=== block 1 ===
==> block_1/closeup.png <==
Region (83, 83) to (103, 103) µm. Cells in grey, sequential cells in the stronger grey; small squares are vias.
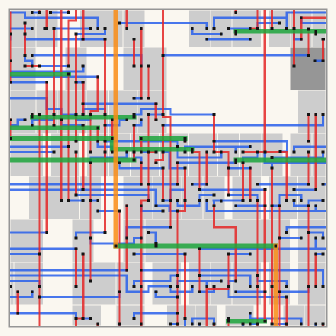

File: src/rtl/pipe_defs_pkg.sv
// Shared pipeline definitions: memory aluop codes, load/store classifiers and MEM FSM states.
package pipe_defs_pkg;

  localparam logic [7:0] OpLb  = 8'hE0;
  localparam logic [7:0] OpLbu = 8'hE4;
  localparam logic [7:0] OpLh  = 8'hE1;
  localparam logic [7:0] OpLhu = 8'hE5;
  localparam logic [7:0] OpLw  = 8'hE3;
  localparam logic [7:0] OpSb  = 8'hE8;
  localparam logic [7:0] OpSh  = 8'hE9;
  localparam logic [7:0] OpSw  = 8'hEB;

  typedef enum logic [0:0] {
    StIdle,
    StAccess
  } mem_state_e;

  function automatic logic is_load(input logic [7:0] op);
    is_load = (op == OpLb) || (op == OpLbu) || (op == OpLh) || (op == OpLhu) || (op == OpLw);
  endfunction

  function automatic logic is_store(input logic [7:0] op);
    is_store = (op == OpSb) || (op == OpSh) || (op == OpSw);
  endfunction

  function automatic logic is_misaligned(input logic [7:0] op, input logic [1:0] addr_lo);
    is_misaligned = 1'b0;
    if ((op == OpLh) || (op == OpLhu) || (op == OpSh)) begin
      is_misaligned = addr_lo[0];
    end else if ((op == OpLw) || (op == OpSw)) begin
      is_misaligned = (addr_lo != 2'b00);
    end
  endfunction

endpackage

File: src/rtl/mem_lane_fmt.sv
// Byte-lane formatting for the MEM stage: store byte enables / replicated write data, and
// load byte/half extraction with sign or zero extension.
module mem_lane_fmt
  import pipe_defs_pkg::*;
(
  input  logic [7:0]  aluop,
  input  logic [1:0]  addr_lo,
  input  logic [31:0] store_data,
  input  logic [31:0] rdata,
  output logic [3:0]  be,
  output logic [31:0] wdata,
  output logic [31:0] ldata
);

  logic [7:0]  byte_sel;
  logic [15:0] half_sel;

  always_comb begin
    byte_sel = rdata[{addr_lo, 3'b000} +: 8];
    half_sel = addr_lo[1] ? rdata[31:16] : rdata[15:0];
    be       = 4'hF;
    wdata    = store_data;
    ldata    = rdata;
    case (aluop)
      OpSb: begin
        be    = 4'b0001 << addr_lo;
        wdata = {4{store_data[7:0]}};
      end
      OpSh: begin
        be    = addr_lo[1] ? 4'hC : 4'h3;
        wdata = {2{store_data[15:0]}};
      end
      OpLb:    ldata = {{24{byte_sel[7]}}, byte_sel};
      OpLbu:   ldata = {24'h0, byte_sel};
      OpLh:    ldata = {{16{half_sel[15]}}, half_sel};
      OpLhu:   ldata = {16'h0, half_sel};
      default: begin
      end
    endcase
  end

endmodule

File: src/rtl/mem_depart.sv
// MEM stage: ALU pass-through to WB, or a req/ack data-memory load/store with upstream stall.
// Optional alignment exceptions are built when MEM_ALIGN_CHECK_EN is defined.
module mem_depart
  import pipe_defs_pkg::*;
#(
  parameter int unsigned ACK_TIMEOUT = 0
) (
  input  logic        clk,
  input  logic        reset_n,
  input  logic        ex_valid_i,
  input  logic [7:0]  ex_aluop_i,
  input  logic [31:0] ex_mem_addr_i,
  input  logic [31:0] ex_store_data_i,
  input  logic [4:0]  ex_wd_i,
  input  logic        ex_wreg_i,
  input  logic [31:0] ex_wdata_i,
  output logic        stall_req_o,
  output logic        dmem_req_o,
  output logic        dmem_we_o,
  output logic [31:0] dmem_addr_o,
  output logic [3:0]  dmem_be_o,
  output logic [31:0] dmem_wdata_o,
  input  logic        dmem_ack_i,
  input  logic [31:0] dmem_rdata_i,
  output logic        wb_valid_o,
  output logic [4:0]  wb_wd_o,
  output logic        wb_wreg_o,
  output logic [31:0] wb_wdata_o,
  output logic        bus_err_o,
  output logic [1:0]  align_exc_o
);

  mem_state_e  state_q, state_d;
  logic [7:0]  op_q;
  logic [31:0] addr_q;
  logic [4:0]  wd_q;
  logic        wreg_q;
  logic [31:0] tmo_q;

  logic        ex_mem, misalign, capture, ack_done, tmo_hit;
  logic [7:0]  fmt_op;
  logic [1:0]  fmt_addr_lo;
  logic [3:0]  fmt_be;
  logic [31:0] fmt_wdata, fmt_ldata;

  // Idle: format the incoming store; Access: extract the returning load with latched op/addr.
  assign fmt_op      = (state_q == StIdle) ? ex_aluop_i : op_q;
  assign fmt_addr_lo = (state_q == StIdle) ? ex_mem_addr_i[1:0] : addr_q[1:0];

  mem_lane_fmt u_lane_fmt (
    .aluop      (fmt_op),
    .addr_lo    (fmt_addr_lo),
    .store_data (ex_store_data_i),
    .rdata      (dmem_rdata_i),
    .be         (fmt_be),
    .wdata      (fmt_wdata),
    .ldata      (fmt_ldata)
  );

  always_ff @(posedge clk) begin
    if (!reset_n) begin
      state_q <= StIdle;
    end else begin
      state_q <= state_d;
    end
  end

  always_comb begin
    state_d = state_q;
    unique case (state_q)
      StIdle:   if (capture) state_d = StAccess;
      StAccess: if (ack_done || tmo_hit) state_d = StIdle;
      default:  state_d = StIdle;
    endcase
  end

  always_comb begin
    stall_req_o = (state_q == StAccess);
    ex_mem      = ex_valid_i && (is_load(ex_aluop_i) || is_store(ex_aluop_i));
`ifdef MEM_ALIGN_CHECK_EN
    misalign    = ex_mem && is_misaligned(ex_aluop_i, ex_mem_addr_i[1:0]);
`else
    misalign    = 1'b0;
`endif
    capture     = (state_q == StIdle) && ex_mem && !misalign;
    ack_done    = (state_q == StAccess) && dmem_ack_i;
    // An ack on the limit edge wins over the abort.
    tmo_hit     = (state_q == StAccess) && !dmem_ack_i && (ACK_TIMEOUT != 0) &&
                  (tmo_q == ACK_TIMEOUT - 1);
  end

`ifdef MEM_ALIGN_CHECK_EN
  logic [1:0] align_exc_q;
  assign align_exc_o = align_exc_q;
`else
  assign align_exc_o = 2'b00;
`endif

  always_ff @(posedge clk) begin
    if (!reset_n) begin
      op_q         <= '0;
      addr_q       <= '0;
      wd_q         <= '0;
      wreg_q       <= 1'b0;
      tmo_q        <= '0;
      dmem_req_o   <= 1'b0;
      dmem_we_o    <= 1'b0;
      dmem_addr_o  <= '0;
      dmem_be_o    <= '0;
      dmem_wdata_o <= '0;
      wb_valid_o   <= 1'b0;
      wb_wd_o      <= '0;
      wb_wreg_o    <= 1'b0;
      wb_wdata_o   <= '0;
      bus_err_o    <= 1'b0;
`ifdef MEM_ALIGN_CHECK_EN
      align_exc_q  <= 2'b00;
`endif
    end else begin
      bus_err_o <= 1'b0;
`ifdef MEM_ALIGN_CHECK_EN
      align_exc_q <= 2'b00;
`endif
      if (state_q == StIdle) begin
        tmo_q <= '0;
        if (!ex_valid_i) begin
          wb_valid_o <= 1'b0;
          wb_wreg_o  <= 1'b0;
        end else if (misalign) begin
          wb_valid_o <= 1'b1;
          wb_wd_o    <= ex_wd_i;
          wb_wreg_o  <= 1'b0;
          wb_wdata_o <= ex_mem_addr_i;
`ifdef MEM_ALIGN_CHECK_EN
          align_exc_q <= is_load(ex_aluop_i) ? 2'b01 : 2'b10;
`endif
        end else if (capture) begin
          op_q         <= ex_aluop_i;
          addr_q       <= ex_mem_addr_i;
          wd_q         <= ex_wd_i;
          wreg_q       <= ex_wreg_i;
          wb_valid_o   <= 1'b0;
          wb_wreg_o    <= 1'b0;
          dmem_req_o   <= 1'b1;
          dmem_we_o    <= is_store(ex_aluop_i);
          dmem_addr_o  <= {ex_mem_addr_i[31:2], 2'b00};
          dmem_be_o    <= fmt_be;
          dmem_wdata_o <= fmt_wdata;
        end else begin
          wb_valid_o <= 1'b1;
          wb_wd_o    <= ex_wd_i;
          wb_wreg_o  <= ex_wreg_i;
          wb_wdata_o <= ex_wdata_i;
        end
      end else if (ack_done) begin
        tmo_q      <= '0;
        dmem_req_o <= 1'b0;
        wb_valid_o <= 1'b1;
        wb_wd_o    <= wd_q;
        wb_wreg_o  <= is_load(op_q) && wreg_q;
        if (is_load(op_q)) begin
          wb_wdata_o <= fmt_ldata;
        end
      end else if (tmo_hit) begin
        tmo_q      <= '0;
        dmem_req_o <= 1'b0;
        bus_err_o  <= 1'b1;
        wb_valid_o <= 1'b1;
        wb_wd_o    <= wd_q;
        wb_wreg_o  <= 1'b0;
      end else begin
        tmo_q      <= tmo_q + 32'd1;
        wb_valid_o <= 1'b0;
      end
    end
  end

endmodule

File: config.mk
export PLATFORM = sky130hd
export DESIGN_NAME = mem_depart
export DESIGN_NICKNAME = d
export VERILOG_FILES = /design/src/rtl/pipe_defs_pkg.sv /design/src/rtl/mem_lane_fmt.sv /design/src/rtl/mem_depart.sv
export SDC_FILE = /design/constraint.sdc
export NUM_CORES = 1
export LEC_CHECK = 0
export ABC_AREA = 1
export CORE_MARGIN = 2
export CORE_UTILIZATION = 44
export CTS_CLUSTER_SIZE = 12
export DETAILED_ROUTE_END_ITERATION = 10
export GPL_ROUTABILITY_DRIVEN = 0
export PLACE_DENSITY_LB_ADDON = 0.05
export SLEW_MARGIN = 5
export SYNTH_ARGS = -nofsm -noshare
export SYNTH_HDL_FRONTEND = slang
export SYNTH_SLANG_ARGS = --single-unit
File: constraint.sdc
create_clock -name clk -period 2.35 [get_ports clk]
set_input_delay 0.235 -clock clk [delete_from_list [all_inputs] [get_ports clk]]
set_output_delay 0.235 -clock clk [all_outputs]
set_load 0.05 [all_outputs]
=== block 2 ===
<file path="src/rtl/implication_pkg.sv">
// implication_pkg: limits and width helper shared by the implication responder and its bind files.
package implication_pkg;
    localparam int LATENCY_MAX = 15;
    localparam int PENDING_MAX = 255;
    function automatic int pending_w(input int max_pending);
        return $clog2(max_pending + 1);
    endfunction
endpackage

</file>
<file path="src/rtl/req_delay_line.sv">
// req_delay_line: DEPTH-deep request shift register with matured output and in-flight flag.
module req_delay_line #(
    parameter int DEPTH = 2
) (
    input  logic clk,
    input  logic rst,
    input  logic req,
    output logic matured,
    output logic any_in_flight
);
    logic [DEPTH-1:0] sr;
    logic [DEPTH:0]   nxt;
    assign nxt = {sr, req};
    always_ff @(posedge clk)
        sr <= rst ? '0 : nxt[DEPTH-1:0];
    assign matured       = sr[DEPTH-1];
    assign any_in_flight = |sr;
endmodule

</file>
<file path="src/rtl/implication_responder.sv">
// implication_responder: acks each req after LATENCY cycles, deferring in order while hold is high.
module implication_responder
    import implication_pkg::*;
#(
    parameter int LATENCY     = 2,
    parameter int MAX_PENDING = 4
) (
    input  logic                                clk,
    input  logic                                rst,
    input  logic                                req,
    input  logic                                hold,
    output logic                                ack,
    output logic                                busy,
    output logic [pending_w(MAX_PENDING)-1:0]   pending,
    output logic                                overflow
);
    localparam int PW = pending_w(MAX_PENDING);
    if (LATENCY < 1 || LATENCY > LATENCY_MAX) begin : g_bad_latency
        $error("LATENCY out of range 1..%0d", LATENCY_MAX);
    end
    if (MAX_PENDING < 1 || MAX_PENDING > PENDING_MAX) begin : g_bad_pending
        $error("MAX_PENDING out of range 1..%0d", PENDING_MAX);
    end
    logic matured, in_flight, full;
    req_delay_line #(.DEPTH(LATENCY)) u_dl (
        .clk(clk),
        .rst(rst),
        .req(req),
        .matured(matured),
        .any_in_flight(in_flight)
    );
    // backlog drains first, so a matured request only bypasses it when the backlog is empty
    assign ack  = !rst && !hold && (pending != '0 || matured);
    assign full = pending == PW'(MAX_PENDING);
    assign busy = in_flight || pending != '0;
    always_ff @(posedge clk) begin
        if (rst) begin
            pending  <= '0;
            overflow <= 1'b0;
        end else if (matured && !ack && full) begin
            overflow <= 1'b1;
        end else begin
            pending <= pending + PW'(matured) - PW'(ack);
        end
    end
endmodule

</file>
<file path="config.mk">
export PLATFORM = sky130hd
export DESIGN_NAME = implication_responder
export DESIGN_NICKNAME = d
export VERILOG_FILES = /design/src/rtl/implication_pkg.sv /design/src/rtl/req_delay_line.sv /design/src/rtl/implication_responder.sv
export SDC_FILE = /design/constraint.sdc
export NUM_CORES = 1
export LEC_CHECK = 0
export ABC_AREA = 1
export CAP_MARGIN = 10
export CELL_PAD_IN_SITES_DETAIL_PLACEMENT = 1
export CELL_PAD_IN_SITES_GLOBAL_PLACEMENT = 2
export CORE_UTILIZATION = 20
export DETAILED_ROUTE_END_ITERATION = 8
export PLACE_DENSITY_LB_ADDON = 0.25
export SYNTH_ARGS = -nofsm -noshare
export SYNTH_HDL_FRONTEND = slang
export SYNTH_HIERARCHICAL = 1
export SYNTH_SLANG_ARGS = --single-unit
</file>
<file path="constraint.sdc">
create_clock -name clk -period 1.8 [get_ports clk]
set_input_delay 0.36 -clock clk [delete_from_list [all_inputs] [get_ports clk]]
set_output_delay 0.36 -clock clk [all_outputs]
set_load 0.01 [all_outputs]
</file>

## Gallery

Cell sizes after repair.
panel A
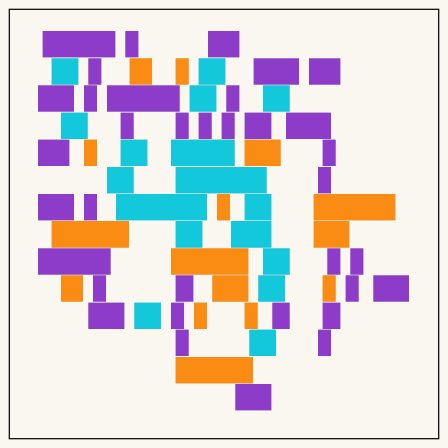
panel B
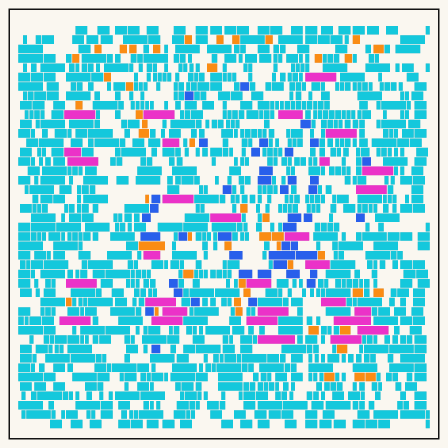
| from | picture |
|---|---|
| block 2 | panel A |
| block 1 | panel B |
Of these, most cells: panel B

Key to panel A:
[cyan] x3 and x4 | cells: 17 | most used: buf_4
[orange] x2 | cells: 15 | most used: inv_2
[purple] x1 and smaller | cells: 35 | most used: inv_1

==> block_1/util_map.png <==
The die is cut into 12 by 12 equal tiles; white is low, dark blue is high, 0 to 100% covered.
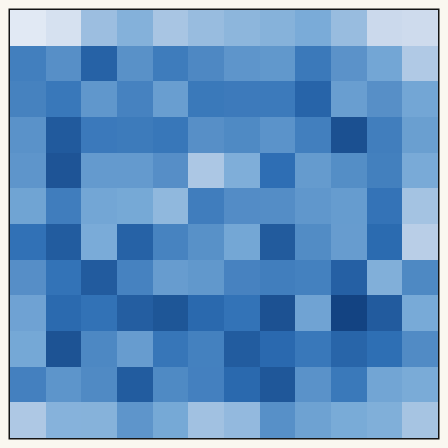
mean over tiles: 61%
tiles over 75% full: 17%
fullest tile: 92%
fin util: 0.6881
area of the core: 13,990 µm²
FP Util: 0.4545

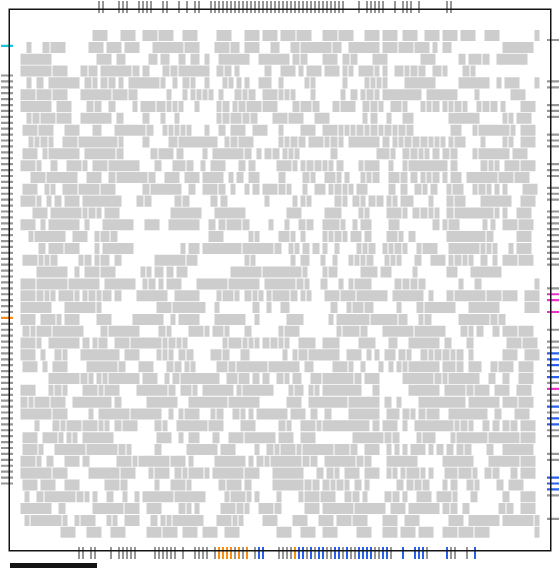
(block_1/pinout.png)
Bar = 20 µm. Pins as bars across the die edge, other pins in grey.
[magenta] `dmem_be_o` | pins: 4 | direction: output | edge: right
[blue] `ex_store_data_i` | pins: 32 | direction: input | edge: 22 bottom, 10 right
[cyan] `clk` | pins: 1 | direction: input | edge: left
[orange] `ex_aluop_i` | pins: 8 | direction: input | edge: 7 bottom, 1 left
all pins by edge: 72 bottom, 71 left, 62 top, 54 right
I/O Buffers: 253
die width: 124.2 µm
die height: 124.2 µm

## Picture notes: block_1/closeup.png
[red] M2
[blue] M1
[green] M3
[orange] M4
most frequent: nand2_1 (21), nand3_1 (20), nand3b_1 (4)
cells with their middle in the window: 52
sequential cells in the window: 0

==> flow_summary.yaml, block 1 <==
# flow metrics
status:
  outcome: "finished clean"
clock_network:
  cts_made_buffers: 17
  cts-resized-gates: 0
global_route:
  grt_pass1_wl_um: 32480
  gr-usage-met3: 0.08606
  use_met2: 0.4066
synth:
  ys_async_sr_fraction: 0
  area_leaders: "dfxtp_1 (39%), nand2_1 (12%), o21ai_0 (8.4%)"
  yosys-stat-area_um2: 6357
timing:
  slew_headroom: 0.3971
  worst_slack_ns: 0.2493
  tns_ns: 0
  skew_ns: 0.008925
  holdWs_ns: 0.3845
layout:
  final_cell_mix: "clkdlybuf4s50_1 (252), nand2_1 (198), nor2_1 (129), dfxtp_1 (123), o21ai_0 (107)"
  fill_cells: 1211
floorplanning:
  ios: 259
setup_path:
  cp_slowest_stage_delay_ns: 0.82
routing:
  drc_errors: 0
  wl_met3_um: 1691
power_and_ir_drop:
  p_seq_frac: 0.377
  comb-power_uw: 986
block 1: path summary, 6_finish.rpt:
kind,from,to,slack [ns],cells past startpoint
worst max-delay path,stall_req_o$_SDFF_PN0_,stall_req_o,0.25,2
worst min-delay path,ex_store_data_i[23],dmem_wdata_o[23]$_SDFFE_PN0P_,0.38,3
worst max register to register,stall_req_o$_SDFF_PN0_,wb_wdata_o[23]$_SDFFE_PN0P_,0.29,13
worst min register to register,op_q[4]$_SDFFE_PN0P_,op_q[4]$_SDFFE_PN0P_,0.46,2
block 1: timing repair:
item,in CTS,in global routing
hold buffers,0,0
buffers inserted,0,1
endpoints found under the setup margin,0,2
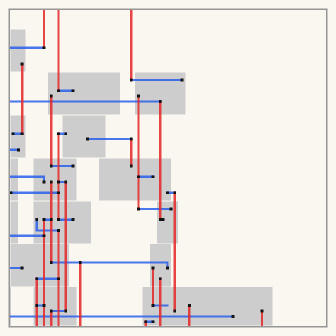
(block_2/closeup.png)
Region (22, 22) to (42, 42) µm. Cells in grey, sequential cells in the stronger grey; small squares are vias.
[blue] M1
[red] M2
most frequent: inv_1 (2), buf_4 (2)
cells with their middle in the window: 11
sequential cells in the window: 0

==> flow_summary.yaml, block 2 <==
# flow metrics
status:
  outcome: "finished clean"
power_and_ir_drop:
  p_sw_frac: 0.3659
  leakage_uw: 0.0003015
  comb_power_share: 0.586
layout:
  fin_area_um2: 599.3
  n_antenna_cell: 0
clock_network:
  clockBufferDepth: 2
  cts_root_buf: "clkbuf_4"
  cts_tree: "yes"
timing:
  worst_slack_ns: 0.07919
  period_minus_slack_ns: 1.721
synth:
  syn_inst: 45
  synthAoiAreaFrac: 0
  syn_area_per_cell_um2: 7.424
setup_path:
  reg2reg_slack_ns: 0.08
worst_hold_path:
  min_to: "u_dl/sr[1]$_SDFF_PP0_"
floorplanning:
  fp_util: 0.2167
  die_area_um2: 1838
routing:
  via_per_inst: 3.976
place:
  dp.cells: 80
-- block 2: cell type report --
type | count | area (µm²) | share of cell area
clock buffers | 3 | 22.52 | 0.03758
inverters | 14 | 52.55 | 0.08768
multi-input cells | 25 | 216.5 | 0.3612
flip-flops and latches | 6 | 123.9 | 0.2067
well taps | 16 | 20.02 | 0.03340
repair buffers | 19 | 163.9 | 0.2735
-- block 2: cell usage after synthesis (all sizes together) --
cell	n
inv	14
nand2	7
dfxtp	6
nand3	6
nor2	6
ha	3
fa	1
nand3b	1
nor3	1
-- block 2: cells by family after synthesis --
family,after synthesis
flops,6
buf+inv,14
simple gates,21
fa+ha+maj,4

=== block 3 ===
`src/rtl/pipe_front_regs_pkg.sv`:
```
// Shared CPU front-end definitions: fetch/decode constants, next-PC select,
// and packed pipeline-register payloads.
package pipe_front_regs_pkg;

    localparam logic [31:0] NOP_INSTR        = 32'h0000_0013;
    localparam logic [31:0] DEFAULT_RESET_PC = 32'h0000_0000;

    typedef enum logic [1:0] {
        PC_PLUS4  = 2'b00,
        PC_TARGET = 2'b01,
        PC_ALU    = 2'b10,
        PC_RSVD   = 2'b11
    } pcsrc_e;

    typedef struct packed {
        logic [31:0] instr;
        logic [31:0] pc;
        logic [31:0] pc_plus4;
        logic        valid;
    } ifid_t;

    typedef struct packed {
        logic        reg_write;
        logic        mem_write;
        logic        result_src;
        logic        branch;
        logic        jump;
        logic [4:0]  ra1;
        logic [4:0]  ra2;
        logic [4:0]  rd;
        logic [31:0] rd1;
        logic [31:0] rd2;
        logic [31:0] imm_ext;
        logic [31:0] pc;
        logic [31:0] pc_plus4;
        logic        valid;
    } idex_t;

    localparam int IFID_W = $bits(ifid_t);
    localparam int IDEX_W = $bits(idex_t);

    function automatic logic [15:0] sat_inc(input logic [15:0] v, input logic inc);
        return (inc && (v != 16'hFFFF)) ? v + 16'd1 : v;
    endfunction

endpackage

```
`src/rtl/pipe_front_regs_pipe_reg.sv`:
```
// Generic pipeline register: reset and clear both load RST_VAL, clear beats hold.
// One cycle latency; i_en=0 holds the current contents.
module pipe_reg #(
    parameter int           W       = 32,
    parameter logic [W-1:0] RST_VAL = '0
) (
    input  logic         clk,
    input  logic         rst,
    input  logic         i_en,
    input  logic         i_clr,
    input  logic [W-1:0] i_d,
    output logic [W-1:0] o_q
);

    logic [W-1:0] r_q;

    always_ff @(posedge clk) begin
        if (rst || i_clr) begin
            r_q <= RST_VAL;
        end else if (i_en) begin
            r_q <= i_d;
        end
    end

    assign o_q = r_q;

endmodule

```
`src/rtl/pipe_front_regs.sv`:
```
// Fetch PC, IF/ID and ID/EX registers with stall/flush control and hazard counters.
// Redirects beat StallF; FlushD beats StallD; all outputs come straight from flops.
module pipe_front_regs #(
    parameter logic [31:0] RESET_PC  = pipe_front_regs_pkg::DEFAULT_RESET_PC,
    parameter logic [31:0] NOP_INSTR = pipe_front_regs_pkg::NOP_INSTR
) (
    input  logic        clk,
    input  logic        rst,
    input  logic        StallF,
    input  logic        StallD,
    input  logic        FlushD,
    input  logic        FlushE,
    input  logic [1:0]  PCSrcE,
    input  logic [31:0] PCTargetE,
    input  logic [31:0] ALUResultE,
    input  logic [31:0] InstrF,
    input  logic        RegWriteD,
    input  logic        MemWriteD,
    input  logic        ResultSrcD,
    input  logic        BranchD,
    input  logic        JumpD,
    input  logic [4:0]  Ra1D,
    input  logic [4:0]  Ra2D,
    input  logic [4:0]  RdD,
    input  logic [31:0] RD1D,
    input  logic [31:0] RD2D,
    input  logic [31:0] ImmExtD,
    output logic [31:0] PCF,
    output logic [31:0] InstrD,
    output logic [31:0] PCD,
    output logic [31:0] PCPlus4D,
    output logic        ValidD,
    output logic        RegWriteE,
    output logic        MemWriteE,
    output logic        ResultSrcE,
    output logic        BranchE,
    output logic        JumpE,
    output logic [4:0]  Ra1E,
    output logic [4:0]  Ra2E,
    output logic [4:0]  RdE,
    output logic [31:0] RD1E,
    output logic [31:0] RD2E,
    output logic [31:0] ImmExtE,
    output logic [31:0] PCE,
    output logic [31:0] PCPlus4E,
    output logic        ValidE,
    output logic [15:0] StallCnt,
    output logic [15:0] FlushCnt
);

    import pipe_front_regs_pkg::*;

    localparam ifid_t IFID_RST = '{instr: NOP_INSTR, pc: 32'h0, pc_plus4: 32'h0, valid: 1'b0};

    logic [31:0] r_pcf;
    logic [31:0] w_pcf_plus4;
    logic [31:0] w_pc_next;
    ifid_t       w_ifid_d;
    ifid_t       w_ifid_q;
    idex_t       w_idex_d;
    idex_t       w_idex_q;
    logic [15:0] r_stall_cnt;
    logic [15:0] r_flush_cnt;

    assign w_pcf_plus4 = r_pcf + 32'd4;

    // The reserved encoding follows the branch/JAL target path.
    always_comb begin
        w_pc_next = w_pcf_plus4;
        case (pcsrc_e'(PCSrcE))
            PC_PLUS4:  w_pc_next = StallF ? r_pcf : w_pcf_plus4;
            PC_TARGET: w_pc_next = PCTargetE;
            PC_ALU:    w_pc_next = ALUResultE;
            PC_RSVD:   w_pc_next = PCTargetE;
            default:   w_pc_next = w_pcf_plus4;
        endcase
    end

    always_ff @(posedge clk) begin
        if (rst) begin
            r_pcf       <= RESET_PC;
            r_stall_cnt <= 16'h0;
            r_flush_cnt <= 16'h0;
        end else begin
            r_pcf       <= w_pc_next;
            r_stall_cnt <= sat_inc(r_stall_cnt, StallD);
            r_flush_cnt <= sat_inc(r_flush_cnt, FlushD | FlushE);
        end
    end

    assign w_ifid_d = '{instr: InstrF, pc: r_pcf, pc_plus4: w_pcf_plus4, valid: 1'b1};

    pipe_reg #(
        .W       (IFID_W),
        .RST_VAL (IFID_RST)
    ) u_ifid (
        .clk   (clk),
        .rst   (rst),
        .i_en  (~StallD),
        .i_clr (FlushD),
        .i_d   (w_ifid_d),
        .o_q   (w_ifid_q)
    );

    assign w_idex_d = '{
        reg_write:  RegWriteD,
        mem_write:  MemWriteD,
        result_src: ResultSrcD,
        branch:     BranchD,
        jump:       JumpD,
        ra1:        Ra1D,
        ra2:        Ra2D,
        rd:         RdD,
        rd1:        RD1D,
        rd2:        RD2D,
        imm_ext:    ImmExtD,
        pc:         w_ifid_q.pc,
        pc_plus4:   w_ifid_q.pc_plus4,
        valid:      w_ifid_q.valid
    };

    // Execute never stalls; a flush inserts an all-zero bubble.
    pipe_reg #(
        .W       (IDEX_W),
        .RST_VAL ('0)
    ) u_idex (
        .clk   (clk),
        .rst   (rst),
        .i_en  (1'b1),
        .i_clr (FlushE),
        .i_d   (w_idex_d),
        .o_q   (w_idex_q)
    );

    assign PCF        = r_pcf;
    assign InstrD     = w_ifid_q.instr;
    assign PCD        = w_ifid_q.pc;
    assign PCPlus4D   = w_ifid_q.pc_plus4;
    assign ValidD     = w_ifid_q.valid;
    assign RegWriteE  = w_idex_q.reg_write;
    assign MemWriteE  = w_idex_q.mem_write;
    assign ResultSrcE = w_idex_q.result_src;
    assign BranchE    = w_idex_q.branch;
    assign JumpE      = w_idex_q.jump;
    assign Ra1E       = w_idex_q.ra1;
    assign Ra2E       = w_idex_q.ra2;
    assign RdE        = w_idex_q.rd;
    assign RD1E       = w_idex_q.rd1;
    assign RD2E       = w_idex_q.rd2;
    assign ImmExtE    = w_idex_q.imm_ext;
    assign PCE        = w_idex_q.pc;
    assign PCPlus4E   = w_idex_q.pc_plus4;
    assign ValidE     = w_idex_q.valid;
    assign StallCnt   = r_stall_cnt;
    assign FlushCnt   = r_flush_cnt;

endmodule

```
`config.mk`:
```
export PLATFORM = sky130hd
export DESIGN_NAME = pipe_front_regs
export DESIGN_NICKNAME = d
export VERILOG_FILES = /design/src/rtl/pipe_front_regs_pkg.sv /design/src/rtl/pipe_front_regs_pipe_reg.sv /design/src/rtl/pipe_front_regs.sv
export SDC_FILE = /design/constraint.sdc
export NUM_CORES = 1
export LEC_CHECK = 0
export CAP_MARGIN = 20
export CELL_PAD_IN_SITES_DETAIL_PLACEMENT = 0
export CELL_PAD_IN_SITES_GLOBAL_PLACEMENT = 2
export CORE_AREA = 5 5 228 230
export DETAILED_ROUTE_END_ITERATION = 10
export DIE_AREA = 0 0 233 235
export PLACE_DENSITY = 0.83
export SLEW_MARGIN = 20
export SYNTH_ARGS = -nofsm -noshare
export SYNTH_HDL_FRONTEND = slang
export SYNTH_SLANG_ARGS = --single-unit
```
`constraint.sdc`:
```
create_clock -name clk -period 4.4 [get_ports clk]
set_input_delay 0.66 -clock clk [delete_from_list [all_inputs] [get_ports clk]]
set_output_delay 0.66 -clock clk [all_outputs]
set_load 0.01 [all_outputs]
```
=== block 4 ===
`src/rtl/wam_game_controller_pkg.sv`:
```
`default_nettype none
// ============================================================================
// Module  : wam_pkg
// Brief   : Shared state, game-mode and difficulty encodings for whack-a-mole.
// Revision: 1.0
// ============================================================================
package wam_pkg;

    localparam logic [1:0] c_ST_SETUP     = 2'd0;
    localparam logic [1:0] c_ST_PLAY      = 2'd1;
    localparam logic [1:0] c_ST_GAME_OVER = 2'd2;
    localparam logic [1:0] c_ST_RESTART   = 2'd3;

    localparam logic [3:0] c_GM_NORMAL     = 4'b0001;
    localparam logic [3:0] c_GM_TIMED      = 4'b0010;
    localparam logic [3:0] c_GM_DEATHMATCH = 4'b0100;
    localparam logic [3:0] c_GM_CONTINUITY = 4'b1000;

    localparam logic [3:0] c_DIFF_EASY   = 4'b0001;
    localparam logic [3:0] c_DIFF_MEDIUM = 4'b0010;
    localparam logic [3:0] c_DIFF_HARD   = 4'b0100;
    localparam logic [3:0] c_DIFF_EXPERT = 4'b1000;

    localparam int c_DEF_NORMAL_HITS = 25;
    localparam int c_DEF_EXT_HITS    = 50;

    typedef enum logic [1:0] {
        MODE_NORMAL     = 2'd0,
        MODE_TIMED      = 2'd1,
        MODE_DEATHMATCH = 2'd2,
        MODE_CONTINUITY = 2'd3
    } mode_t;

    // Anything that is not exactly one of the defined one-hot codes plays as normal.
    function automatic mode_t decode_mode(input logic [3:0] gm);
        mode_t m;
        case (gm)
            c_GM_TIMED:      m = MODE_TIMED;
            c_GM_DEATHMATCH: m = MODE_DEATHMATCH;
            c_GM_CONTINUITY: m = MODE_CONTINUITY;
            default:         m = MODE_NORMAL;
        endcase
        return m;
    endfunction

    function automatic logic is_onehot4(input logic [3:0] v);
        return (v != 4'd0) && ((v & (v - 4'd1)) == 4'd0);
    endfunction

endpackage
`default_nettype wire

```
`src/rtl/wam_window_tracker.sv`:
```
`default_nettype none
// ============================================================================
// Module  : wam_window_tracker
// Brief   : Light-window edge detection and once-per-window hit/miss/close pulses.
// Revision: 1.0
// ============================================================================
module wam_window_tracker (
    input  logic       clk,
    input  logic       reset,
    input  logic       enable,
    input  logic       light_active,
    input  logic [3:0] light_coord,
    input  logic       key_valid,
    input  logic [3:0] key_code,
    output logic       hit,
    output logic       miss,
    output logic       close
);

    logic r_light_d;
    logic r_in_window;
    logic r_hit_taken;
    logic w_open;
    logic w_live;
    logic w_taken;

    // A window only exists if its rising edge was seen while enabled, so a light
    // already lit when play begins is ignored until the next one.
    assign w_open  = enable & light_active & ~r_light_d;
    assign close   = enable & r_in_window & ~light_active;
    // The closing cycle still belongs to the window so a last-moment key scores.
    assign w_live  = enable & (w_open | r_in_window);
    assign w_taken = r_hit_taken & ~w_open;
    assign hit     = w_live & key_valid & (key_code == light_coord) & ~w_taken;
    assign miss    = close & ~w_taken & ~hit;

    always_ff @(posedge clk or negedge reset) begin
        if (!reset) begin
            r_light_d   <= 1'b0;
            r_in_window <= 1'b0;
            r_hit_taken <= 1'b0;
        end else begin
            r_light_d   <= light_active;
            r_hit_taken <= w_open ? hit : (r_hit_taken | hit);
            if (!enable)
                r_in_window <= 1'b0;
            else if (w_open)
                r_in_window <= 1'b1;
            else if (close)
                r_in_window <= 1'b0;
        end
    end

endmodule
`default_nettype wire

```
`src/rtl/wam_game_controller.sv`:
```
`default_nettype none
// ============================================================================
// Module  : wam_game_controller
// Brief   : Game FSM, scoring, lives and level control; WAM_STREAK_EN adds best_streak.
// Revision: 1.0
// ============================================================================
module wam_game_controller
    import wam_pkg::*;
#(
    parameter int NORMAL_HITS = c_DEF_NORMAL_HITS,
    parameter int EXT_HITS    = c_DEF_EXT_HITS,
    parameter int DM_LIVES    = 1,
    parameter int LEVEL_STEP  = 10
) (
    input  logic       clk,
    input  logic       reset,
    input  logic       play,
    input  logic [3:0] gamemode,
    input  logic [3:0] difficulty,
    input  logic       ext_game,
    input  logic       light_active,
    input  logic [3:0] light_coord,
    input  logic       key_valid,
    input  logic [3:0] key_code,
    input  logic       time_up,
    output logic       load_seed,
    output logic       start_game,
    output logic       clear_n,
    output logic [1:0] state,
    output logic [5:0] total_points,
    output logic [5:0] light_flicks,
    output logic [5:0] max_hits,
    output logic [1:0] lives_left,
    output logic [3:0] level_diff,
    output logic       game_over
`ifdef WAM_STREAK_EN
    ,
    output logic [5:0] best_streak
`endif
);

    localparam logic [5:0] c_NORMAL_MAX = 6'(NORMAL_HITS);
    localparam logic [5:0] c_EXT_MAX    = 6'(EXT_HITS);
    localparam logic [1:0] c_DM_LIVES   = 2'(DM_LIVES);
    localparam logic [7:0] c_LVL1       = 8'(LEVEL_STEP);
    localparam logic [7:0] c_LVL2       = 8'(2 * LEVEL_STEP);
    localparam logic [7:0] c_LVL3       = 8'(3 * LEVEL_STEP);
    localparam logic [5:0] c_SAT        = 6'd63;

    logic       r_play_q;
    logic       r_play_qq;
    logic       w_play_rise;
    logic [1:0] r_state;
    mode_t      r_mode;
    logic [3:0] r_diff;
    logic [5:0] r_points;
    logic [5:0] r_flicks;
    logic [5:0] r_max_hits;
    logic [1:0] r_lives;
    logic [3:0] r_level_diff;
    logic [3:0] w_cont_level;
    logic [7:0] w_fl8;
    logic       w_in_play;
    logic       w_game_end;
    logic       w_hit;
    logic       w_miss;
    logic       w_close;

    assign w_play_rise = r_play_q & ~r_play_qq;
    assign w_in_play   = (r_state == c_ST_PLAY);
    assign w_game_end  = (r_flicks == r_max_hits)
                       || ((r_mode == MODE_DEATHMATCH) && (r_lives == 2'd0))
                       || ((r_mode == MODE_TIMED) && time_up);

    wam_window_tracker u_tracker (
        .clk          (clk),
        .reset        (reset),
        .enable       (w_in_play),
        .light_active (light_active),
        .light_coord  (light_coord),
        .key_valid    (key_valid),
        .key_code     (key_code),
        .hit          (w_hit),
        .miss         (w_miss),
        .close        (w_close)
    );

    always_ff @(posedge clk or negedge reset) begin
        if (!reset) begin
            r_play_q  <= 1'b0;
            r_play_qq <= 1'b0;
            r_state   <= c_ST_SETUP;
        end else begin
            r_play_q  <= play;
            r_play_qq <= r_play_q;
            case (r_state)
                c_ST_SETUP:     if (w_play_rise) r_state <= c_ST_RESTART;
                c_ST_RESTART:   r_state <= c_ST_PLAY;
                c_ST_PLAY: begin
                    if (w_play_rise)
                        r_state <= c_ST_RESTART;
                    else if (w_game_end)
                        r_state <= c_ST_GAME_OVER;
                end
                c_ST_GAME_OVER: if (w_play_rise) r_state <= c_ST_RESTART;
                default:        r_state <= c_ST_SETUP;
            endcase
        end
    end

    always_ff @(posedge clk or negedge reset) begin
        if (!reset) begin
            r_mode     <= MODE_NORMAL;
            r_diff     <= 4'd0;
            r_points   <= 6'd0;
            r_flicks   <= 6'd0;
            r_max_hits <= 6'd0;
            r_lives    <= 2'd0;
        end else if (r_state == c_ST_RESTART) begin
            r_mode     <= decode_mode(gamemode);
            r_diff     <= difficulty;
            r_points   <= 6'd0;
            r_flicks   <= 6'd0;
            r_max_hits <= ext_game ? c_EXT_MAX : c_NORMAL_MAX;
            r_lives    <= (decode_mode(gamemode) == MODE_DEATHMATCH) ? c_DM_LIVES : 2'd0;
        end else if (w_in_play) begin
            if (w_hit && (r_points != c_SAT))
                r_points <= r_points + 6'd1;
            if (w_close && (r_flicks != c_SAT))
                r_flicks <= r_flicks + 6'd1;
            if (w_miss && (r_mode == MODE_DEATHMATCH) && (r_lives != 2'd0))
                r_lives <= r_lives - 2'd1;
        end
    end

    // Continuity level follows the registered flick count, so it lags by one cycle.
    assign w_fl8 = {2'b00, r_flicks};

    always_comb begin
        w_cont_level = 4'b0001;
        if (w_fl8 >= c_LVL3)
            w_cont_level = 4'b1000;
        else if (w_fl8 >= c_LVL2)
            w_cont_level = 4'b0100;
        else if (w_fl8 >= c_LVL1)
            w_cont_level = 4'b0010;
    end

    always_ff @(posedge clk or negedge reset) begin
        if (!reset)
            r_level_diff <= c_DIFF_MEDIUM;
        else if (r_mode == MODE_CONTINUITY)
            r_level_diff <= w_cont_level;
        else
            r_level_diff <= is_onehot4(r_diff) ? r_diff : c_DIFF_MEDIUM;
    end

`ifdef WAM_STREAK_EN
    logic [5:0] r_cur_streak;
    logic [5:0] r_best_streak;

    always_ff @(posedge clk or negedge reset) begin
        if (!reset) begin
            r_cur_streak  <= 6'd0;
            r_best_streak <= 6'd0;
        end else if (r_state == c_ST_RESTART) begin
            r_cur_streak  <= 6'd0;
            r_best_streak <= 6'd0;
        end else begin
            if (w_hit && (r_cur_streak != c_SAT))
                r_cur_streak <= r_cur_streak + 6'd1;
            else if (w_miss)
                r_cur_streak <= 6'd0;
            if (r_cur_streak > r_best_streak)
                r_best_streak <= r_cur_streak;
        end
    end

    assign best_streak = r_best_streak;
`endif

    assign load_seed    = (r_state == c_ST_SETUP);
    assign start_game   = w_in_play;
    assign clear_n      = (r_state != c_ST_RESTART);
    assign game_over    = (r_state == c_ST_GAME_OVER);
    assign state        = r_state;
    assign total_points = r_points;
    assign light_flicks = r_flicks;
    assign max_hits     = r_max_hits;
    assign lives_left   = r_lives;
    assign level_diff   = r_level_diff;

endmodule
`default_nettype wire

```
`config.mk`:
```
export PLATFORM = sky130hd
export DESIGN_NAME = wam_game_controller
export DESIGN_NICKNAME = d
export VERILOG_FILES = /design/src/rtl/wam_game_controller_pkg.sv /design/src/rtl/wam_window_tracker.sv /design/src/rtl/wam_game_controller.sv
export SDC_FILE = /design/constraint.sdc
export NUM_CORES = 1
export LEC_CHECK = 0
export CAP_MARGIN = 20
export CORE_AREA = 2 2 64 66
export CTS_BUF_LIST = sky130_fd_sc_hd__clkbuf_4 sky130_fd_sc_hd__clkbuf_8
export DETAILED_ROUTE_END_ITERATION = 8
export DIE_AREA = 0 0 66 68
export PLACE_DENSITY_LB_ADDON = 0.25
export SLEW_MARGIN = 20
export SYNTH_ARGS = -nofsm -noshare
export SYNTH_HDL_FRONTEND = slang
export SYNTH_SLANG_ARGS = --single-unit
```
`constraint.sdc`:
```
create_clock -name clk -period 2.1 [get_ports clk]
set_input_delay 0.42 -clock clk [delete_from_list [all_inputs] [get_ports clk]]
set_output_delay 0.42 -clock clk [all_outputs]
set_load 0.1 [all_outputs]
```
==> block_4/closeup.png <==
Region (40, 41) to (60, 61) µm. Cells in grey, sequential cells in the stronger grey; small squares are vias.
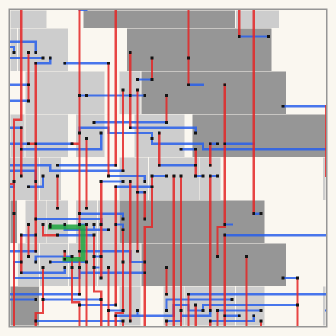
[blue] M1
[red] M2
[green] M3
most frequent: o21ai_0 (5), nand2_1 (5), nor2_1 (5)
sequential cells in the window: 5
cells with their middle in the window: 28
netlist names of flops here include: `level_diff` (3), `light_flicks` (2)

==> flow_summary.yaml, block 4 <==
# flow metrics
floorplanning:
  tap_cells: 50
synth:
  simple_gate_share: 0.2432
  yosys.cell_types.count: 41
  synthXorXnorAreaFrac: 0.07489
  yosys_warnings: 0
power_and_ir_drop:
  p_seq_frac: 0.285
  power_density_nw_per_um2: 1469
  clock_power_share: 0.137
  ir_worst_vdd_uv: 716.3
global_route:
  use_met2: 0.3333
setup_path:
  path_cells: "clkdlybuf4s50_1 -> nor4bb_2 -> o22ai_1 -> or3_4 -> or4_1 -> a21oi_1"
  reg2reg_depth: 5
  cp_slowest_stage_delay_ns: 0.49
clock_network:
  cts_made_buffers: 5
layout:
  seq_area_frac: 0.3535
  instances_no_fill: 300
status:
  outcome: "finished clean"
==> block 4: synthesized netlist by cell type (3+ instances only) <==
library cell,n,area [µm²]
dfrtp_1,33,825.8
or3_1,4,25.02
inv_1,10,37.54
o21ai_0,14,70.07
nand4b_1,3,26.28
clkbuf_1,4,15.01
buf_4,3,22.52
o211ai_1,4,30.03
a21oi_1,6,30.03
ha_1,4,50.05
nor2_1,17,63.81
xnor2_1,10,87.58
nand2_1,34,127.6
or4_1,4,30.03
xor2_1,5,43.79
nand3_1,6,30.03
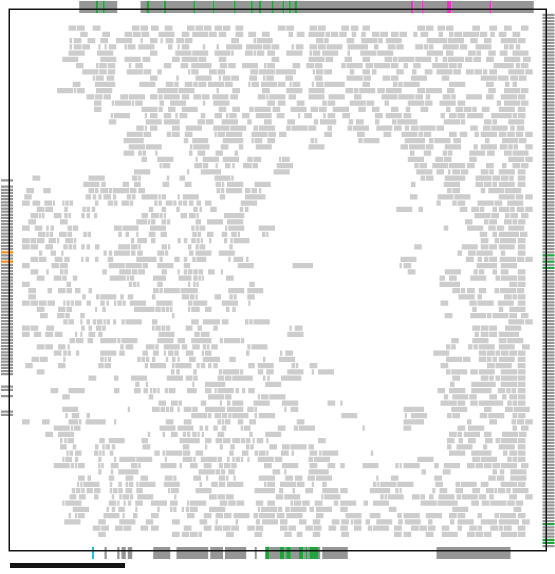
(block_3/pinout.png)
Bar = 50 µm. Pins as bars across the die edge, other pins in grey.
[orange] `PCSrcE` | pins: 2 | direction: input | edge: left
[magenta] `RdD` | pins: 5 | direction: input | edge: top
[green] `PCD` | pins: 32 | direction: output | edge: 13 bottom, 13 top, 6 right
[cyan] `clk` | pins: 1 | direction: input | edge: bottom
die height: 235 µm
I/O Buffers: 561

==> flow_summary.yaml, block 3 <==
# flow metrics
layout:
  inverters: 14
  fill_cells: 4959
  largest_class: "registers"
  n_antenna_cell: 10
synth:
  synth_seq_share: 0.5305
run:
  maxCapViolCount: 0
clock_network:
  cts_tree: "yes"
  clockBufferDepth: 3
setup_path:
  cp_slowest_stage_delay_ns: 0.71
  cp.required_ns: 3.74
  reg2reg_depth: 6
status:
  violations: "antenna rules"
  outcome: "finished, violations left"
place:
  routabilityCongestion: 0.8186
timing:
  setup_viol: 0
  tightest_slew_ns: 0.9900
power_and_ir_drop:
  p_int_uw: 5526
floorplanning:
  rows: 82
worst_hold_path:
  min_path_cells: 2
  hp-class: "reg2reg"
routing:
  first_pass_iters: 5
  drtAntennaViolNets: 1
block 3: cells by family after synthesis:
| group | after synthesis | synth area share |
|---|---|---|
| simple gates | 528 | 0.2270 |
| flops | 338 | 0.5305 |
| compound gates | 190 | 0.09220 |
| buf+inv | 136 | 0.05336 |
| mux | 77 | 0.06042 |
| xor+xnor | 49 | 0.03364 |
| fa+ha+maj | 3 | 0.002943 |
block 3: routing by layer:
metal  up-vias  global-route usage  part of all wire
li1       5417                   -                 -
met1      5084              0.2312              0.43
met2       406              0.3041              0.48
met3        64             0.04588             0.072
met4         6             0.04440             0.019
met5         -                   0           0.00091

=== block 5 ===
==> block_5/sizing.png <==
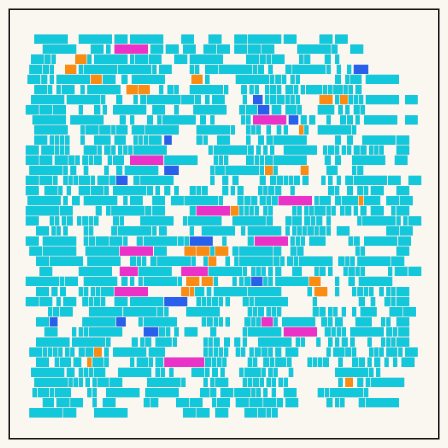

**config.mk**
```make
export PLATFORM = sky130hd
export DESIGN_NAME = bullet_manager
export DESIGN_NICKNAME = d
export VERILOG_FILES = /design/src/rtl/bullet_manager.sv
export SDC_FILE = /design/constraint.sdc
export NUM_CORES = 1
export LEC_CHECK = 0
export ABC_AREA = 1
export ABC_CLOCK_PERIOD_IN_PS = 4000
export CORE_MARGIN = 4
export CORE_UTILIZATION = 51
export DETAILED_ROUTE_END_ITERATION = 10
export PLACE_DENSITY_LB_ADDON = 0.2
export SLEW_MARGIN = 20
export SYNTH_ARGS = -nofsm -noshare
export SYNTH_HDL_FRONTEND = slang
export SYNTH_SLANG_ARGS = --single-unit
```
**constraint.sdc**
```tcl
create_clock -name clk -period 4 [get_ports clk]
set_input_delay 0.6 -clock clk [delete_from_list [all_inputs] [get_ports clk]]
set_output_delay 0.6 -clock clk [all_outputs]
set_load 0.01 [all_outputs]
```
**src/rtl/bullet_manager.sv**
```systemverilog
// bullet_manager: player bullet slots that spawn at the plane nose, rise once per move tick, and retire on hit or off-top.
// Optional macro BULLET_AUTOFIRE_EN: held fire relaunches after every cooldown; default is one shot per fire press.
module bullet_manager #(
  parameter int unsigned NBUL     = 4,
  parameter int unsigned SPEED    = 4,
  parameter int unsigned COOLDOWN = 16,
  parameter int unsigned NOSE_OFS = 14,
  parameter int unsigned BUL_H    = 8
) (
  input  logic               clk,
  input  logic               rst,
  input  logic               move,
  input  logic               fire,
  input  logic [10:0]        planex,
  input  logic [10:0]        planey,
  input  logic [NBUL-1:0]    bullet_hit,
  output logic [NBUL*11-1:0] bx,
  output logic [NBUL*11-1:0] by,
  output logic [NBUL-1:0]    bvalid,
  output logic [7:0]         shots
);
  localparam int unsigned PW = 11;
  localparam int unsigned CW = $clog2(COOLDOWN + 2);

  logic [NBUL-1:0][PW-1:0] bx_q, bx_d, by_q, by_d;
  logic [NBUL-1:0]         bvalid_q, bvalid_d;
  logic [7:0]              shots_q, shots_d;
  logic [CW-1:0]           cool_q, cool_d;
  logic                    fire_req_c;
  logic [NBUL-1:0]         free_sel_c;
  logic                    launch_c;

`ifdef BULLET_AUTOFIRE_EN
  assign fire_req_c = fire;
`else
  logic fire_q, pending_q, pending_d;

  assign fire_req_c = pending_q;
  // A press arms one request; the next move tick consumes it, launched or not
  assign pending_d  = (fire & ~fire_q) | (pending_q & ~move);

  always_ff @(posedge clk or posedge rst) begin
    if (rst) begin
      fire_q    <= 1'b0;
      pending_q <= 1'b0;
    end else begin
      fire_q    <= fire;
      pending_q <= pending_d;
    end
  end
`endif

  // One-hot lowest idle slot; all zeros when every slot is busy
  assign free_sel_c = ~bvalid_q & (bvalid_q + NBUL'(1));
  assign launch_c   = move & fire_req_c & (cool_q == '0) & (|(~bvalid_q));

  always_comb begin
    bx_d     = bx_q;
    by_d     = by_q;
    bvalid_d = bvalid_q;
    shots_d  = shots_q;
    cool_d   = cool_q;
    for (int unsigned i = 0; i < NBUL; i++) begin
      if (bvalid_q[i]) begin
        if (bullet_hit[i]) begin
          bvalid_d[i] = 1'b0;
        end else if (move) begin
          if (by_q[i] >= PW'(SPEED)) by_d[i] = by_q[i] - PW'(SPEED);
          else                       bvalid_d[i] = 1'b0;
        end
      end else if (launch_c && free_sel_c[i]) begin
        bvalid_d[i] = 1'b1;
        bx_d[i]     = planex + PW'(NOSE_OFS);
        by_d[i]     = planey - PW'(BUL_H);
      end
    end
    if (launch_c) begin
      cool_d = CW'(COOLDOWN);
      if (shots_q != 8'hFF) shots_d = shots_q + 8'd1;
    end else if (move && cool_q != '0) begin
      cool_d = cool_q - CW'(1);
    end
  end

  always_ff @(posedge clk or posedge rst) begin
    if (rst) begin
      bx_q     <= '0;
      by_q     <= '0;
      bvalid_q <= '0;
      shots_q  <= '0;
      cool_q   <= '0;
    end else begin
      bx_q     <= bx_d;
      by_q     <= by_d;
      bvalid_q <= bvalid_d;
      shots_q  <= shots_d;
      cool_q   <= cool_d;
    end
  end

  assign bx     = bx_q;
  assign by     = by_q;
  assign bvalid = bvalid_q;
  assign shots  = shots_q;
endmodule

```
=== block 6 ===
[config.mk]
export PLATFORM = sky130hd
export DESIGN_NAME = regfile_wb_arbiter
export DESIGN_NICKNAME = d
export VERILOG_FILES = /design/src/rtl/regfile_wb_arbiter.sv
export SDC_FILE = /design/constraint.sdc
export NUM_CORES = 1
export LEC_CHECK = 0
export CAP_MARGIN = 15
export CORE_UTILIZATION = 42
export DETAILED_ROUTE_END_ITERATION = 16
export GPL_TIMING_DRIVEN = 0
export PLACE_DENSITY = 0.87
export SYNTH_ARGS = -nofsm -noshare
export SYNTH_HDL_FRONTEND = slang
export SYNTH_SLANG_ARGS = --single-unit
[constraint.sdc]
create_clock -name clk -period 4.7 [get_ports clk]
set_clock_uncertainty 0.15 [all_clocks]
set_input_delay 1.41 -clock clk [delete_from_list [all_inputs] [get_ports clk]]
set_output_delay 1.41 -clock clk [all_outputs]
set_load 0.02 [all_outputs]
[src/rtl/regfile_wb_arbiter.sv]
// Round-robin arbiter sharing the regfile write port between the ALU pipeline (source 0)
// and the multi-cycle mul/div/load unit (source 1); the winner is registered onto the write port.
module regfile_wb_arbiter #(
    parameter int RW = 5,
    parameter int W  = 32
) (
    input  logic          clk,
    input  logic          rst,
    input  logic          hold,
    input  logic          s0_valid,
    input  logic [RW-1:0] s0_addr,
    input  logic [W-1:0]  s0_data,
    output logic          s0_ready,
    input  logic          s1_valid,
    input  logic [RW-1:0] s1_addr,
    input  logic [W-1:0]  s1_data,
    output logic          s1_ready,
    output logic          write_en,
    output logic [RW-1:0] write_addr,
    output logic [W-1:0]  write_data,
    output logic          last_grant
);

    logic          r_write_en;
    logic [RW-1:0] r_write_addr;
    logic [W-1:0]  r_write_data;
    logic          r_last_grant;

    logic          w_grant_vld;
    logic          w_grant_idx;
    logic [RW-1:0] w_grant_addr;
    logic [W-1:0]  w_grant_data;

    // Reset is kept out of this decode so it only reaches the flops as an async clear.
    always_comb begin
        w_grant_vld = 1'b0;
        w_grant_idx = 1'b0;
        if (!hold) begin
            if (s0_valid && s1_valid) begin
                w_grant_vld = 1'b1;
                w_grant_idx = ~r_last_grant;
            end else if (s0_valid) begin
                w_grant_vld = 1'b1;
                w_grant_idx = 1'b0;
            end else if (s1_valid) begin
                w_grant_vld = 1'b1;
                w_grant_idx = 1'b1;
            end
        end
    end

    assign w_grant_addr = w_grant_idx ? s1_addr : s0_addr;
    assign w_grant_data = w_grant_idx ? s1_data : s0_data;

    // While reset is held no source may believe it was accepted.
    assign s0_ready = rst & w_grant_vld & ~w_grant_idx;
    assign s1_ready = rst & w_grant_vld &  w_grant_idx;

    always_ff @(posedge clk or negedge rst) begin
        if (!rst) begin
            r_write_en   <= 1'b0;
            r_write_addr <= '0;
            r_write_data <= '0;
            r_last_grant <= 1'b1;
        end else begin
            // Writes to r0 are consumed but never reach the regfile.
            r_write_en <= w_grant_vld && (w_grant_addr != '0);
            if (w_grant_vld) begin
                r_write_addr <= w_grant_addr;
                r_write_data <= w_grant_data;
                r_last_grant <= w_grant_idx;
            end
        end
    end

    assign write_en   = r_write_en;
    assign write_addr = r_write_addr;
    assign write_data = r_write_data;
    assign last_grant = r_last_grant;

endmodule
=== block 7 ===
## src/rtl/led_status_ctrl.sv

```systemverilog
// Status-LED scheduler: picks the highest-priority requester (latched fault,
// warning, run) and plays its blink pattern from a 1 us timebase.
`timescale 1ns/1ps
module led_status_ctrl #(
    parameter int unsigned TICK_PER_MS   = 1000,
    parameter int unsigned RUN_HALF_MS   = 500,
    parameter int unsigned FAULT_HALF_MS = 100,
    parameter int unsigned WARN_ON_MS    = 100,
    parameter int unsigned WARN_GAP_MS   = 100,
    parameter int unsigned WARN_PAUSE_MS = 800
) (
    input  logic       clk,
    input  logic       rst_n,
    input  logic       time_1us,
    input  logic       run_en,
    input  logic       warn_req,
    input  logic       fault_req,
    input  logic       fault_clr,
    output logic       led_out,
    output logic [1:0] mode
);

    localparam int unsigned CW = 10;

    typedef enum logic [1:0] {
        MODE_OFF   = 2'd0,
        MODE_RUN   = 2'd1,
        MODE_WARN  = 2'd2,
        MODE_FAULT = 2'd3
    } mode_e;

    // r_sync[1:0] is the synchronizer, r_sync[2] the previous synchronized value
    logic [2:0]    r_sync;
    logic [CW-1:0] r_ms_cnt;
    logic [CW-1:0] r_ph_cnt;
    logic [1:0]    r_phase;
    logic          r_fault;
    logic          r_led;
    mode_e         r_mode;

    logic [CW-1:0] w_ms_cnt_nxt;
    logic [CW-1:0] w_ph_cnt_nxt;
    logic [1:0]    w_phase_nxt;
    logic          w_fault_nxt;
    logic          w_led_nxt;
    mode_e         w_mode_nxt;
    mode_e         w_target;
    logic          w_us_pulse;
    logic          w_ms_pulse;
    logic          w_ph_done;
    logic          w_last_phase;
    logic          w_cycle_end;
    logic [CW-1:0] w_ph_len;

    assign w_us_pulse  = r_sync[1] & ~r_sync[2];
    assign w_ms_pulse  = w_us_pulse && (r_mode != MODE_OFF) &&
                         (r_ms_cnt == CW'(TICK_PER_MS - 1));
    assign w_ph_done   = w_ms_pulse && (r_ph_cnt == w_ph_len - 1'b1);
    assign w_cycle_end = w_ph_done && w_last_phase;

    // Length and last-phase flag of the phase currently being played
    always_comb begin
        w_ph_len     = CW'(1);
        w_last_phase = 1'b0;
        case (r_mode)
            MODE_RUN: begin
                w_ph_len     = CW'(RUN_HALF_MS);
                w_last_phase = (r_phase == 2'd1);
            end
            MODE_FAULT: begin
                w_ph_len     = CW'(FAULT_HALF_MS);
                w_last_phase = (r_phase == 2'd1);
            end
            MODE_WARN: begin
                case (r_phase)
                    2'd1:    w_ph_len = CW'(WARN_GAP_MS);
                    2'd3:    w_ph_len = CW'(WARN_PAUSE_MS);
                    default: w_ph_len = CW'(WARN_ON_MS);
                endcase
                w_last_phase = (r_phase == 2'd3);
            end
            default: begin
                w_ph_len     = CW'(1);
                w_last_phase = 1'b0;
            end
        endcase
    end

    // Fault latch next value and highest-priority target (set beats clear)
    always_comb begin
        w_fault_nxt = fault_req | (r_fault & ~fault_clr);
        w_target    = MODE_OFF;
        if (w_fault_nxt) begin
            w_target = MODE_FAULT;
        end else if (warn_req) begin
            w_target = MODE_WARN;
        end else if (run_en) begin
            w_target = MODE_RUN;
        end
    end

    // Next state: pattern sequencing, overridden by preemption or end-of-cycle switch
    always_comb begin
        w_mode_nxt   = r_mode;
        w_phase_nxt  = r_phase;
        w_ph_cnt_nxt = r_ph_cnt;
        w_ms_cnt_nxt = r_ms_cnt;
        w_led_nxt    = r_led;

        if ((r_mode != MODE_OFF) && w_us_pulse) begin
            w_ms_cnt_nxt = w_ms_pulse ? '0 : r_ms_cnt + 1'b1;
        end

        if (w_ms_pulse) begin
            if (w_ph_done) begin
                if (r_mode == MODE_WARN) begin
                    w_phase_nxt = r_phase + 2'd1;
                end else begin
                    w_phase_nxt = {1'b0, ~r_phase[0]};
                end
                w_ph_cnt_nxt = '0;
                // even phases are the lit ones in every pattern
                w_led_nxt    = ~w_phase_nxt[0];
            end else begin
                w_ph_cnt_nxt = r_ph_cnt + 1'b1;
            end
        end

        if ((w_target > r_mode) || ((w_target < r_mode) && w_cycle_end)) begin
            w_mode_nxt   = w_target;
            w_phase_nxt  = 2'd0;
            w_ph_cnt_nxt = '0;
            w_ms_cnt_nxt = '0;
            w_led_nxt    = (w_target != MODE_OFF);
        end
    end

    // State and output registers
    always_ff @(posedge clk or negedge rst_n) begin
        if (!rst_n) begin
            r_sync   <= '0;
            r_ms_cnt <= '0;
            r_ph_cnt <= '0;
            r_phase  <= '0;
            r_fault  <= 1'b0;
            r_led    <= 1'b0;
            r_mode   <= MODE_OFF;
        end else begin
            r_sync   <= {r_sync[1:0], time_1us};
            r_ms_cnt <= w_ms_cnt_nxt;
            r_ph_cnt <= w_ph_cnt_nxt;
            r_phase  <= w_phase_nxt;
            r_fault  <= w_fault_nxt;
            r_led    <= w_led_nxt;
            r_mode   <= w_mode_nxt;
        end
    end

    assign led_out = r_led;
    assign mode    = r_mode;

endmodule

```

## config.mk

```make
export PLATFORM = sky130hd
export DESIGN_NAME = led_status_ctrl
export DESIGN_NICKNAME = d
export VERILOG_FILES = /design/src/rtl/led_status_ctrl.sv
export SDC_FILE = /design/constraint.sdc
export NUM_CORES = 1
export LEC_CHECK = 0
export CAP_MARGIN = 20
export CORE_MARGIN = 5
export CORE_UTILIZATION = 55
export CTS_BUF_LIST = sky130_fd_sc_hd__clkbuf_8
export DETAILED_ROUTE_END_ITERATION = 7
export PLACE_DENSITY = 0.84
export SLEW_MARGIN = 10
export SYNTH_ARGS = -nofsm -noshare
export SYNTH_HDL_FRONTEND = slang
export SYNTH_SLANG_ARGS = --single-unit
```

## constraint.sdc

```tcl
create_clock -name clk -period 2.3 [get_ports clk]
set_input_delay 0.575 -clock clk [delete_from_list [all_inputs] [get_ports clk]]
set_output_delay 0.575 -clock clk [all_outputs]
set_load 0.01 [all_outputs]
```

=== block 8 ===
### src/rtl/mem_router.sv
// CPU-side memory router: decodes word addresses into an on-chip SRAM window
// or an external controller window, sequences each access and returns a
// single-cycle completion (with error flag on external timeout).
module mem_router #(
    parameter int unsigned ADDR_W   = 30,
    parameter int unsigned DATA_W   = 32,
    parameter int unsigned SRAM_AW  = 12,
    parameter int unsigned EXT_AW   = 27,
    parameter int unsigned SRAM_LAT = 1,
    parameter int unsigned TIMEOUT  = 255
) (
    input  logic                i_clk,
    input  logic                i_rst_n,
    // CPU side
    input  logic                i_cpu_req,
    input  logic                i_cpu_we,
    input  logic [ADDR_W-1:0]   i_cpu_addr,
    input  logic [DATA_W-1:0]   i_cpu_wdata,
    input  logic [DATA_W/8-1:0] i_cpu_be,
    output logic                o_cpu_ready,
    output logic                o_cpu_done,
    output logic [DATA_W-1:0]   o_cpu_rdata,
    output logic                o_cpu_err,
    // SRAM side
    output logic [SRAM_AW-1:0]  o_sram_addr,
    output logic [DATA_W-1:0]   o_sram_wdata,
    output logic [DATA_W/8-1:0] o_sram_be,
    output logic                o_sram_wren,
    input  logic [DATA_W-1:0]   i_sram_q,
    // External controller side
    output logic [EXT_AW-1:0]   o_ext_addr,
    output logic [DATA_W-1:0]   o_ext_wdata,
    output logic [DATA_W/8-1:0] o_ext_be,
    output logic                o_ext_read_req,
    output logic                o_ext_write_req,
    input  logic                i_ext_wait,
    input  logic [DATA_W-1:0]   i_ext_rdata,
    input  logic                i_ext_rdata_valid
);

    localparam int unsigned BeW  = DATA_W / 8;
    localparam int unsigned LatW = (SRAM_LAT > 1) ? $clog2(SRAM_LAT) : 1;
    localparam int unsigned ToW  = $clog2(TIMEOUT + 1);

    // First external word address, full width and truncated to the external bus
    localparam logic [ADDR_W-1:0] SramWords = ADDR_W'(2 ** SRAM_AW);
    localparam logic [EXT_AW-1:0] ExtBase   = EXT_AW'(2 ** SRAM_AW);

    typedef enum logic [2:0] {
        StIdle,
        StSramWr,
        StSramRd,
        StExtCmd,
        StExtRd,
        StResp
    } state_e;

    state_e              r_state;
    state_e              w_state_d;

    logic                r_we;
    logic [DATA_W-1:0]   r_wdata;
    logic [BeW-1:0]      r_be;
    logic [SRAM_AW-1:0]  r_sram_addr;
    logic [EXT_AW-1:0]   r_ext_addr;
    logic [DATA_W-1:0]   r_rdata;
    logic                r_err;
    logic [LatW-1:0]     r_lat;
    logic [ToW-1:0]      r_to_cnt;

    logic                w_is_ext;
    logic [EXT_AW-1:0]   w_ext_addr;
    logic                w_accept;
    logic                w_sram_cap;
    logic                w_ext_cap;
    logic                w_timeout;
    logic                w_in_ext;
    logic                w_to_hit;

    // Low bits of a true subtraction, so the SRAM window never aliases externally
    assign w_is_ext   = (i_cpu_addr >= SramWords);
    assign w_ext_addr = i_cpu_addr[EXT_AW-1:0] - ExtBase;

    assign w_in_ext = (r_state == StExtCmd) || (r_state == StExtRd);
    // >= keeps a late command acceptance from escaping the timeout in StExtRd
    assign w_to_hit = (r_to_cnt >= ToW'(TIMEOUT - 1));

    // Next-state decode and datapath strobes
    always_comb begin
        w_state_d  = r_state;
        w_accept   = 1'b0;
        w_sram_cap = 1'b0;
        w_ext_cap  = 1'b0;
        w_timeout  = 1'b0;
        unique case (r_state)
            StIdle: begin
                if (i_cpu_req) begin
                    w_accept = 1'b1;
                    if (w_is_ext)      w_state_d = StExtCmd;
                    else if (i_cpu_we) w_state_d = StSramWr;
                    else               w_state_d = StSramRd;
                end
            end
            StSramWr: w_state_d = StIdle;
            StSramRd: begin
                if (r_lat == LatW'(SRAM_LAT - 1)) begin
                    w_sram_cap = 1'b1;
                    w_state_d  = StResp;
                end
            end
            StExtCmd: begin
                if (!i_ext_wait) begin
                    w_state_d = r_we ? StResp : StExtRd;
                end else if (w_to_hit) begin
                    w_timeout = 1'b1;
                    w_state_d = StResp;
                end
            end
            StExtRd: begin
                if (i_ext_rdata_valid) begin
                    w_ext_cap = 1'b1;
                    w_state_d = StResp;
                end else if (w_to_hit) begin
                    w_timeout = 1'b1;
                    w_state_d = StResp;
                end
            end
            StResp:  w_state_d = StIdle;
            default: w_state_d = StIdle;
        endcase
    end

    // State register
    always_ff @(posedge i_clk or negedge i_rst_n) begin
        if (!i_rst_n) r_state <= StIdle;
        else          r_state <= w_state_d;
    end

    // Request capture, counters and response data
    always_ff @(posedge i_clk or negedge i_rst_n) begin
        if (!i_rst_n) begin
            r_we        <= 1'b0;
            r_wdata     <= '0;
            r_be        <= '0;
            r_sram_addr <= '0;
            r_ext_addr  <= '0;
            r_rdata     <= '0;
            r_err       <= 1'b0;
            r_lat       <= '0;
            r_to_cnt    <= '0;
        end else begin
            if (w_accept) begin
                r_we     <= i_cpu_we;
                r_wdata  <= i_cpu_wdata;
                r_be     <= i_cpu_be;
                r_err    <= 1'b0;
                r_lat    <= '0;
                r_to_cnt <= '0;
                if (w_is_ext) r_ext_addr  <= w_ext_addr;
                else          r_sram_addr <= i_cpu_addr[SRAM_AW-1:0];
            end
            if (r_state == StSramRd) r_lat <= r_lat + LatW'(1);
            if (w_in_ext)            r_to_cnt <= r_to_cnt + ToW'(1);
            if (w_sram_cap)          r_rdata <= i_sram_q;
            if (w_ext_cap)           r_rdata <= i_ext_rdata;
            if (w_timeout) begin
                r_rdata <= '0;
                r_err   <= 1'b1;
            end
        end
    end

    assign o_cpu_ready     = (r_state == StIdle);
    assign o_cpu_done      = (r_state == StSramWr) || (r_state == StResp);
    assign o_cpu_err       = (r_state == StResp) && r_err;
    assign o_cpu_rdata     = r_rdata;

    assign o_sram_addr     = r_sram_addr;
    assign o_sram_wdata    = r_wdata;
    assign o_sram_be       = r_be;
    assign o_sram_wren     = (r_state == StSramWr);

    assign o_ext_addr      = r_ext_addr;
    assign o_ext_wdata     = r_wdata;
    assign o_ext_be        = r_be;
    assign o_ext_read_req  = (r_state == StExtCmd) && !r_we;
    assign o_ext_write_req = (r_state == StExtCmd) && r_we;

endmodule

### config.mk
export PLATFORM = sky130hd
export DESIGN_NAME = mem_router
export DESIGN_NICKNAME = d
export VERILOG_FILES = /design/src/rtl/mem_router.sv
export SDC_FILE = /design/constraint.sdc
export NUM_CORES = 1
export LEC_CHECK = 0
export CORE_MARGIN = 10
export CORE_UTILIZATION = 45
export DETAILED_ROUTE_END_ITERATION = 8
export GPL_TIMING_DRIVEN = 0
export PLACE_DENSITY = 0.86
export SETUP_SLACK_MARGIN = 0.4
export SYNTH_ARGS = -nofsm -noshare
export SYNTH_HDL_FRONTEND = slang
export SYNTH_SLANG_ARGS = --single-unit
### constraint.sdc
create_clock -name i_clk -period 5.15 [get_ports i_clk]
set_input_delay 1.2875 -clock i_clk [delete_from_list [all_inputs] [get_ports i_clk]]
set_output_delay 1.2875 -clock i_clk [all_outputs]
set_load 0.01 [all_outputs]
==> block_7/pinout.png <==
Bar = 20 µm. Pins as bars across the die edge, other pins in grey.
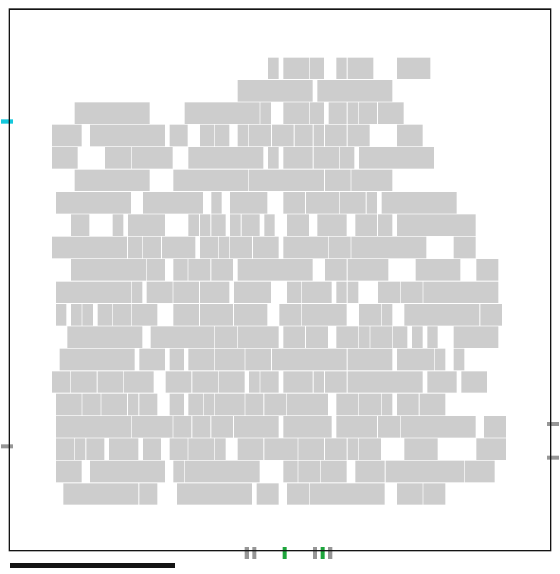
[cyan] `clk` | pins: 1 | direction: input | edge: left
[green] `mode` | pins: 2 | direction: output | edge: bottom
all pins by edge: 6 bottom, 2 left, 2 right

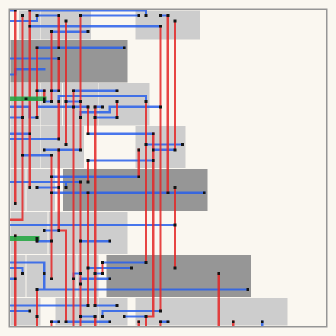
(block_7/closeup.png)
Region (39, 39) to (59, 59) µm. Cells in grey, sequential cells in the stronger grey; small squares are vias.
[red] M2
[blue] M1
[green] M3
cells with their middle in the window: 22
most frequent: buf_4 (3), dfrtp_1 (3)
sequential cells in the window: 3
netlist names of flops here include: `r_ms_cnt` (3)

==> flow_summary.yaml, block 7 <==
# flow metrics
global_route:
  grt_pass1_vias: 1622
  busiest_layer: "met2"
  gr-usage-met3: 0.05812
clock_network:
  cts.clk_slew.worst_paths_ns: 0.06
power_and_ir_drop:
  p_sw_uw: 629.5
  fin_total_pwr_uw: 1787
  ir_worst_vdd_uv: 496.4
synth:
  yosys_warnings: 0
timing:
  setup_viol: 13
  worst_slack_ns: -0.05130
status:
  violations: "setup timing"
  outcome: "finished, violations left"
place:
  post-dp-hpwl_um: 3070
floorplanning:
  rows: 20
  tap_cells: 33
-- block 7: cell usage after synthesis (all sizes together), types with 2 or more instances --
library cell,n
nand2,13
o21ai,3
a21oi,9
nand4,5
nand3,8
nor2,22
buf,6
a2bb2oi,2
mux2i,4
or3,3
nor4,2
ha,7
xnor2,3
nor3,2
nand3b,2
xor2,15
nand2b,2
mux2,3
and3,2
nor2b,3
or2,6
and2,4
dfrtp,29
inv,6
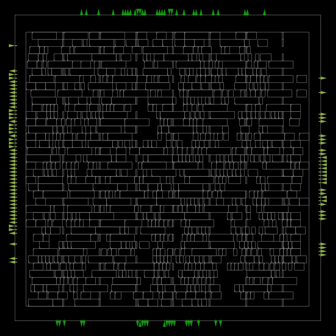
(block_5/placed.png)
fin util: 0.6850
Seq area share: 0.3544

About block_5/sizing.png:
[cyan] x1 and smaller | cells: 846 | most used: nand2_1
[blue] x3 and x4 | cells: 13 | most used: clkinv_4
[orange] x2 | cells: 26 | most used: o21ai_2
[magenta] x6 and larger | cells: 13 | most used: clkbuf_16
cell area after layout: 7556 µm²
synthesis-to-layout area growth: 28.76%
layout buffer count excluding clock buffers: 131

==> flow_summary.yaml, block 5 <==
# flow metrics
synth:
  ys_cells: 770
  synth_seq_share: 0.4563
  synthAdderAreaFrac: 0.02772
  syn_inst: 770
  logic_family: "simple AND/OR/NAND/NOR gates"
clock_network:
  cts.clk_slew.worst_paths_ns: 0.07
  cts-resized-gates: 0
status:
  outcome: "finished clean"
global_route:
  busiest_layer: "met2"
power_and_ir_drop:
  comb_power_share: 0.360
worst_hold_path:
  min_path_cells: 1
setup_path:
  crit_path_start: "move"
  crit_path_start_kind: "input port"
  cpMaxStageDelayCell: "clkdlybuf4s50_1"
layout:
  comb_area_um2: 2776
routing:
  drc_errors: 0
floorplanning:
  die_area_um2: 13290
block 5: Yosys cell counts, drive strengths merged:
master,n,area [µm²]
dfrtp,107,2678
xnor2,8,70.07
o21bai,1,7.510
nand4,13,81.33
a21oi,6,30.03
mux2i,1,10.01
o22ai,1,6.260
buf,8,66.31
or2,1,6.260
nand2,274,1051
o21a,3,22.52
clkbuf,11,41.29
nor2,57,250.2
nand3,70,390.4
nor3b,1,7.510
and2,1,6.260
xor2,16,140.1
o31ai,2,15.01
o21ai,88,474.2
nor3,7,45.04
ha,13,162.7
inv,81,306.5
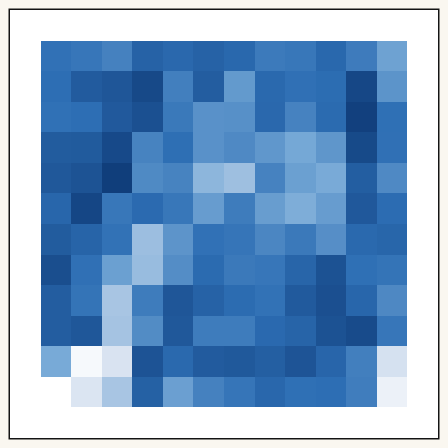
(block_8/util_map.png)
The die is cut into 14 by 14 equal tiles; white is low, dark blue is high, 0 to 100% covered.
mean over tiles: 51%
nearly empty tiles: 27%
emptiest ninth of the die: bottom left
fin util: 0.7208
FP Util: 0.4557

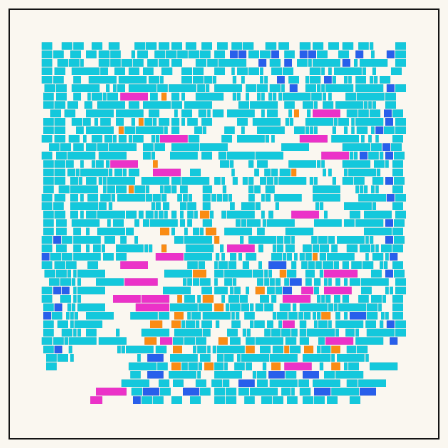
(block_8/sizing.png)
[orange] x2 | cells: 34 | most used: a31o_2
[cyan] x1 and smaller | cells: 867 | most used: clkdlybuf4s50_1
[blue] x3 and x4 | cells: 49 | most used: buf_4
[magenta] x6 and larger | cells: 25 | most used: clkbuf_16

==> flow_summary.yaml, block 8 <==
# flow metrics
status:
  outcome: "finished clean"
floorplanning:
  chipHeight_um: 138.1
power_and_ir_drop:
  power_leader: "combinational cells"
  p_int_uw: 3623
synth:
  ys_cells: 661
  synthAoiAreaFrac: 0.1286
  synthXorXnorAreaFrac: 0.006978
  synthAdderAreaFrac: 0.007974
  synth_seq_share: 0.4825
worst_hold_path:
  hp-class: "reg2reg"
  holdCritStartpoint: "r_err$_DFFE_PN0P_"
clock_network:
  cts_made_buffers: 17
layout:
  layout-drive-gt1-share: 0.1108
setup_path:
  cp.required_ns: 5.45
  arrival_ns: 4.06
  path_cells: "clkdlybuf4s50_1 -> inv_1 -> ha_1 -> or3b_2 -> clkbuf_1 -> nor3_4 -> nand3_2 -> buf_2 -> a31o_2"
global_route:
  busiest_layer: "met2"
  grt_pass1_vias: 6318
routing:
  wl_met1_um: 8518
block 8: cell usage after synthesis (12+ instances only):
library cell / instances
nor4_1: 16
buf_4: 36
o41ai_1: 18
mux2i_1: 36
nor3_1: 16
clkbuf_1: 35
dfrtp_1: 121
a31o_2: 13
nor2_1: 50
a211oi_1: 32
a21oi_1: 12
nand2_1: 135
inv_1: 19
block 8: cell type report:
type	instances	area, µm²
plain buffers	84	480.5
clock buffers	20	436.7
clock inverters	10	128.9
fillers	1068	3845
inverters	19	71.32
multi-input cells	437	2696
flip-flops and latches	121	3028
well taps	180	225.2
repair buffers	284	2861
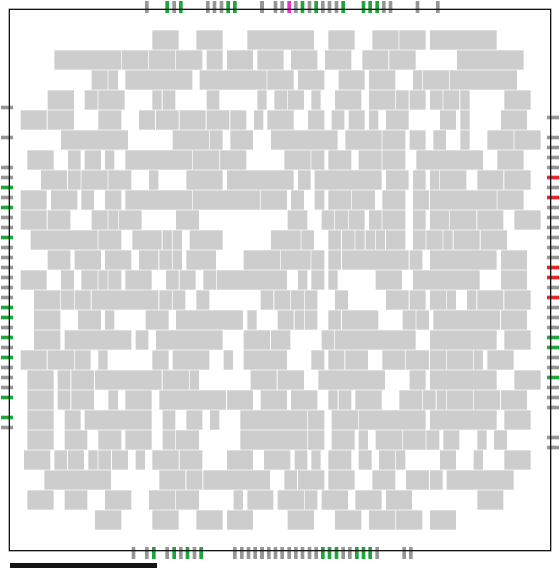
(block_6/pinout.png)
Bar = 20 µm. Pins as bars across the die edge, other pins in grey.
[red] `write_addr` | pins: 5 | direction: output | edge: right
[magenta] `write_en` | pins: 1 | direction: output | edge: top
[green] `s1_data` | pins: 32 | direction: input | edge: 10 bottom, 10 top, 9 left, 3 right

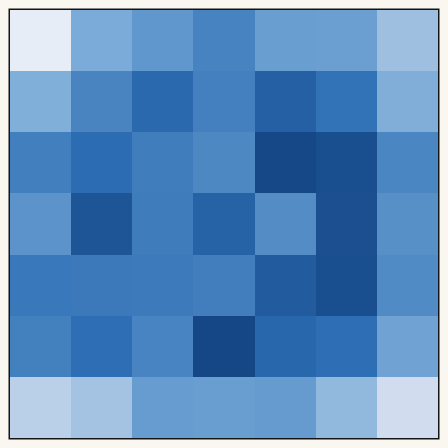
(block_6/util_map.png)
The die is cut into 7 by 7 equal tiles; white is low, dark blue is high, 0 to 100% covered.
mean over tiles: 64%
fullest tile: 91%
tiles over 75% full: 29%
area of the core: 4817 µm²
fin util: 0.7325
FP Util: 0.4449

==> flow_summary.yaml, block 6 <==
# flow metrics
run:
  tool_warnings: 26
  maxCapViolCount: 0
layout:
  sh_comb_area: 0.2748
  regArea_um2: 977.2
  buffer_area_frac: 0.3869
status:
  outcome: "finished clean"
floorplanning:
  ios: 120
clock_network:
  cts-htree-levels: 2
  clock_latency_ns: 0.30
synth:
  synth_seq_share: 0.4559
  synth_top_flop_cell: "dfrtp_1"
  yosys-stat-area_um2: 2143
routing:
  via_per_inst: 5.731
  route.met2.wl_um: 3490
  routed_wl_um: 7119
  first_pass_iters: 7
place:
  placed_area_um2: 3413
timing:
  holdWs_ns: 0.3991
  slew_headroom: 0.4040
power_and_ir_drop:
  seq_power_uw: 408
  leakage_uw: 0.001334
  comb_power_share: 0.351
setup_path:
  worst-path-max-fanout: 10
## block 6: sequential cells by signal, summed over array words and instances (netlist names)
name,count
write_addr,5
last_grant,1
write_en,1
write_data,32
## block 6: layout by cell type, fill, tap and decap left out, types with 2 or more instances in the layout
cell and n:
o2111ai_1 37, clkdlybuf4s50_1 116, nor2_1 41, dfrtp_1 38
buf_2 23, o21ai_0 28, o21ai_1 11, a31oi_1 37
buf_4 3, buf_6 4, or4_1 2, clkbuf_8 6
dlygate4sd2_1 2, inv_2 3

=== block 9 ===
==> block_9/closeup.png <==
Region (110, 110) to (130, 130) µm. Cells in grey, sequential cells in the stronger grey; small squares are vias.
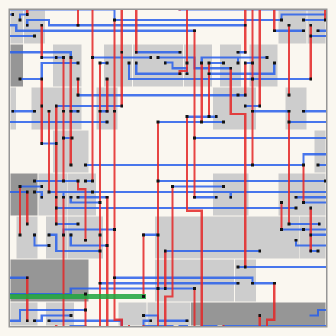

[config.mk]
export PLATFORM = sky130hd
export DESIGN_NAME = button_conditioner_flat
export DESIGN_NICKNAME = d
export VERILOG_FILES = /design/src/rtl/flappy_pkg.sv /design/src/rtl/button_conditioner_if.sv /design/src/rtl/btn_channel.sv /design/src/rtl/button_conditioner.sv /design/src/flat_wrapper.sv
export SDC_FILE = /design/constraint.sdc
export NUM_CORES = 1
export LEC_CHECK = 0
export CAP_MARGIN = 25
export CORE_UTILIZATION = 27
export DETAILED_ROUTE_END_ITERATION = 10
export PLACE_DENSITY = 0.51
export SLEW_MARGIN = 20
export SYNTH_ARGS = -nofsm -noshare
export SYNTH_HDL_FRONTEND = slang
export SYNTH_SLANG_ARGS = --single-unit
[constraint.sdc]
create_clock -name clk -period 10.3 [get_ports clk]
set_input_delay 2.06 -clock clk [delete_from_list [all_inputs] [get_ports clk]]
set_output_delay 2.06 -clock clk [all_outputs]
set_load 0.03 [all_outputs]
[src/rtl/flappy_pkg.sv]
// Shared definitions for the flappy-bird push-button front end:
// per-channel state encoding and the default timing constants.
package flappy_pkg;

    typedef enum logic [2:0] {
        RELEASED,
        PRESS_CHK,
        HELD_DELAY,
        HELD_REPEAT,
        RELEASE_CHK
    } btn_state_e;

    localparam int DEF_NUM_BTN         = 2;
    localparam int DEF_DEBOUNCE_CYCLES = 250000;
    localparam int DEF_REPEAT_DELAY    = 5000000;
    localparam int DEF_REPEAT_PERIOD   = 2500000;

    function automatic int at_least_one(input int v);
        return (v < 1) ? 1 : v;
    endfunction

    function automatic int max3(input int a, input int b, input int c);
        int m;
        m = (a > b) ? a : b;
        return (m > c) ? m : c;
    endfunction

endpackage

[src/rtl/button_conditioner_if.sv]
// Button bundle between the raw pins and the game logic.
interface button_conditioner_if #(
    parameter int NUM_BTN = 2
);
    logic [NUM_BTN-1:0] btn_raw;
    logic [NUM_BTN-1:0] btn_level;
    logic [NUM_BTN-1:0] btn_press;
    logic               btn_conflict;

    modport master (output btn_raw, input btn_level, input btn_press, input btn_conflict);
    modport slave  (input btn_raw, output btn_level, output btn_press, output btn_conflict);
endinterface

[src/rtl/btn_channel.sv]
// One button channel: 2-flop synchronizer, debounce/auto-repeat FSM and
// a saturating counter pair (debounce count, repeat count).
module btn_channel
    import flappy_pkg::*;
#(
    parameter int DEBOUNCE_CYCLES = DEF_DEBOUNCE_CYCLES,
    parameter int REPEAT_DELAY    = DEF_REPEAT_DELAY,
    parameter int REPEAT_PERIOD   = DEF_REPEAT_PERIOD
) (
    input  logic clk,
    input  logic reset,
    input  logic i_raw,
    input  logic i_suppress,
    output logic o_level,
    output logic o_press,
    output logic o_level_nxt
);
    localparam int DB   = at_least_one(DEBOUNCE_CYCLES);
    localparam int RD   = at_least_one(REPEAT_DELAY);
    localparam int RP   = at_least_one(REPEAT_PERIOD);
    localparam int MAXC = max3(DB, RD, RP);
    localparam int CW   = (MAXC > 1) ? $clog2(MAXC) : 1;

    // Counters act on the "next" sample: a stored value of LIMIT-1 means the
    // current sample completes the count, so stored values stay below MAXC.
    localparam logic [CW-1:0] DB_LAST = CW'(DB - 1);
    localparam logic [CW-1:0] RD_LAST = CW'(RD - 1);
    localparam logic [CW-1:0] RP_LAST = CW'(RP - 1);

    logic [1:0]    r_sync;
    btn_state_e    r_state;
    logic [CW-1:0] r_dcnt;
    logic [CW-1:0] r_rcnt;
    logic          r_prior_rep;
    logic          r_level;
    logic          r_press;

    btn_state_e    w_state_nxt;
    logic [CW-1:0] w_dcnt_nxt;
    logic [CW-1:0] w_rcnt_nxt;
    logic          w_prior_nxt;
    logic          w_level_nxt;
    logic          w_press_nxt;
    logic          w_sync;
    logic [CW-1:0] w_dcnt_inc;
    logic [CW-1:0] w_rcnt_inc;
    logic [CW-1:0] w_rep_last;

    assign w_sync     = r_sync[1];
    assign w_dcnt_inc = (&r_dcnt) ? r_dcnt : r_dcnt + 1'b1;
    assign w_rcnt_inc = (&r_rcnt) ? r_rcnt : r_rcnt + 1'b1;
    assign w_rep_last = (r_state == HELD_DELAY) ? RD_LAST : RP_LAST;

    always_ff @(posedge clk or posedge reset) begin
        if (reset) begin
            r_sync      <= '0;
            r_state     <= RELEASED;
            r_dcnt      <= '0;
            r_rcnt      <= '0;
            r_prior_rep <= 1'b0;
            r_level     <= 1'b0;
            r_press     <= 1'b0;
        end else begin
            r_sync      <= {r_sync[0], i_raw};
            r_state     <= w_state_nxt;
            r_dcnt      <= w_dcnt_nxt;
            r_rcnt      <= w_rcnt_nxt;
            r_prior_rep <= w_prior_nxt;
            r_level     <= w_level_nxt;
            r_press     <= w_press_nxt;
        end
    end

    always_comb begin
        w_state_nxt = r_state;
        w_dcnt_nxt  = r_dcnt;
        w_rcnt_nxt  = r_rcnt;
        w_prior_nxt = r_prior_rep;
        w_level_nxt = r_level;
        w_press_nxt = 1'b0;
        case (r_state)
            RELEASED: begin
                if (w_sync) begin
                    if (DB_LAST == '0) begin
                        w_state_nxt = HELD_DELAY;
                        w_level_nxt = 1'b1;
                        w_press_nxt = 1'b1;
                        w_rcnt_nxt  = '0;
                    end else begin
                        w_state_nxt = PRESS_CHK;
                        w_dcnt_nxt  = CW'(1);
                    end
                end
            end
            PRESS_CHK: begin
                if (!w_sync) begin
                    w_state_nxt = RELEASED;
                    w_dcnt_nxt  = '0;
                end else if (r_dcnt >= DB_LAST) begin
                    w_state_nxt = HELD_DELAY;
                    w_level_nxt = 1'b1;
                    w_press_nxt = 1'b1;
                    w_dcnt_nxt  = '0;
                    w_rcnt_nxt  = '0;
                end else begin
                    w_dcnt_nxt  = w_dcnt_inc;
                end
            end
            HELD_DELAY, HELD_REPEAT: begin
                if (!w_sync) begin
                    w_prior_nxt = (r_state == HELD_REPEAT);
                    if (DB_LAST == '0) begin
                        w_state_nxt = RELEASED;
                        w_level_nxt = 1'b0;
                        w_rcnt_nxt  = '0;
                    end else begin
                        w_state_nxt = RELEASE_CHK;
                        w_dcnt_nxt  = CW'(1);
                    end
                end else if (!i_suppress) begin
                    if (r_rcnt >= w_rep_last) begin
                        w_state_nxt = HELD_REPEAT;
                        w_press_nxt = 1'b1;
                        w_rcnt_nxt  = '0;
                    end else begin
                        w_rcnt_nxt  = w_rcnt_inc;
                    end
                end
            end
            RELEASE_CHK: begin
                // Repeat counter is left alone so a bounce resumes the cadence.
                if (w_sync) begin
                    w_state_nxt = r_prior_rep ? HELD_REPEAT : HELD_DELAY;
                    w_dcnt_nxt  = '0;
                end else if (r_dcnt >= DB_LAST) begin
                    w_state_nxt = RELEASED;
                    w_level_nxt = 1'b0;
                    w_dcnt_nxt  = '0;
                    w_rcnt_nxt  = '0;
                end else begin
                    w_dcnt_nxt  = w_dcnt_inc;
                end
            end
            default: w_state_nxt = RELEASED;
        endcase
    end

    assign o_level     = r_level;
    assign o_press     = r_press;
    assign o_level_nxt = w_level_nxt;

endmodule

[src/rtl/button_conditioner.sv]
// Debounce + auto-repeat front end for the game buttons, with up/down
// conflict detection that freezes auto-repeat while both are held.
module button_conditioner
    import flappy_pkg::*;
#(
    parameter int NUM_BTN         = DEF_NUM_BTN,
    parameter int DEBOUNCE_CYCLES = DEF_DEBOUNCE_CYCLES,
    parameter int REPEAT_DELAY    = DEF_REPEAT_DELAY,
    parameter int REPEAT_PERIOD   = DEF_REPEAT_PERIOD
) (
    input  logic                 clk,
    input  logic                 reset,
    button_conditioner_if.slave  btn
);
    logic [NUM_BTN-1:0] w_level_nxt;
    logic [NUM_BTN-1:0] w_suppress;
    logic               r_conflict;

    for (genvar g = 0; g < NUM_BTN; g++) begin : g_ch
        btn_channel #(
            .DEBOUNCE_CYCLES (DEBOUNCE_CYCLES),
            .REPEAT_DELAY    (REPEAT_DELAY),
            .REPEAT_PERIOD   (REPEAT_PERIOD)
        ) u_ch (
            .clk         (clk),
            .reset       (reset),
            .i_raw       (btn.btn_raw[g]),
            .i_suppress  (w_suppress[g]),
            .o_level     (btn.btn_level[g]),
            .o_press     (btn.btn_press[g]),
            .o_level_nxt (w_level_nxt[g])
        );
    end

    // Built from next-state levels so the flag lines up with btn_level.
    if (NUM_BTN >= 2) begin : g_conflict
        always_ff @(posedge clk or posedge reset) begin
            if (reset) r_conflict <= 1'b0;
            else       r_conflict <= w_level_nxt[0] & w_level_nxt[1];
        end
        always_comb begin
            w_suppress      = '0;
            w_suppress[1:0] = {2{r_conflict}};
        end
    end else begin : g_no_conflict
        assign r_conflict = 1'b0;
        assign w_suppress = '0;
    end

    assign btn.btn_conflict = r_conflict;

endmodule

[src/flat_wrapper.sv]
// flat-port wrapper written by rule: the top's interface ports become plain ports
module button_conditioner_flat import flappy_pkg::*;
#(
    parameter int NUM_BTN         = DEF_NUM_BTN,
    parameter int DEBOUNCE_CYCLES = DEF_DEBOUNCE_CYCLES,
    parameter int REPEAT_DELAY    = DEF_REPEAT_DELAY,
    parameter int REPEAT_PERIOD   = DEF_REPEAT_PERIOD
)
  (clk, reset, btn_btn_raw, btn_btn_level, btn_btn_press, btn_btn_conflict);
  button_conditioner_if #(.NUM_BTN(NUM_BTN)) btn_i ();
  input  logic clk;
  input  logic reset;
  input wire logic [$bits(btn_i.btn_raw)-1:0] btn_btn_raw;
  output wire logic [$bits(btn_i.btn_level)-1:0] btn_btn_level;
  output wire logic [$bits(btn_i.btn_press)-1:0] btn_btn_press;
  output wire logic [$bits(btn_i.btn_conflict)-1:0] btn_btn_conflict;
  assign btn_i.btn_raw = btn_btn_raw;
  assign btn_btn_level = btn_i.btn_level;
  assign btn_btn_press = btn_i.btn_press;
  assign btn_btn_conflict = btn_i.btn_conflict;
  button_conditioner #(.NUM_BTN(NUM_BTN), .DEBOUNCE_CYCLES(DEBOUNCE_CYCLES), .REPEAT_DELAY(REPEAT_DELAY), .REPEAT_PERIOD(REPEAT_PERIOD)) u_core (.clk(clk), .reset(reset), .btn(btn_i));
endmodule
=== block 10 ===
**config.mk**
```make
export PLATFORM = sky130hd
export DESIGN_NAME = lcd_msg_scheduler
export DESIGN_NICKNAME = d
export VERILOG_FILES = /design/src/rtl/lcd_msg_scheduler.sv
export SDC_FILE = /design/constraint.sdc
export NUM_CORES = 1
export LEC_CHECK = 0
export CAP_MARGIN = 25
export CORE_MARGIN = 2
export CORE_UTILIZATION = 30
export CTS_BUF_LIST = sky130_fd_sc_hd__clkbuf_8
export DETAILED_ROUTE_END_ITERATION = 12
export SETUP_SLACK_MARGIN = 0.1
export SLEW_MARGIN = 0
export SYNTH_ARGS = -nofsm -noshare
export SYNTH_HDL_FRONTEND = slang
export SYNTH_SLANG_ARGS = --single-unit
export TNS_END_PERCENT = 50
```
**constraint.sdc**
```tcl
create_clock -name clk -period 2.9 [get_ports clk]
set_input_delay 0.435 -clock clk [delete_from_list [all_inputs] [get_ports clk]]
set_output_delay 0.435 -clock clk [all_outputs]
set_load 0.1 [all_outputs]
```
**src/rtl/lcd_msg_scheduler.sv**
```systemverilog
// lcd_msg_scheduler: picks which of the four LCD1602 messages is shown.
// Requests from the access-control logic are latched into a pending set and
// arbitrated ALARM > OPEN > PASS > USER. The block enforces the LCD power-up
// wait, a minimum on-screen time for non-alarm messages and an auto-return
// from OPEN to USER. It also stretches message_change so the LCD's slow
// refresh clock cannot miss it.
module lcd_msg_scheduler #(
  parameter int unsigned POWERUP_CYCLES  = 2500000,
  parameter int unsigned CHANGE_CYCLES   = 3200000,
  parameter int unsigned MIN_HOLD_CYCLES = 50000000,
  parameter int unsigned OPEN_CYCLES     = 150000000,
  parameter int unsigned DIGITS_W        = 14
) (
  input  logic                clk,
  input  logic                reset,
  input  logic                req_user,
  input  logic                req_pass,
  input  logic                req_open,
  input  logic                req_alarm,
  input  logic                alarm_clear,
  input  logic [DIGITS_W-1:0] digits_in,
  input  logic                digits_valid,
  output logic                ready_o,
  output logic [1:0]          sel_msg,
  output logic                message_change,
  output logic [DIGITS_W-1:0] data_out,
  output logic                busy
);

  localparam logic [1:0] MSG_USER  = 2'b00;
  localparam logic [1:0] MSG_PASS  = 2'b01;
  localparam logic [1:0] MSG_OPEN  = 2'b10;
  localparam logic [1:0] MSG_ALARM = 2'b11;

  localparam int unsigned BOOT_W = $clog2(POWERUP_CYCLES) + 1;
  localparam int unsigned CHG_W  = $clog2(CHANGE_CYCLES) + 1;
  localparam int unsigned HOLD_W = $clog2(MIN_HOLD_CYCLES) + 1;
  localparam int unsigned OPEN_W = $clog2(OPEN_CYCLES) + 1;

  localparam logic [BOOT_W-1:0] BOOT_LAST = BOOT_W'(POWERUP_CYCLES - 1);
  localparam logic [CHG_W-1:0]  CHG_LAST  = CHG_W'(CHANGE_CYCLES - 1);
  localparam logic [HOLD_W-1:0] HOLD_MAX  = HOLD_W'(MIN_HOLD_CYCLES);
  localparam logic [OPEN_W-1:0] OPEN_MAX  = OPEN_W'(OPEN_CYCLES);

  typedef enum logic [1:0] {
    ST_BOOT   = 2'd0,
    ST_SHOW   = 2'd1,
    ST_SWITCH = 2'd2
  } state_t;

  // Registered state
  state_t              state_q,   state_d;
  logic [BOOT_W-1:0]   boot_cnt_q, boot_cnt_d;
  logic [CHG_W-1:0]    chg_cnt_q,  chg_cnt_d;
  logic [HOLD_W-1:0]   hold_cnt_q, hold_cnt_d;
  logic [OPEN_W-1:0]   open_cnt_q, open_cnt_d;
  logic [3:0]          pend_q,     pend_d;
  logic                alarm_latch_q, alarm_latch_d;
  logic                ready_q,   ready_d;
  logic [1:0]          sel_q,     sel_d;
  logic                mc_q,      mc_d;
  logic [DIGITS_W-1:0] data_q,    data_d;
  logic                busy_q,    busy_d;

  // Arbitration helpers
  logic [3:0] req_vec;
  logic [3:0] req_eff;
  logic [3:0] pend_base;
  logic [3:0] sel_oh;
  logic [3:0] cand_vec;
  logic [1:0] cand;
  logic       cand_valid;
  logic       commit;
  logic       open_hit;
  logic       alarm_release;

  // Candidate selection: highest-priority pending-or-requested code that is not on screen
  always_comb begin
    // NOTE: every signal driven here gets a value on every path (defaults first),
    // otherwise synthesis infers a latch to hold the old value.
    req_vec   = {req_alarm, req_open, req_pass, req_user};
    sel_oh    = 4'b0001 << sel_q;
    // While the alarm is latched only ALARM survives, both as a request and as pending.
    req_eff   = alarm_latch_q ? {req_vec[3], 3'b000} : req_vec;
    pend_base = alarm_latch_q ? {pend_q[3], 3'b000}  : pend_q;
    cand_vec  = (pend_base | req_eff) & ~sel_oh;
    cand_valid = |cand_vec;
    cand = MSG_USER;
    if (cand_vec[3])      cand = MSG_ALARM;
    else if (cand_vec[2]) cand = MSG_OPEN;
    else if (cand_vec[1]) cand = MSG_PASS;
    commit = (state_q == ST_SHOW) && cand_valid &&
             ((cand == MSG_ALARM) || (hold_cnt_q == HOLD_MAX));
    open_hit = (state_q == ST_SHOW) && !commit && (sel_q == MSG_OPEN) &&
               (open_cnt_q == OPEN_MAX);
    // A simultaneous req_alarm keeps the alarm latched.
    alarm_release = alarm_latch_q && alarm_clear && !req_alarm;
  end

  // Next-state: FSM, counters, pending set, alarm latch and output registers
  always_comb begin
    state_d       = state_q;
    boot_cnt_d    = boot_cnt_q;
    chg_cnt_d     = chg_cnt_q;
    hold_cnt_d    = hold_cnt_q;
    open_cnt_d    = open_cnt_q;
    alarm_latch_d = alarm_latch_q;
    ready_d       = ready_q;
    sel_d         = sel_q;
    mc_d          = mc_q;
    busy_d        = busy_q;
    data_d        = data_q;

    // Requests for the code already on screen are dropped; a committed code is
    // consumed even if its request arrives in the commit cycle.
    pend_d = pend_base | (req_eff & ~sel_oh);
    if (commit)        pend_d[cand] = 1'b0;
    if (open_hit)      pend_d[0]    = 1'b1;
    if (alarm_release) pend_d[0]    = 1'b1;

    if (commit && (cand == MSG_ALARM)) alarm_latch_d = 1'b1;
    else if (alarm_release)            alarm_latch_d = 1'b0;

    if (commit)                        open_cnt_d = '0;
    else if (open_hit)                 open_cnt_d = '0;
    else if ((state_q == ST_SHOW) && (sel_q == MSG_OPEN))
      open_cnt_d = open_cnt_q + OPEN_W'(1);

    if (commit && (cand == MSG_USER))  data_d = '0;
    else if (digits_valid)             data_d = digits_in;

    case (state_q)
      ST_BOOT: begin
        if (boot_cnt_q == BOOT_LAST) begin
          state_d = ST_SHOW;
          ready_d = 1'b1;
          busy_d  = 1'b0;
          // Nothing meaningful is on screen yet, so the first message need not wait.
          hold_cnt_d = HOLD_MAX;
        end else begin
          boot_cnt_d = boot_cnt_q + BOOT_W'(1);
        end
      end
      ST_SHOW: begin
        if (commit) begin
          state_d    = ST_SWITCH;
          sel_d      = cand;
          mc_d       = 1'b1;
          busy_d     = 1'b1;
          hold_cnt_d = '0;
          chg_cnt_d  = '0;
        end else if (hold_cnt_q != HOLD_MAX) begin
          hold_cnt_d = hold_cnt_q + HOLD_W'(1);
        end
      end
      ST_SWITCH: begin
        if (chg_cnt_q == CHG_LAST) begin
          state_d = ST_SHOW;
          mc_d    = 1'b0;
          busy_d  = 1'b0;
        end else begin
          chg_cnt_d = chg_cnt_q + CHG_W'(1);
        end
      end
      default: begin
        state_d = ST_BOOT;
      end
    endcase
  end

  // State register with synchronous active-high reset
  always_ff @(posedge clk) begin
    // NOTE: sequential state uses non-blocking (<=) so every flop samples the
    // pre-edge values; blocking here would create order-dependent races.
    if (reset) begin
      state_q       <= ST_BOOT;
      boot_cnt_q    <= '0;
      chg_cnt_q     <= '0;
      hold_cnt_q    <= '0;
      open_cnt_q    <= '0;
      pend_q        <= '0;
      alarm_latch_q <= 1'b0;
      ready_q       <= 1'b0;
      sel_q         <= MSG_USER;
      mc_q          <= 1'b0;
      data_q        <= '0;
      busy_q        <= 1'b1;
    end else begin
      state_q       <= state_d;
      boot_cnt_q    <= boot_cnt_d;
      chg_cnt_q     <= chg_cnt_d;
      hold_cnt_q    <= hold_cnt_d;
      open_cnt_q    <= open_cnt_d;
      pend_q        <= pend_d;
      alarm_latch_q <= alarm_latch_d;
      ready_q       <= ready_d;
      sel_q         <= sel_d;
      mc_q          <= mc_d;
      data_q        <= data_d;
      busy_q        <= busy_d;
    end
  end

  assign ready_o        = ready_q;
  assign sel_msg        = sel_q;
  assign message_change = mc_q;
  assign data_out       = data_q;
  assign busy           = busy_q;

endmodule

```
=== block 11 ===
--- src/rtl/fir_mac_sequencer.sv ---
// fir_mac_sequencer: time-multiplexed FIR, one signed MAC sequenced over NTAPS taps per sample
// Ports: clk, reset (sync, active-high); x_in/x_valid/x_ready sample handshake;
//   coef_we/coef_addr/coef_wdata coefficient write, coef_err dropped-write pulse;
//   y_out/y_valid filter output and one-cycle update pulse; busy while accumulating.
// Define FIR_SEQ_SAT_EN to saturate y_out instead of wrapping it.
module fir_mac_sequencer #(
  parameter int NTAPS = 4,
  parameter int DW = 8,
  parameter int CW = 8,
  parameter int OW = 16,
  localparam int AW = $clog2(NTAPS)
) (
  input  logic                 clk,
  input  logic                 reset,
  input  logic signed [DW-1:0] x_in,
  input  logic                 x_valid,
  output logic                 x_ready,
  input  logic                 coef_we,
  input  logic [AW-1:0]        coef_addr,
  input  logic signed [CW-1:0] coef_wdata,
  output logic                 coef_err,
  output logic signed [OW-1:0] y_out,
  output logic                 y_valid,
  output logic                 busy
);
  localparam int ACCW = DW + CW + AW;
  localparam bit POW2 = NTAPS == (1 << AW);
  typedef enum logic {IDLE, MAC} state_t;
  state_t state, state_n;
  logic signed [DW-1:0] x_reg [NTAPS];
  logic signed [CW-1:0] coef [NTAPS];
  logic signed [ACCW-1:0] acc, sum;
  logic signed [DW+CW-1:0] prod;
  logic signed [OW-1:0] y_fmt;
  logic [AW-1:0] tap;
  logic take, last, addr_ok;
`ifdef FIR_SEQ_SAT_EN
  localparam logic signed [ACCW-1:0] YMAX = ACCW'(2 ** (OW - 1) - 1);
  localparam logic signed [ACCW-1:0] YMIN = ~YMAX;
`endif
  always_ff @(posedge clk)
    if (reset) state <= IDLE;
    else state <= state_n;
  always_comb begin
    x_ready = state == IDLE;
    busy = state == MAC;
    take = x_valid && x_ready;
    last = busy && tap == AW'(NTAPS - 1);
    state_n = take ? MAC : last ? IDLE : state;
    addr_ok = POW2 || (32'(coef_addr) < NTAPS);
    prod = (DW+CW)'(coef[tap]) * (DW+CW)'(x_reg[tap]);
    sum = acc + ACCW'(prod);
`ifdef FIR_SEQ_SAT_EN
    y_fmt = sum > YMAX ? OW'(YMAX) : sum < YMIN ? OW'(YMIN) : sum[OW-1:0];
`else
    y_fmt = sum[OW-1:0];
`endif
  end
  // The coefficient write lands at the same edge that accepts a sample, so the
  // MAC pass that follows already sees the new value.
  always_ff @(posedge clk)
    if (reset) begin
      for (int k = 0; k < NTAPS; k++) begin
        x_reg[k] <= '0;
        coef[k] <= CW'(k + 1);
      end
      acc <= '0;
      tap <= '0;
      y_out <= '0;
      y_valid <= 1'b0;
      coef_err <= 1'b0;
    end else begin
      y_valid <= last;
      coef_err <= coef_we && (busy || !addr_ok);
      if (coef_we && !busy && addr_ok) coef[coef_addr] <= coef_wdata;
      if (take) begin
        x_reg[0] <= x_in;
        for (int k = 1; k < NTAPS; k++) x_reg[k] <= x_reg[k-1];
        acc <= '0;
        tap <= '0;
      end else if (busy) begin
        acc <= sum;
        tap <= tap + 1'b1;
      end
      if (last) y_out <= y_fmt;
    end
endmodule

--- config.mk ---
export PLATFORM = sky130hd
export DESIGN_NAME = fir_mac_sequencer
export DESIGN_NICKNAME = d
export VERILOG_FILES = /design/src/rtl/fir_mac_sequencer.sv
export SDC_FILE = /design/constraint.sdc
export NUM_CORES = 1
export LEC_CHECK = 0
export CAP_MARGIN = 40
export CORE_ASPECT_RATIO = 0.9
export CORE_UTILIZATION = 50
export CTS_CLUSTER_SIZE = 25
export DETAILED_ROUTE_END_ITERATION = 12
export PLACE_DENSITY = 0.69
export SLEW_MARGIN = 20
export SYNTH_ARGS = -nofsm -noshare
export SYNTH_HDL_FRONTEND = slang
export SYNTH_SLANG_ARGS = --single-unit
--- constraint.sdc ---
create_clock -name clk -period 11 [get_ports clk]
set_clock_uncertainty 0.15 [all_clocks]
set_input_delay 1.65 -clock clk [delete_from_list [all_inputs] [get_ports clk]]
set_output_delay 1.65 -clock clk [all_outputs]
set_load 0.01 [all_outputs]

==> notes/layouts.md <==
Pictures saved along the way, in no particular order.

Placement view.
picture 1
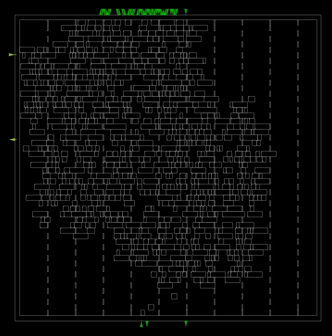
picture 2
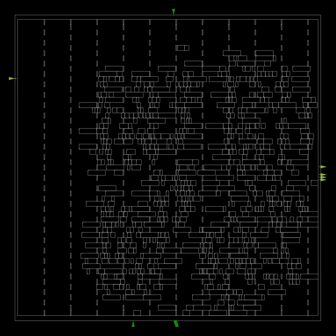
picture 3
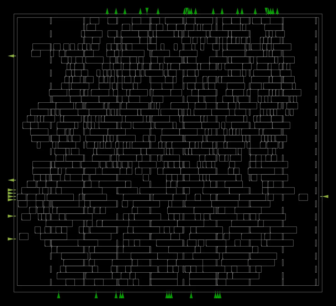
picture 2 -> block 9
picture 3 -> block 11
picture 1 -> block 10
The one with the highest utilization is picture 3.
The one with the fewest cells is picture 3.

==> block_10/util_map.png <==
The die is cut into 15 by 15 equal tiles; white is low, dark blue is high, 0 to 100% covered.
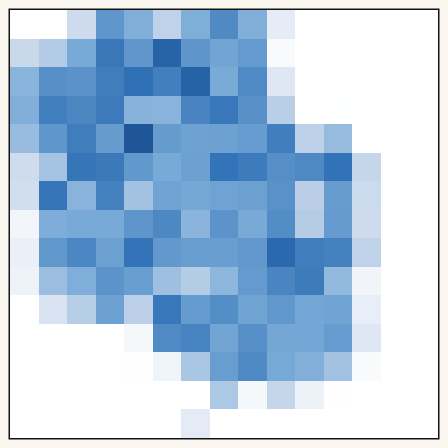
nearly empty tiles: 34%
emptiest ninth of the die: top right
densest ninth of the die: middle
mean over tiles: 32%
fullest tile: 85%
tiles over 75% full: 1.8%

==> flow_summary.yaml, block 10 <==
# flow metrics
setup_path:
  end_kind: "flop"
  worst-path-max-fanout: 16
  path_cells: "nor4b_1 -> nand4_1 -> o31ai_2 -> o31ai_4 -> buf_4 -> or4_1 -> a21oi_1"
floorplanning:
  rows: 54
  die_area_um2: 23090
clock_network:
  holdBufCountCts: 0
  cts.clk_slew.worst_paths_ns: 0.08
  cts_setup_buffers: 0
routing:
  routed_wl_um: 15010
  first_pass_iters: 5
  drc_errors: 0
layout:
  largest_class: "combinational gates"
  comb_area_um2: 3761
  nNonClkBuffers: 64
  buffer_area_frac: 0.07131
timing:
  holdWs_ns: 0.3611
status:
  outcome: "finished clean"
synth:
  synth_top_flop_cell: "dfxtp_1"
  syn_inst: 788
place:
  port-buffer-count: 40
-- block 10: flip-flops by register name, summed over array words and instances, names as in the netlist --
register	flops
boot_cnt_q	23
pend_q	4
message_change	1
chg_cnt_q	23
hold_cnt_q	27
state_q	2
ready_o	1
busy	1
data_out	14
sel_msg	2
open_cnt_q	29
alarm_latch_q	1
-- block 10: kinds of logic after synthesis --
family	after synthesis	synth area share
adders and majority gates	6	0.01143
buffers and inverters	64	0.04038
and+or+nand+nor	388	0.3145
AOI/OAI and AO/OA	112	0.1164
DFF	128	0.3901
xor gates and xnor gates	53	0.07067
muxes	37	0.05657
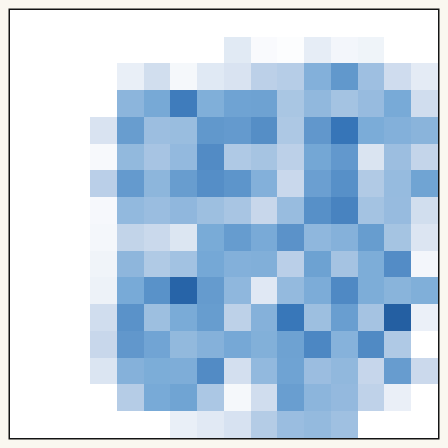
(block_9/util_map.png)
The die is cut into 16 by 16 equal tiles; white is low, dark blue is high, 0 to 100% covered.
fullest tile: 81%
tiles over 75% full: 0.80%
mean over tiles: 27%
nearly empty tiles: 31%
emptiest ninth of the die: top left

About block_9/closeup.png:
[green] M3
[blue] M1
[red] M2
netlist names of flops here include: `u_core.g_ch.u_ch.r_rcnt` (2)
most frequent: nor2_1 (5), o21ai_0 (4), a21oi_1 (4)
sequential cells in the window: 2
cells with their middle in the window: 31

==> flow_summary.yaml, block 9 <==
# flow metrics
synth:
  top_area_frac: 0.4043
  synth-edff-count: 0
  mux_share: 0.006306
  yosys.cell_types.count: 75
  synthAdderAreaFrac: 0.04822
  logic_family: "simple AND/OR/NAND/NOR gates"
  yosys_warnings: 0
global_route:
  antenna_found_initial: 0
  grt_pass1_wl_um: 27830
status:
  outcome: "finished clean"
floorplanning:
  die_x_um: 160.1
  rows: 57
setup_path:
  arrival_ns: 4.45
  cpMaxStageDelayCell: "dfrtp_1"
  rr_endpoint: "u_core.g_ch[1].u_ch.r_rcnt[6]$_DFFE_PP0P_"
layout:
  fill_cells: 2584
  regArea_um2: 2728
  fin_area_um2: 7352
  instances_no_fill: 1082
  largest_class: "combinational gates"
  comb.multi_input.count: 602
routing:
  wl_met1_um: 7775
  first_pass_iters: 4
timing:
  holdWs_ns: 0.3721
power_and_ir_drop:
  clock_power_share: 0.354
  power_leader: "sequential cells"
place:
  placed_area_um2: 7076
clock_network:
  cts-htree-levels: 3
block 9: per-layer routing:
layer  up-vias  track usage
li1       2844            -
met1      2684       0.1759
met2        53       0.2123
met3        13      0.01844
met4         0      0.04935
met5         -            0
block 9: critical path: cells and delay by family (launching register included):
| kind | cells | cell delay (ns) |
|---|---|---|
| AND-OR/OR-AND | 4 | 1.05 |
| flip-flops | 1 | 0.73 |
| buffers and inverters | 1 | 0.30 |
| AND/OR/NAND/NOR | 3 | 1.72 |
| adder cells (fa/ha/maj) | 1 | 0.29 |
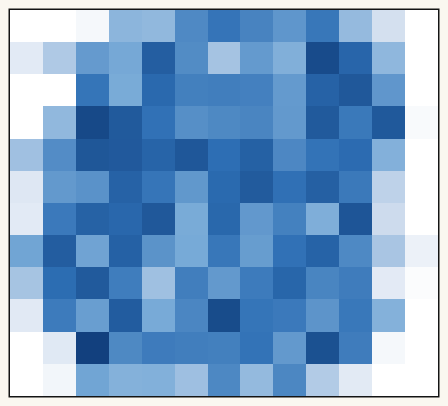
(block_11/util_map.png)
The die is cut into 13 by 12 equal tiles; white is low, dark blue is high, 0 to 100% covered.
mean over tiles: 53%
nearly empty tiles: 12%
fullest tile: 94%
area of the core: 14,000 µm²
fin util: 0.5764

==> flow_summary.yaml, block 11 <==
# flow metrics
synth:
  fp_nets: 766
  area_leaders: "edfxtp_1 (27%), fa_1 (20%), dfxtp_1 (11%)"
  synth-edff-count: 64
power_and_ir_drop:
  p_seq_frac: 0.292
  p_int_uw: 931.5
setup_path:
  cp_slowest_stage_delay_ns: 0.56
  arrival_ns: 6.33
global_route:
  gr-usage-met3: 0.04432
  grt_pass1_vias: 4918
clock_network:
  cts.clk_slew.worst_paths_ns: 0.07
  clkSinkCount: 103
layout:
  buffer_area_frac: 0.06014
  ff_count: 103
  inverters: 89
  area_growth_pct: 12.33
  nNonClkBuffers: 51
floorplanning:
  fp_util: 0.5132
status:
  outcome: "finished clean"
routing:
  drc_errors: 0
## block 11: cells by family (layout without fill, tap and decap cells)
group / Yosys count / count (layout)
AND/OR/NAND/NOR: 217 / 217
buffers and inverters: 111 / 155
adder cells (fa/ha/maj): 109 / 109
flip-flops: 103 / 103
AND-OR/OR-AND: 51 / 51
multiplexers: 27 / 27
XOR/XNOR: 17 / 17
## block 11: critical path: cells and delay by family (launching register included)
family,cells,cell delay [ns]
compound gates,6,1.73
fa+ha+maj,6,2.64
buf+inv,3,0.55
flops,1,0.32
mux,1,0.36
simple gates,2,0.35

=== block 12 ===
### src/rtl/axi_master_pkg.sv
// Shared types and AXI encodings for the burst master.
package axi_master_pkg;

  typedef enum logic [2:0] {
    IDLE,
    WADDR,
    WDATA,
    WRESP,
    RADDR,
    RDATA,
    DONE
  } state_t;

  localparam logic [1:0] BURST_FIXED = 2'b00;
  localparam logic [1:0] BURST_INCR  = 2'b01;
  localparam logic [1:0] BURST_WRAP  = 2'b10;

  localparam logic [1:0] RESP_OKAY   = 2'b00;
  localparam logic [1:0] RESP_EXOKAY = 2'b01;
  localparam logic [1:0] RESP_SLVERR = 2'b10;
  localparam logic [1:0] RESP_DECERR = 2'b11;

  // Worst of two AXI responses (higher code is more severe).
  function automatic logic [1:0] resp_max(input logic [1:0] a, input logic [1:0] b);
    return (a > b) ? a : b;
  endfunction

endpackage

### src/rtl/axi_burst_master.sv
// AXI4 burst initiator: accepts one command, runs AW/W/B or AR/R, reports a response.
module axi_burst_master
  import axi_master_pkg::*;
#(
  parameter int          ADDR_WID = 32,
  parameter int          DATA_WID = 32,
  parameter int          ASIZE    = $clog2(DATA_WID/8),
  parameter int          STRBLEN  = DATA_WID/8,
  parameter logic [1:0]  RD_ID    = 2'b00
) (
  input  logic                aclk,
  input  logic                aresetn,
  // command port
  input  logic                cmd_valid,
  output logic                cmd_ready,
  input  logic                cmd_write,
  input  logic [ADDR_WID-1:0] cmd_addr,
  input  logic [7:0]          cmd_len,
  input  logic [ASIZE-1:0]    cmd_size,
  input  logic [1:0]          cmd_burst,
  // user write stream
  input  logic [DATA_WID-1:0] wr_data,
  input  logic [STRBLEN-1:0]  wr_strb,
  input  logic                wr_valid,
  output logic                wr_ready,
  // user read stream
  output logic [DATA_WID-1:0] rd_data,
  output logic                rd_last,
  output logic                rd_valid,
  input  logic                rd_ready,
  // completion
  output logic                done_valid,
  output logic [1:0]          done_resp,
  // AW
  output logic [ADDR_WID-1:0] awaddr,
  output logic [7:0]          awlen,
  output logic [ASIZE-1:0]    awsize,
  output logic [1:0]          awburst,
  output logic                awvalid,
  input  logic                awready,
  // W
  output logic [DATA_WID-1:0] wdata,
  output logic [STRBLEN-1:0]  wstrb,
  output logic                wlast,
  output logic                wvalid,
  input  logic                wready,
  // B
  input  logic [1:0]          bresp,
  input  logic                bvalid,
  output logic                bready,
  // AR
  output logic [1:0]          arid,
  output logic [ADDR_WID-1:0] araddr,
  output logic [7:0]          arlen,
  output logic [ASIZE-1:0]    arsize,
  output logic [1:0]          arburst,
  output logic                arvalid,
  input  logic                arready,
  // R
  input  logic [DATA_WID-1:0] rdata,
  input  logic [1:0]          rresp,
  input  logic                rlast,
  input  logic                rvalid,
  output logic                rready
);

  state_t                state_q, state_d;
  logic                  write_q, write_d;
  logic [ADDR_WID-1:0]   addr_q,  addr_d;
  logic [7:0]            len_q,   len_d;
  logic [ASIZE-1:0]      size_q,  size_d;
  logic [1:0]            burst_q, burst_d;
  logic [7:0]            cnt_q,   cnt_d;
  logic [1:0]            acc_q,   acc_d;
  logic [1:0]            bresp_q, bresp_d;
  logic                  last_beat;

  // Address payloads come straight from the command registers, so they hold under valid.
  assign awaddr  = addr_q;
  assign awlen   = len_q;
  assign awsize  = size_q;
  assign awburst = burst_q;
  assign araddr  = addr_q;
  assign arlen   = len_q;
  assign arsize  = size_q;
  assign arburst = burst_q;

  assign last_beat = (cnt_q == len_q);

  // State and command/status registers with synchronous active-low reset.
  always_ff @(posedge aclk) begin
    if (!aresetn) begin
      state_q <= IDLE;
      write_q <= 1'b0;
      addr_q  <= '0;
      len_q   <= '0;
      size_q  <= '0;
      burst_q <= '0;
      cnt_q   <= '0;
      acc_q   <= '0;
      bresp_q <= '0;
    end else begin
      state_q <= state_d;
      write_q <= write_d;
      addr_q  <= addr_d;
      len_q   <= len_d;
      size_q  <= size_d;
      burst_q <= burst_d;
      cnt_q   <= cnt_d;
      acc_q   <= acc_d;
      bresp_q <= bresp_d;
    end
  end

  // Next-state, beat counting and per-state channel outputs.
  always_comb begin
    state_d    = state_q;
    write_d    = write_q;
    addr_d     = addr_q;
    len_d      = len_q;
    size_d     = size_q;
    burst_d    = burst_q;
    cnt_d      = cnt_q;
    acc_d      = acc_q;
    bresp_d    = bresp_q;

    cmd_ready  = 1'b0;
    wr_ready   = 1'b0;
    rd_data    = '0;
    rd_last    = 1'b0;
    rd_valid   = 1'b0;
    done_valid = 1'b0;
    done_resp  = '0;
    awvalid    = 1'b0;
    wdata      = '0;
    wstrb      = '0;
    wlast      = 1'b0;
    wvalid     = 1'b0;
    bready     = 1'b0;
    arid       = '0;
    arvalid    = 1'b0;
    rready     = 1'b0;

    case (state_q)
      IDLE: begin
        cmd_ready = 1'b1;
        if (cmd_valid) begin
          write_d = cmd_write;
          addr_d  = cmd_addr;
          len_d   = cmd_len;
          size_d  = cmd_size;
          burst_d = cmd_burst;
          cnt_d   = '0;
          acc_d   = RESP_OKAY;
          state_d = cmd_write ? WADDR : RADDR;
        end
      end
      WADDR: begin
        awvalid = 1'b1;
        if (awready) state_d = WDATA;
      end
      WDATA: begin
        wvalid   = wr_valid;
        wr_ready = wready;
        wdata    = wr_data;
        wstrb    = wr_strb;
        wlast    = last_beat;
        if (wr_valid && wready) begin
          cnt_d = cnt_q + 8'd1;
          if (last_beat) state_d = WRESP;
        end
      end
      WRESP: begin
        bready = 1'b1;
        if (bvalid) begin
          bresp_d = bresp;
          state_d = DONE;
        end
      end
      RADDR: begin
        arvalid = 1'b1;
        arid    = RD_ID;
        if (arready) state_d = RDATA;
      end
      RDATA: begin
        rd_valid = rvalid;
        rready   = rd_ready;
        rd_data  = rdata;
        rd_last  = rlast;
        if (rvalid && rd_ready) begin
          cnt_d = cnt_q + 8'd1;
          acc_d = resp_max(acc_q, rresp);
          // An rlast/length disagreement is an error; a missing rlast keeps draining.
          if (rlast) begin
            if (!last_beat) acc_d = RESP_SLVERR;
            state_d = DONE;
          end else if (last_beat) begin
            acc_d = RESP_SLVERR;
          end
        end
      end
      DONE: begin
        done_valid = 1'b1;
        done_resp  = write_q ? bresp_q : acc_q;
        state_d    = IDLE;
      end
      default: state_d = IDLE;
    endcase
  end

endmodule

### config.mk
export PLATFORM = sky130hd
export DESIGN_NAME = axi_burst_master
export DESIGN_NICKNAME = d
export VERILOG_FILES = /design/src/rtl/axi_master_pkg.sv /design/src/rtl/axi_burst_master.sv
export SDC_FILE = /design/constraint.sdc
export NUM_CORES = 1
export LEC_CHECK = 0
export CAP_MARGIN = 25
export CORE_MARGIN = 8
export CORE_UTILIZATION = 30
export CTS_BUF_LIST = sky130_fd_sc_hd__clkbuf_8
export DETAILED_ROUTE_END_ITERATION = 7
export PLACE_DENSITY = 0.77
export SYNTH_ARGS = -nofsm -noshare
export SYNTH_HDL_FRONTEND = slang
export SYNTH_SLANG_ARGS = --single-unit
export TNS_END_PERCENT = 20
### constraint.sdc
create_clock -name aclk -period 1.85 [get_ports aclk]
set_clock_uncertainty 0.1 [all_clocks]
set_input_delay 0.37 -clock aclk [delete_from_list [all_inputs] [get_ports aclk]]
set_output_delay 0.37 -clock aclk [all_outputs]
set_load 0.005 [all_outputs]
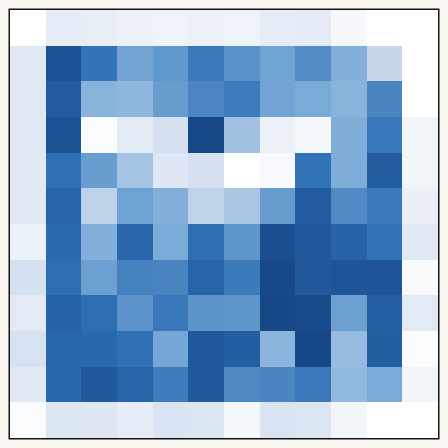
(block_12/util_map.png)
The die is cut into 12 by 12 equal tiles; white is low, dark blue is high, 0 to 100% covered.
emptiest ninth of the die: top right
nearly empty tiles: 6.2%
fullest tile: 91%
mean over tiles: 45%
FP Util: 0.3035
area of the core: 11,320 µm²
fin util: 0.6164

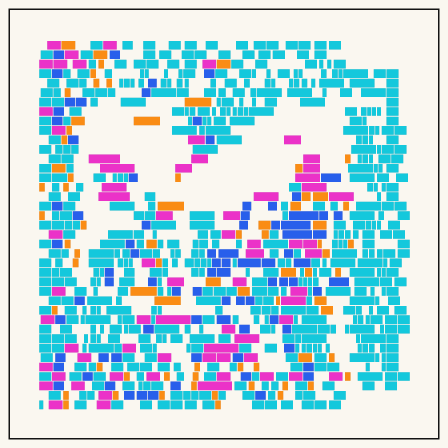
(block_12/sizing.png)
[blue] x3 and x4 | cells: 82
[orange] x2 | cells: 71 | most used: buf_2
[magenta] x6 and larger | cells: 66 | most used: buf_6
[cyan] x1 and smaller | cells: 531 | most used: clkdlybuf4s50_1

-- per-stage QoR --
stage | power [µW] | cells | utilization | cell area [µm²]
6_report | 6456 | 893 | 0.6164 | 6978
5_1_grt | 6869 | 893 | 0.6164 | 6978
4_1_cts | 6371 | 895 | 0.6070 | 6872
3_5_place_dp | 5096 | 865 | 0.5753 | 6513
3_3_place_gp | 5031 | 865 | 0.5753 | 6513
2_1_floorplan | 3180 | 458 | - | 3440
-- sequential cells by signal, summed over array words and instances (netlist names) --
register,count
araddr,32
arlen,8
cnt_q,8
state_q,3
acc_q,2
arburst,2
arsize,2
bresp_q,2
write_q,1
==> flow_summary.yaml <==
# flow metrics
layout:
  seq_area_frac: 0.1746
  n_clock_buffer: 11
  layout-drive-gt1-share: 0.2920
  fill_cells: 976
  clkCellAreaFrac: 0.02421
status:
  outcome: "finished, violations left"
  violations: "setup timing"
setup_path:
  path_delay_family: "buffers and inverters"
  reg2reg_slack_ns: -0.13
  path_class: "reg2out"
  rr_endpoint: "state_q[0]$_SDFFE_PN0P_"
power_and_ir_drop:
  p_clk_uw: 1020
  clock_power_share: 0.158
  power_leader: "combinational cells"
timing:
  hold_viol_final: 0
  worst_slack_ns: -0.2198
  rsz0062_at_grt: "yes"
  setup_viol: 67
global_route:
  antenna_found_initial: 0
run:
  maxCapViolCount: 0
routing:
  vias: 4135
  route.met2.wl_um: 8368
synth:
  synth_top_flop_cell: "dfxtp_1"
  top_area_cell: "dfxtp_1"
  synthXorXnorAreaFrac: 0.02294
floorplanning:
  rows: 39


## Gallery

I/O pins on the die edge.
shot_01.png
Bar = 20 µm. Pins as bars across the die edge, other pins in grey.
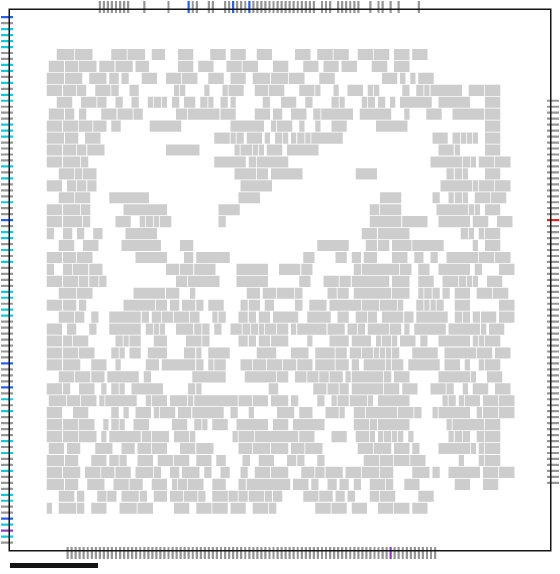
shot_02.png
Bar = 50 µm. Pins as bars across the die edge, other pins in grey.
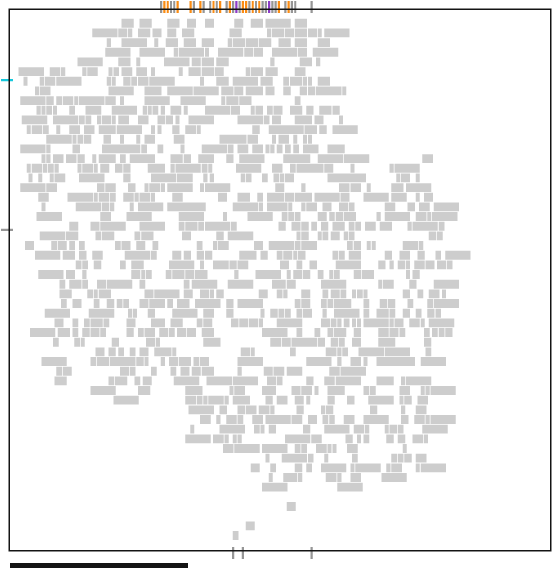
shot_03.png
Bar = 10 µm. Pins as bars across the die edge, other pins in grey.
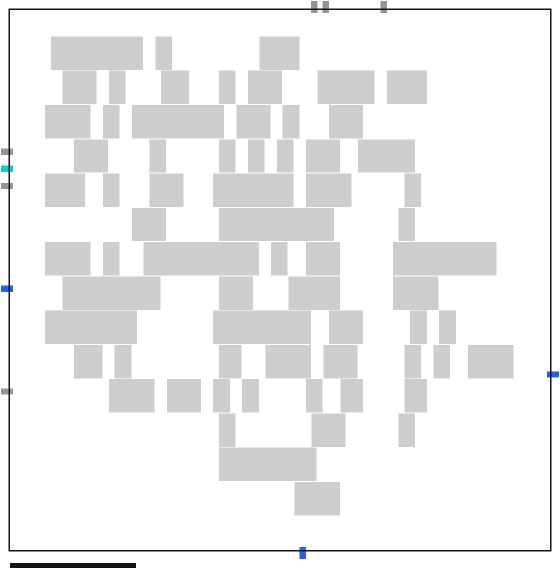
shot_04.png
Bar = 50 µm. Pins as bars across the die edge, other pins in grey.
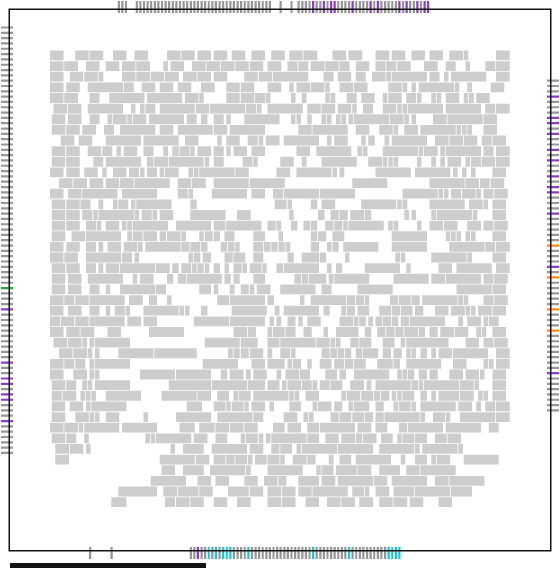
shot_05.png
Bar = 50 µm. Pins as bars across the die edge, other pins in grey.
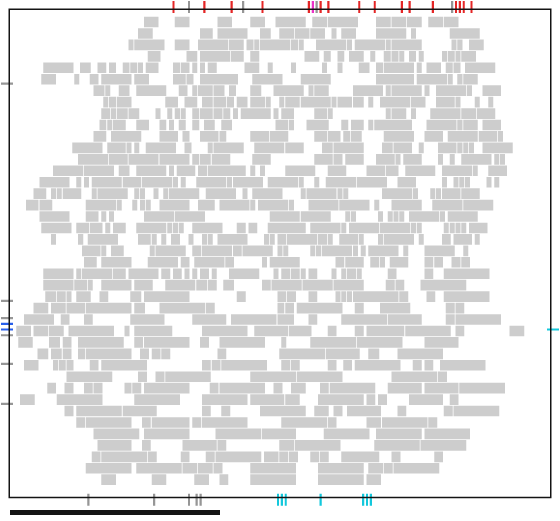
shot_06.png
Bar = 20 µm. Pins as bars across the die edge, other pins in grey.
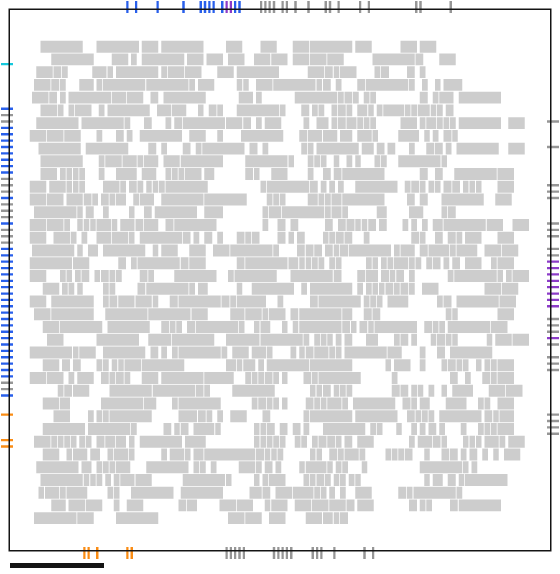
shot_02.png comes from block 10.
shot_01.png comes from block 12.
shot_06.png comes from block 5.
shot_05.png comes from block 11.
shot_03.png comes from block 2.
shot_04.png comes from block 8.
Of these, smallest die: shot_03.png


==> screenshots <==
Placement view.
image #1
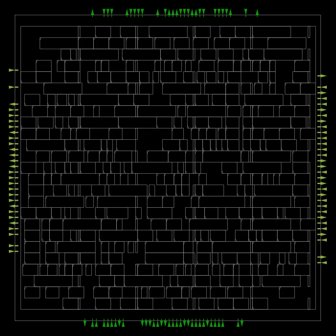
image #2
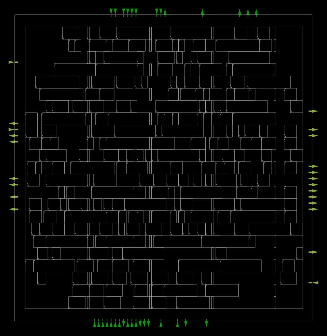
image #3
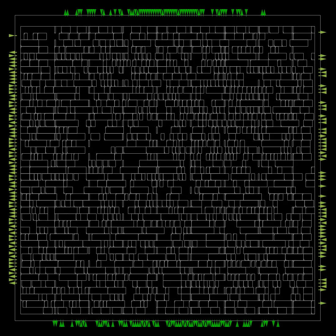
image #4
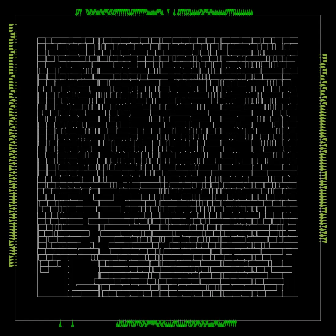
image #5
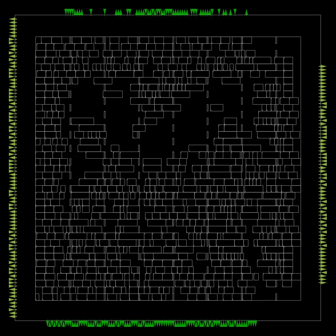
image #6
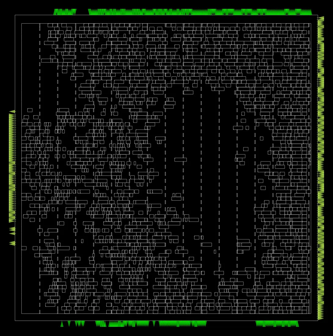
The one with the most sequential cells is image #6.
The one with the most cells is image #6.
Image #4 comes from block 8.
Image #1 comes from block 6.
Image #5 comes from block 12.
Image #3 comes from block 1.
Image #6 comes from block 3.
Image #2 comes from block 4.

No activity file was given, so power comes from the tool's default toggle rates.
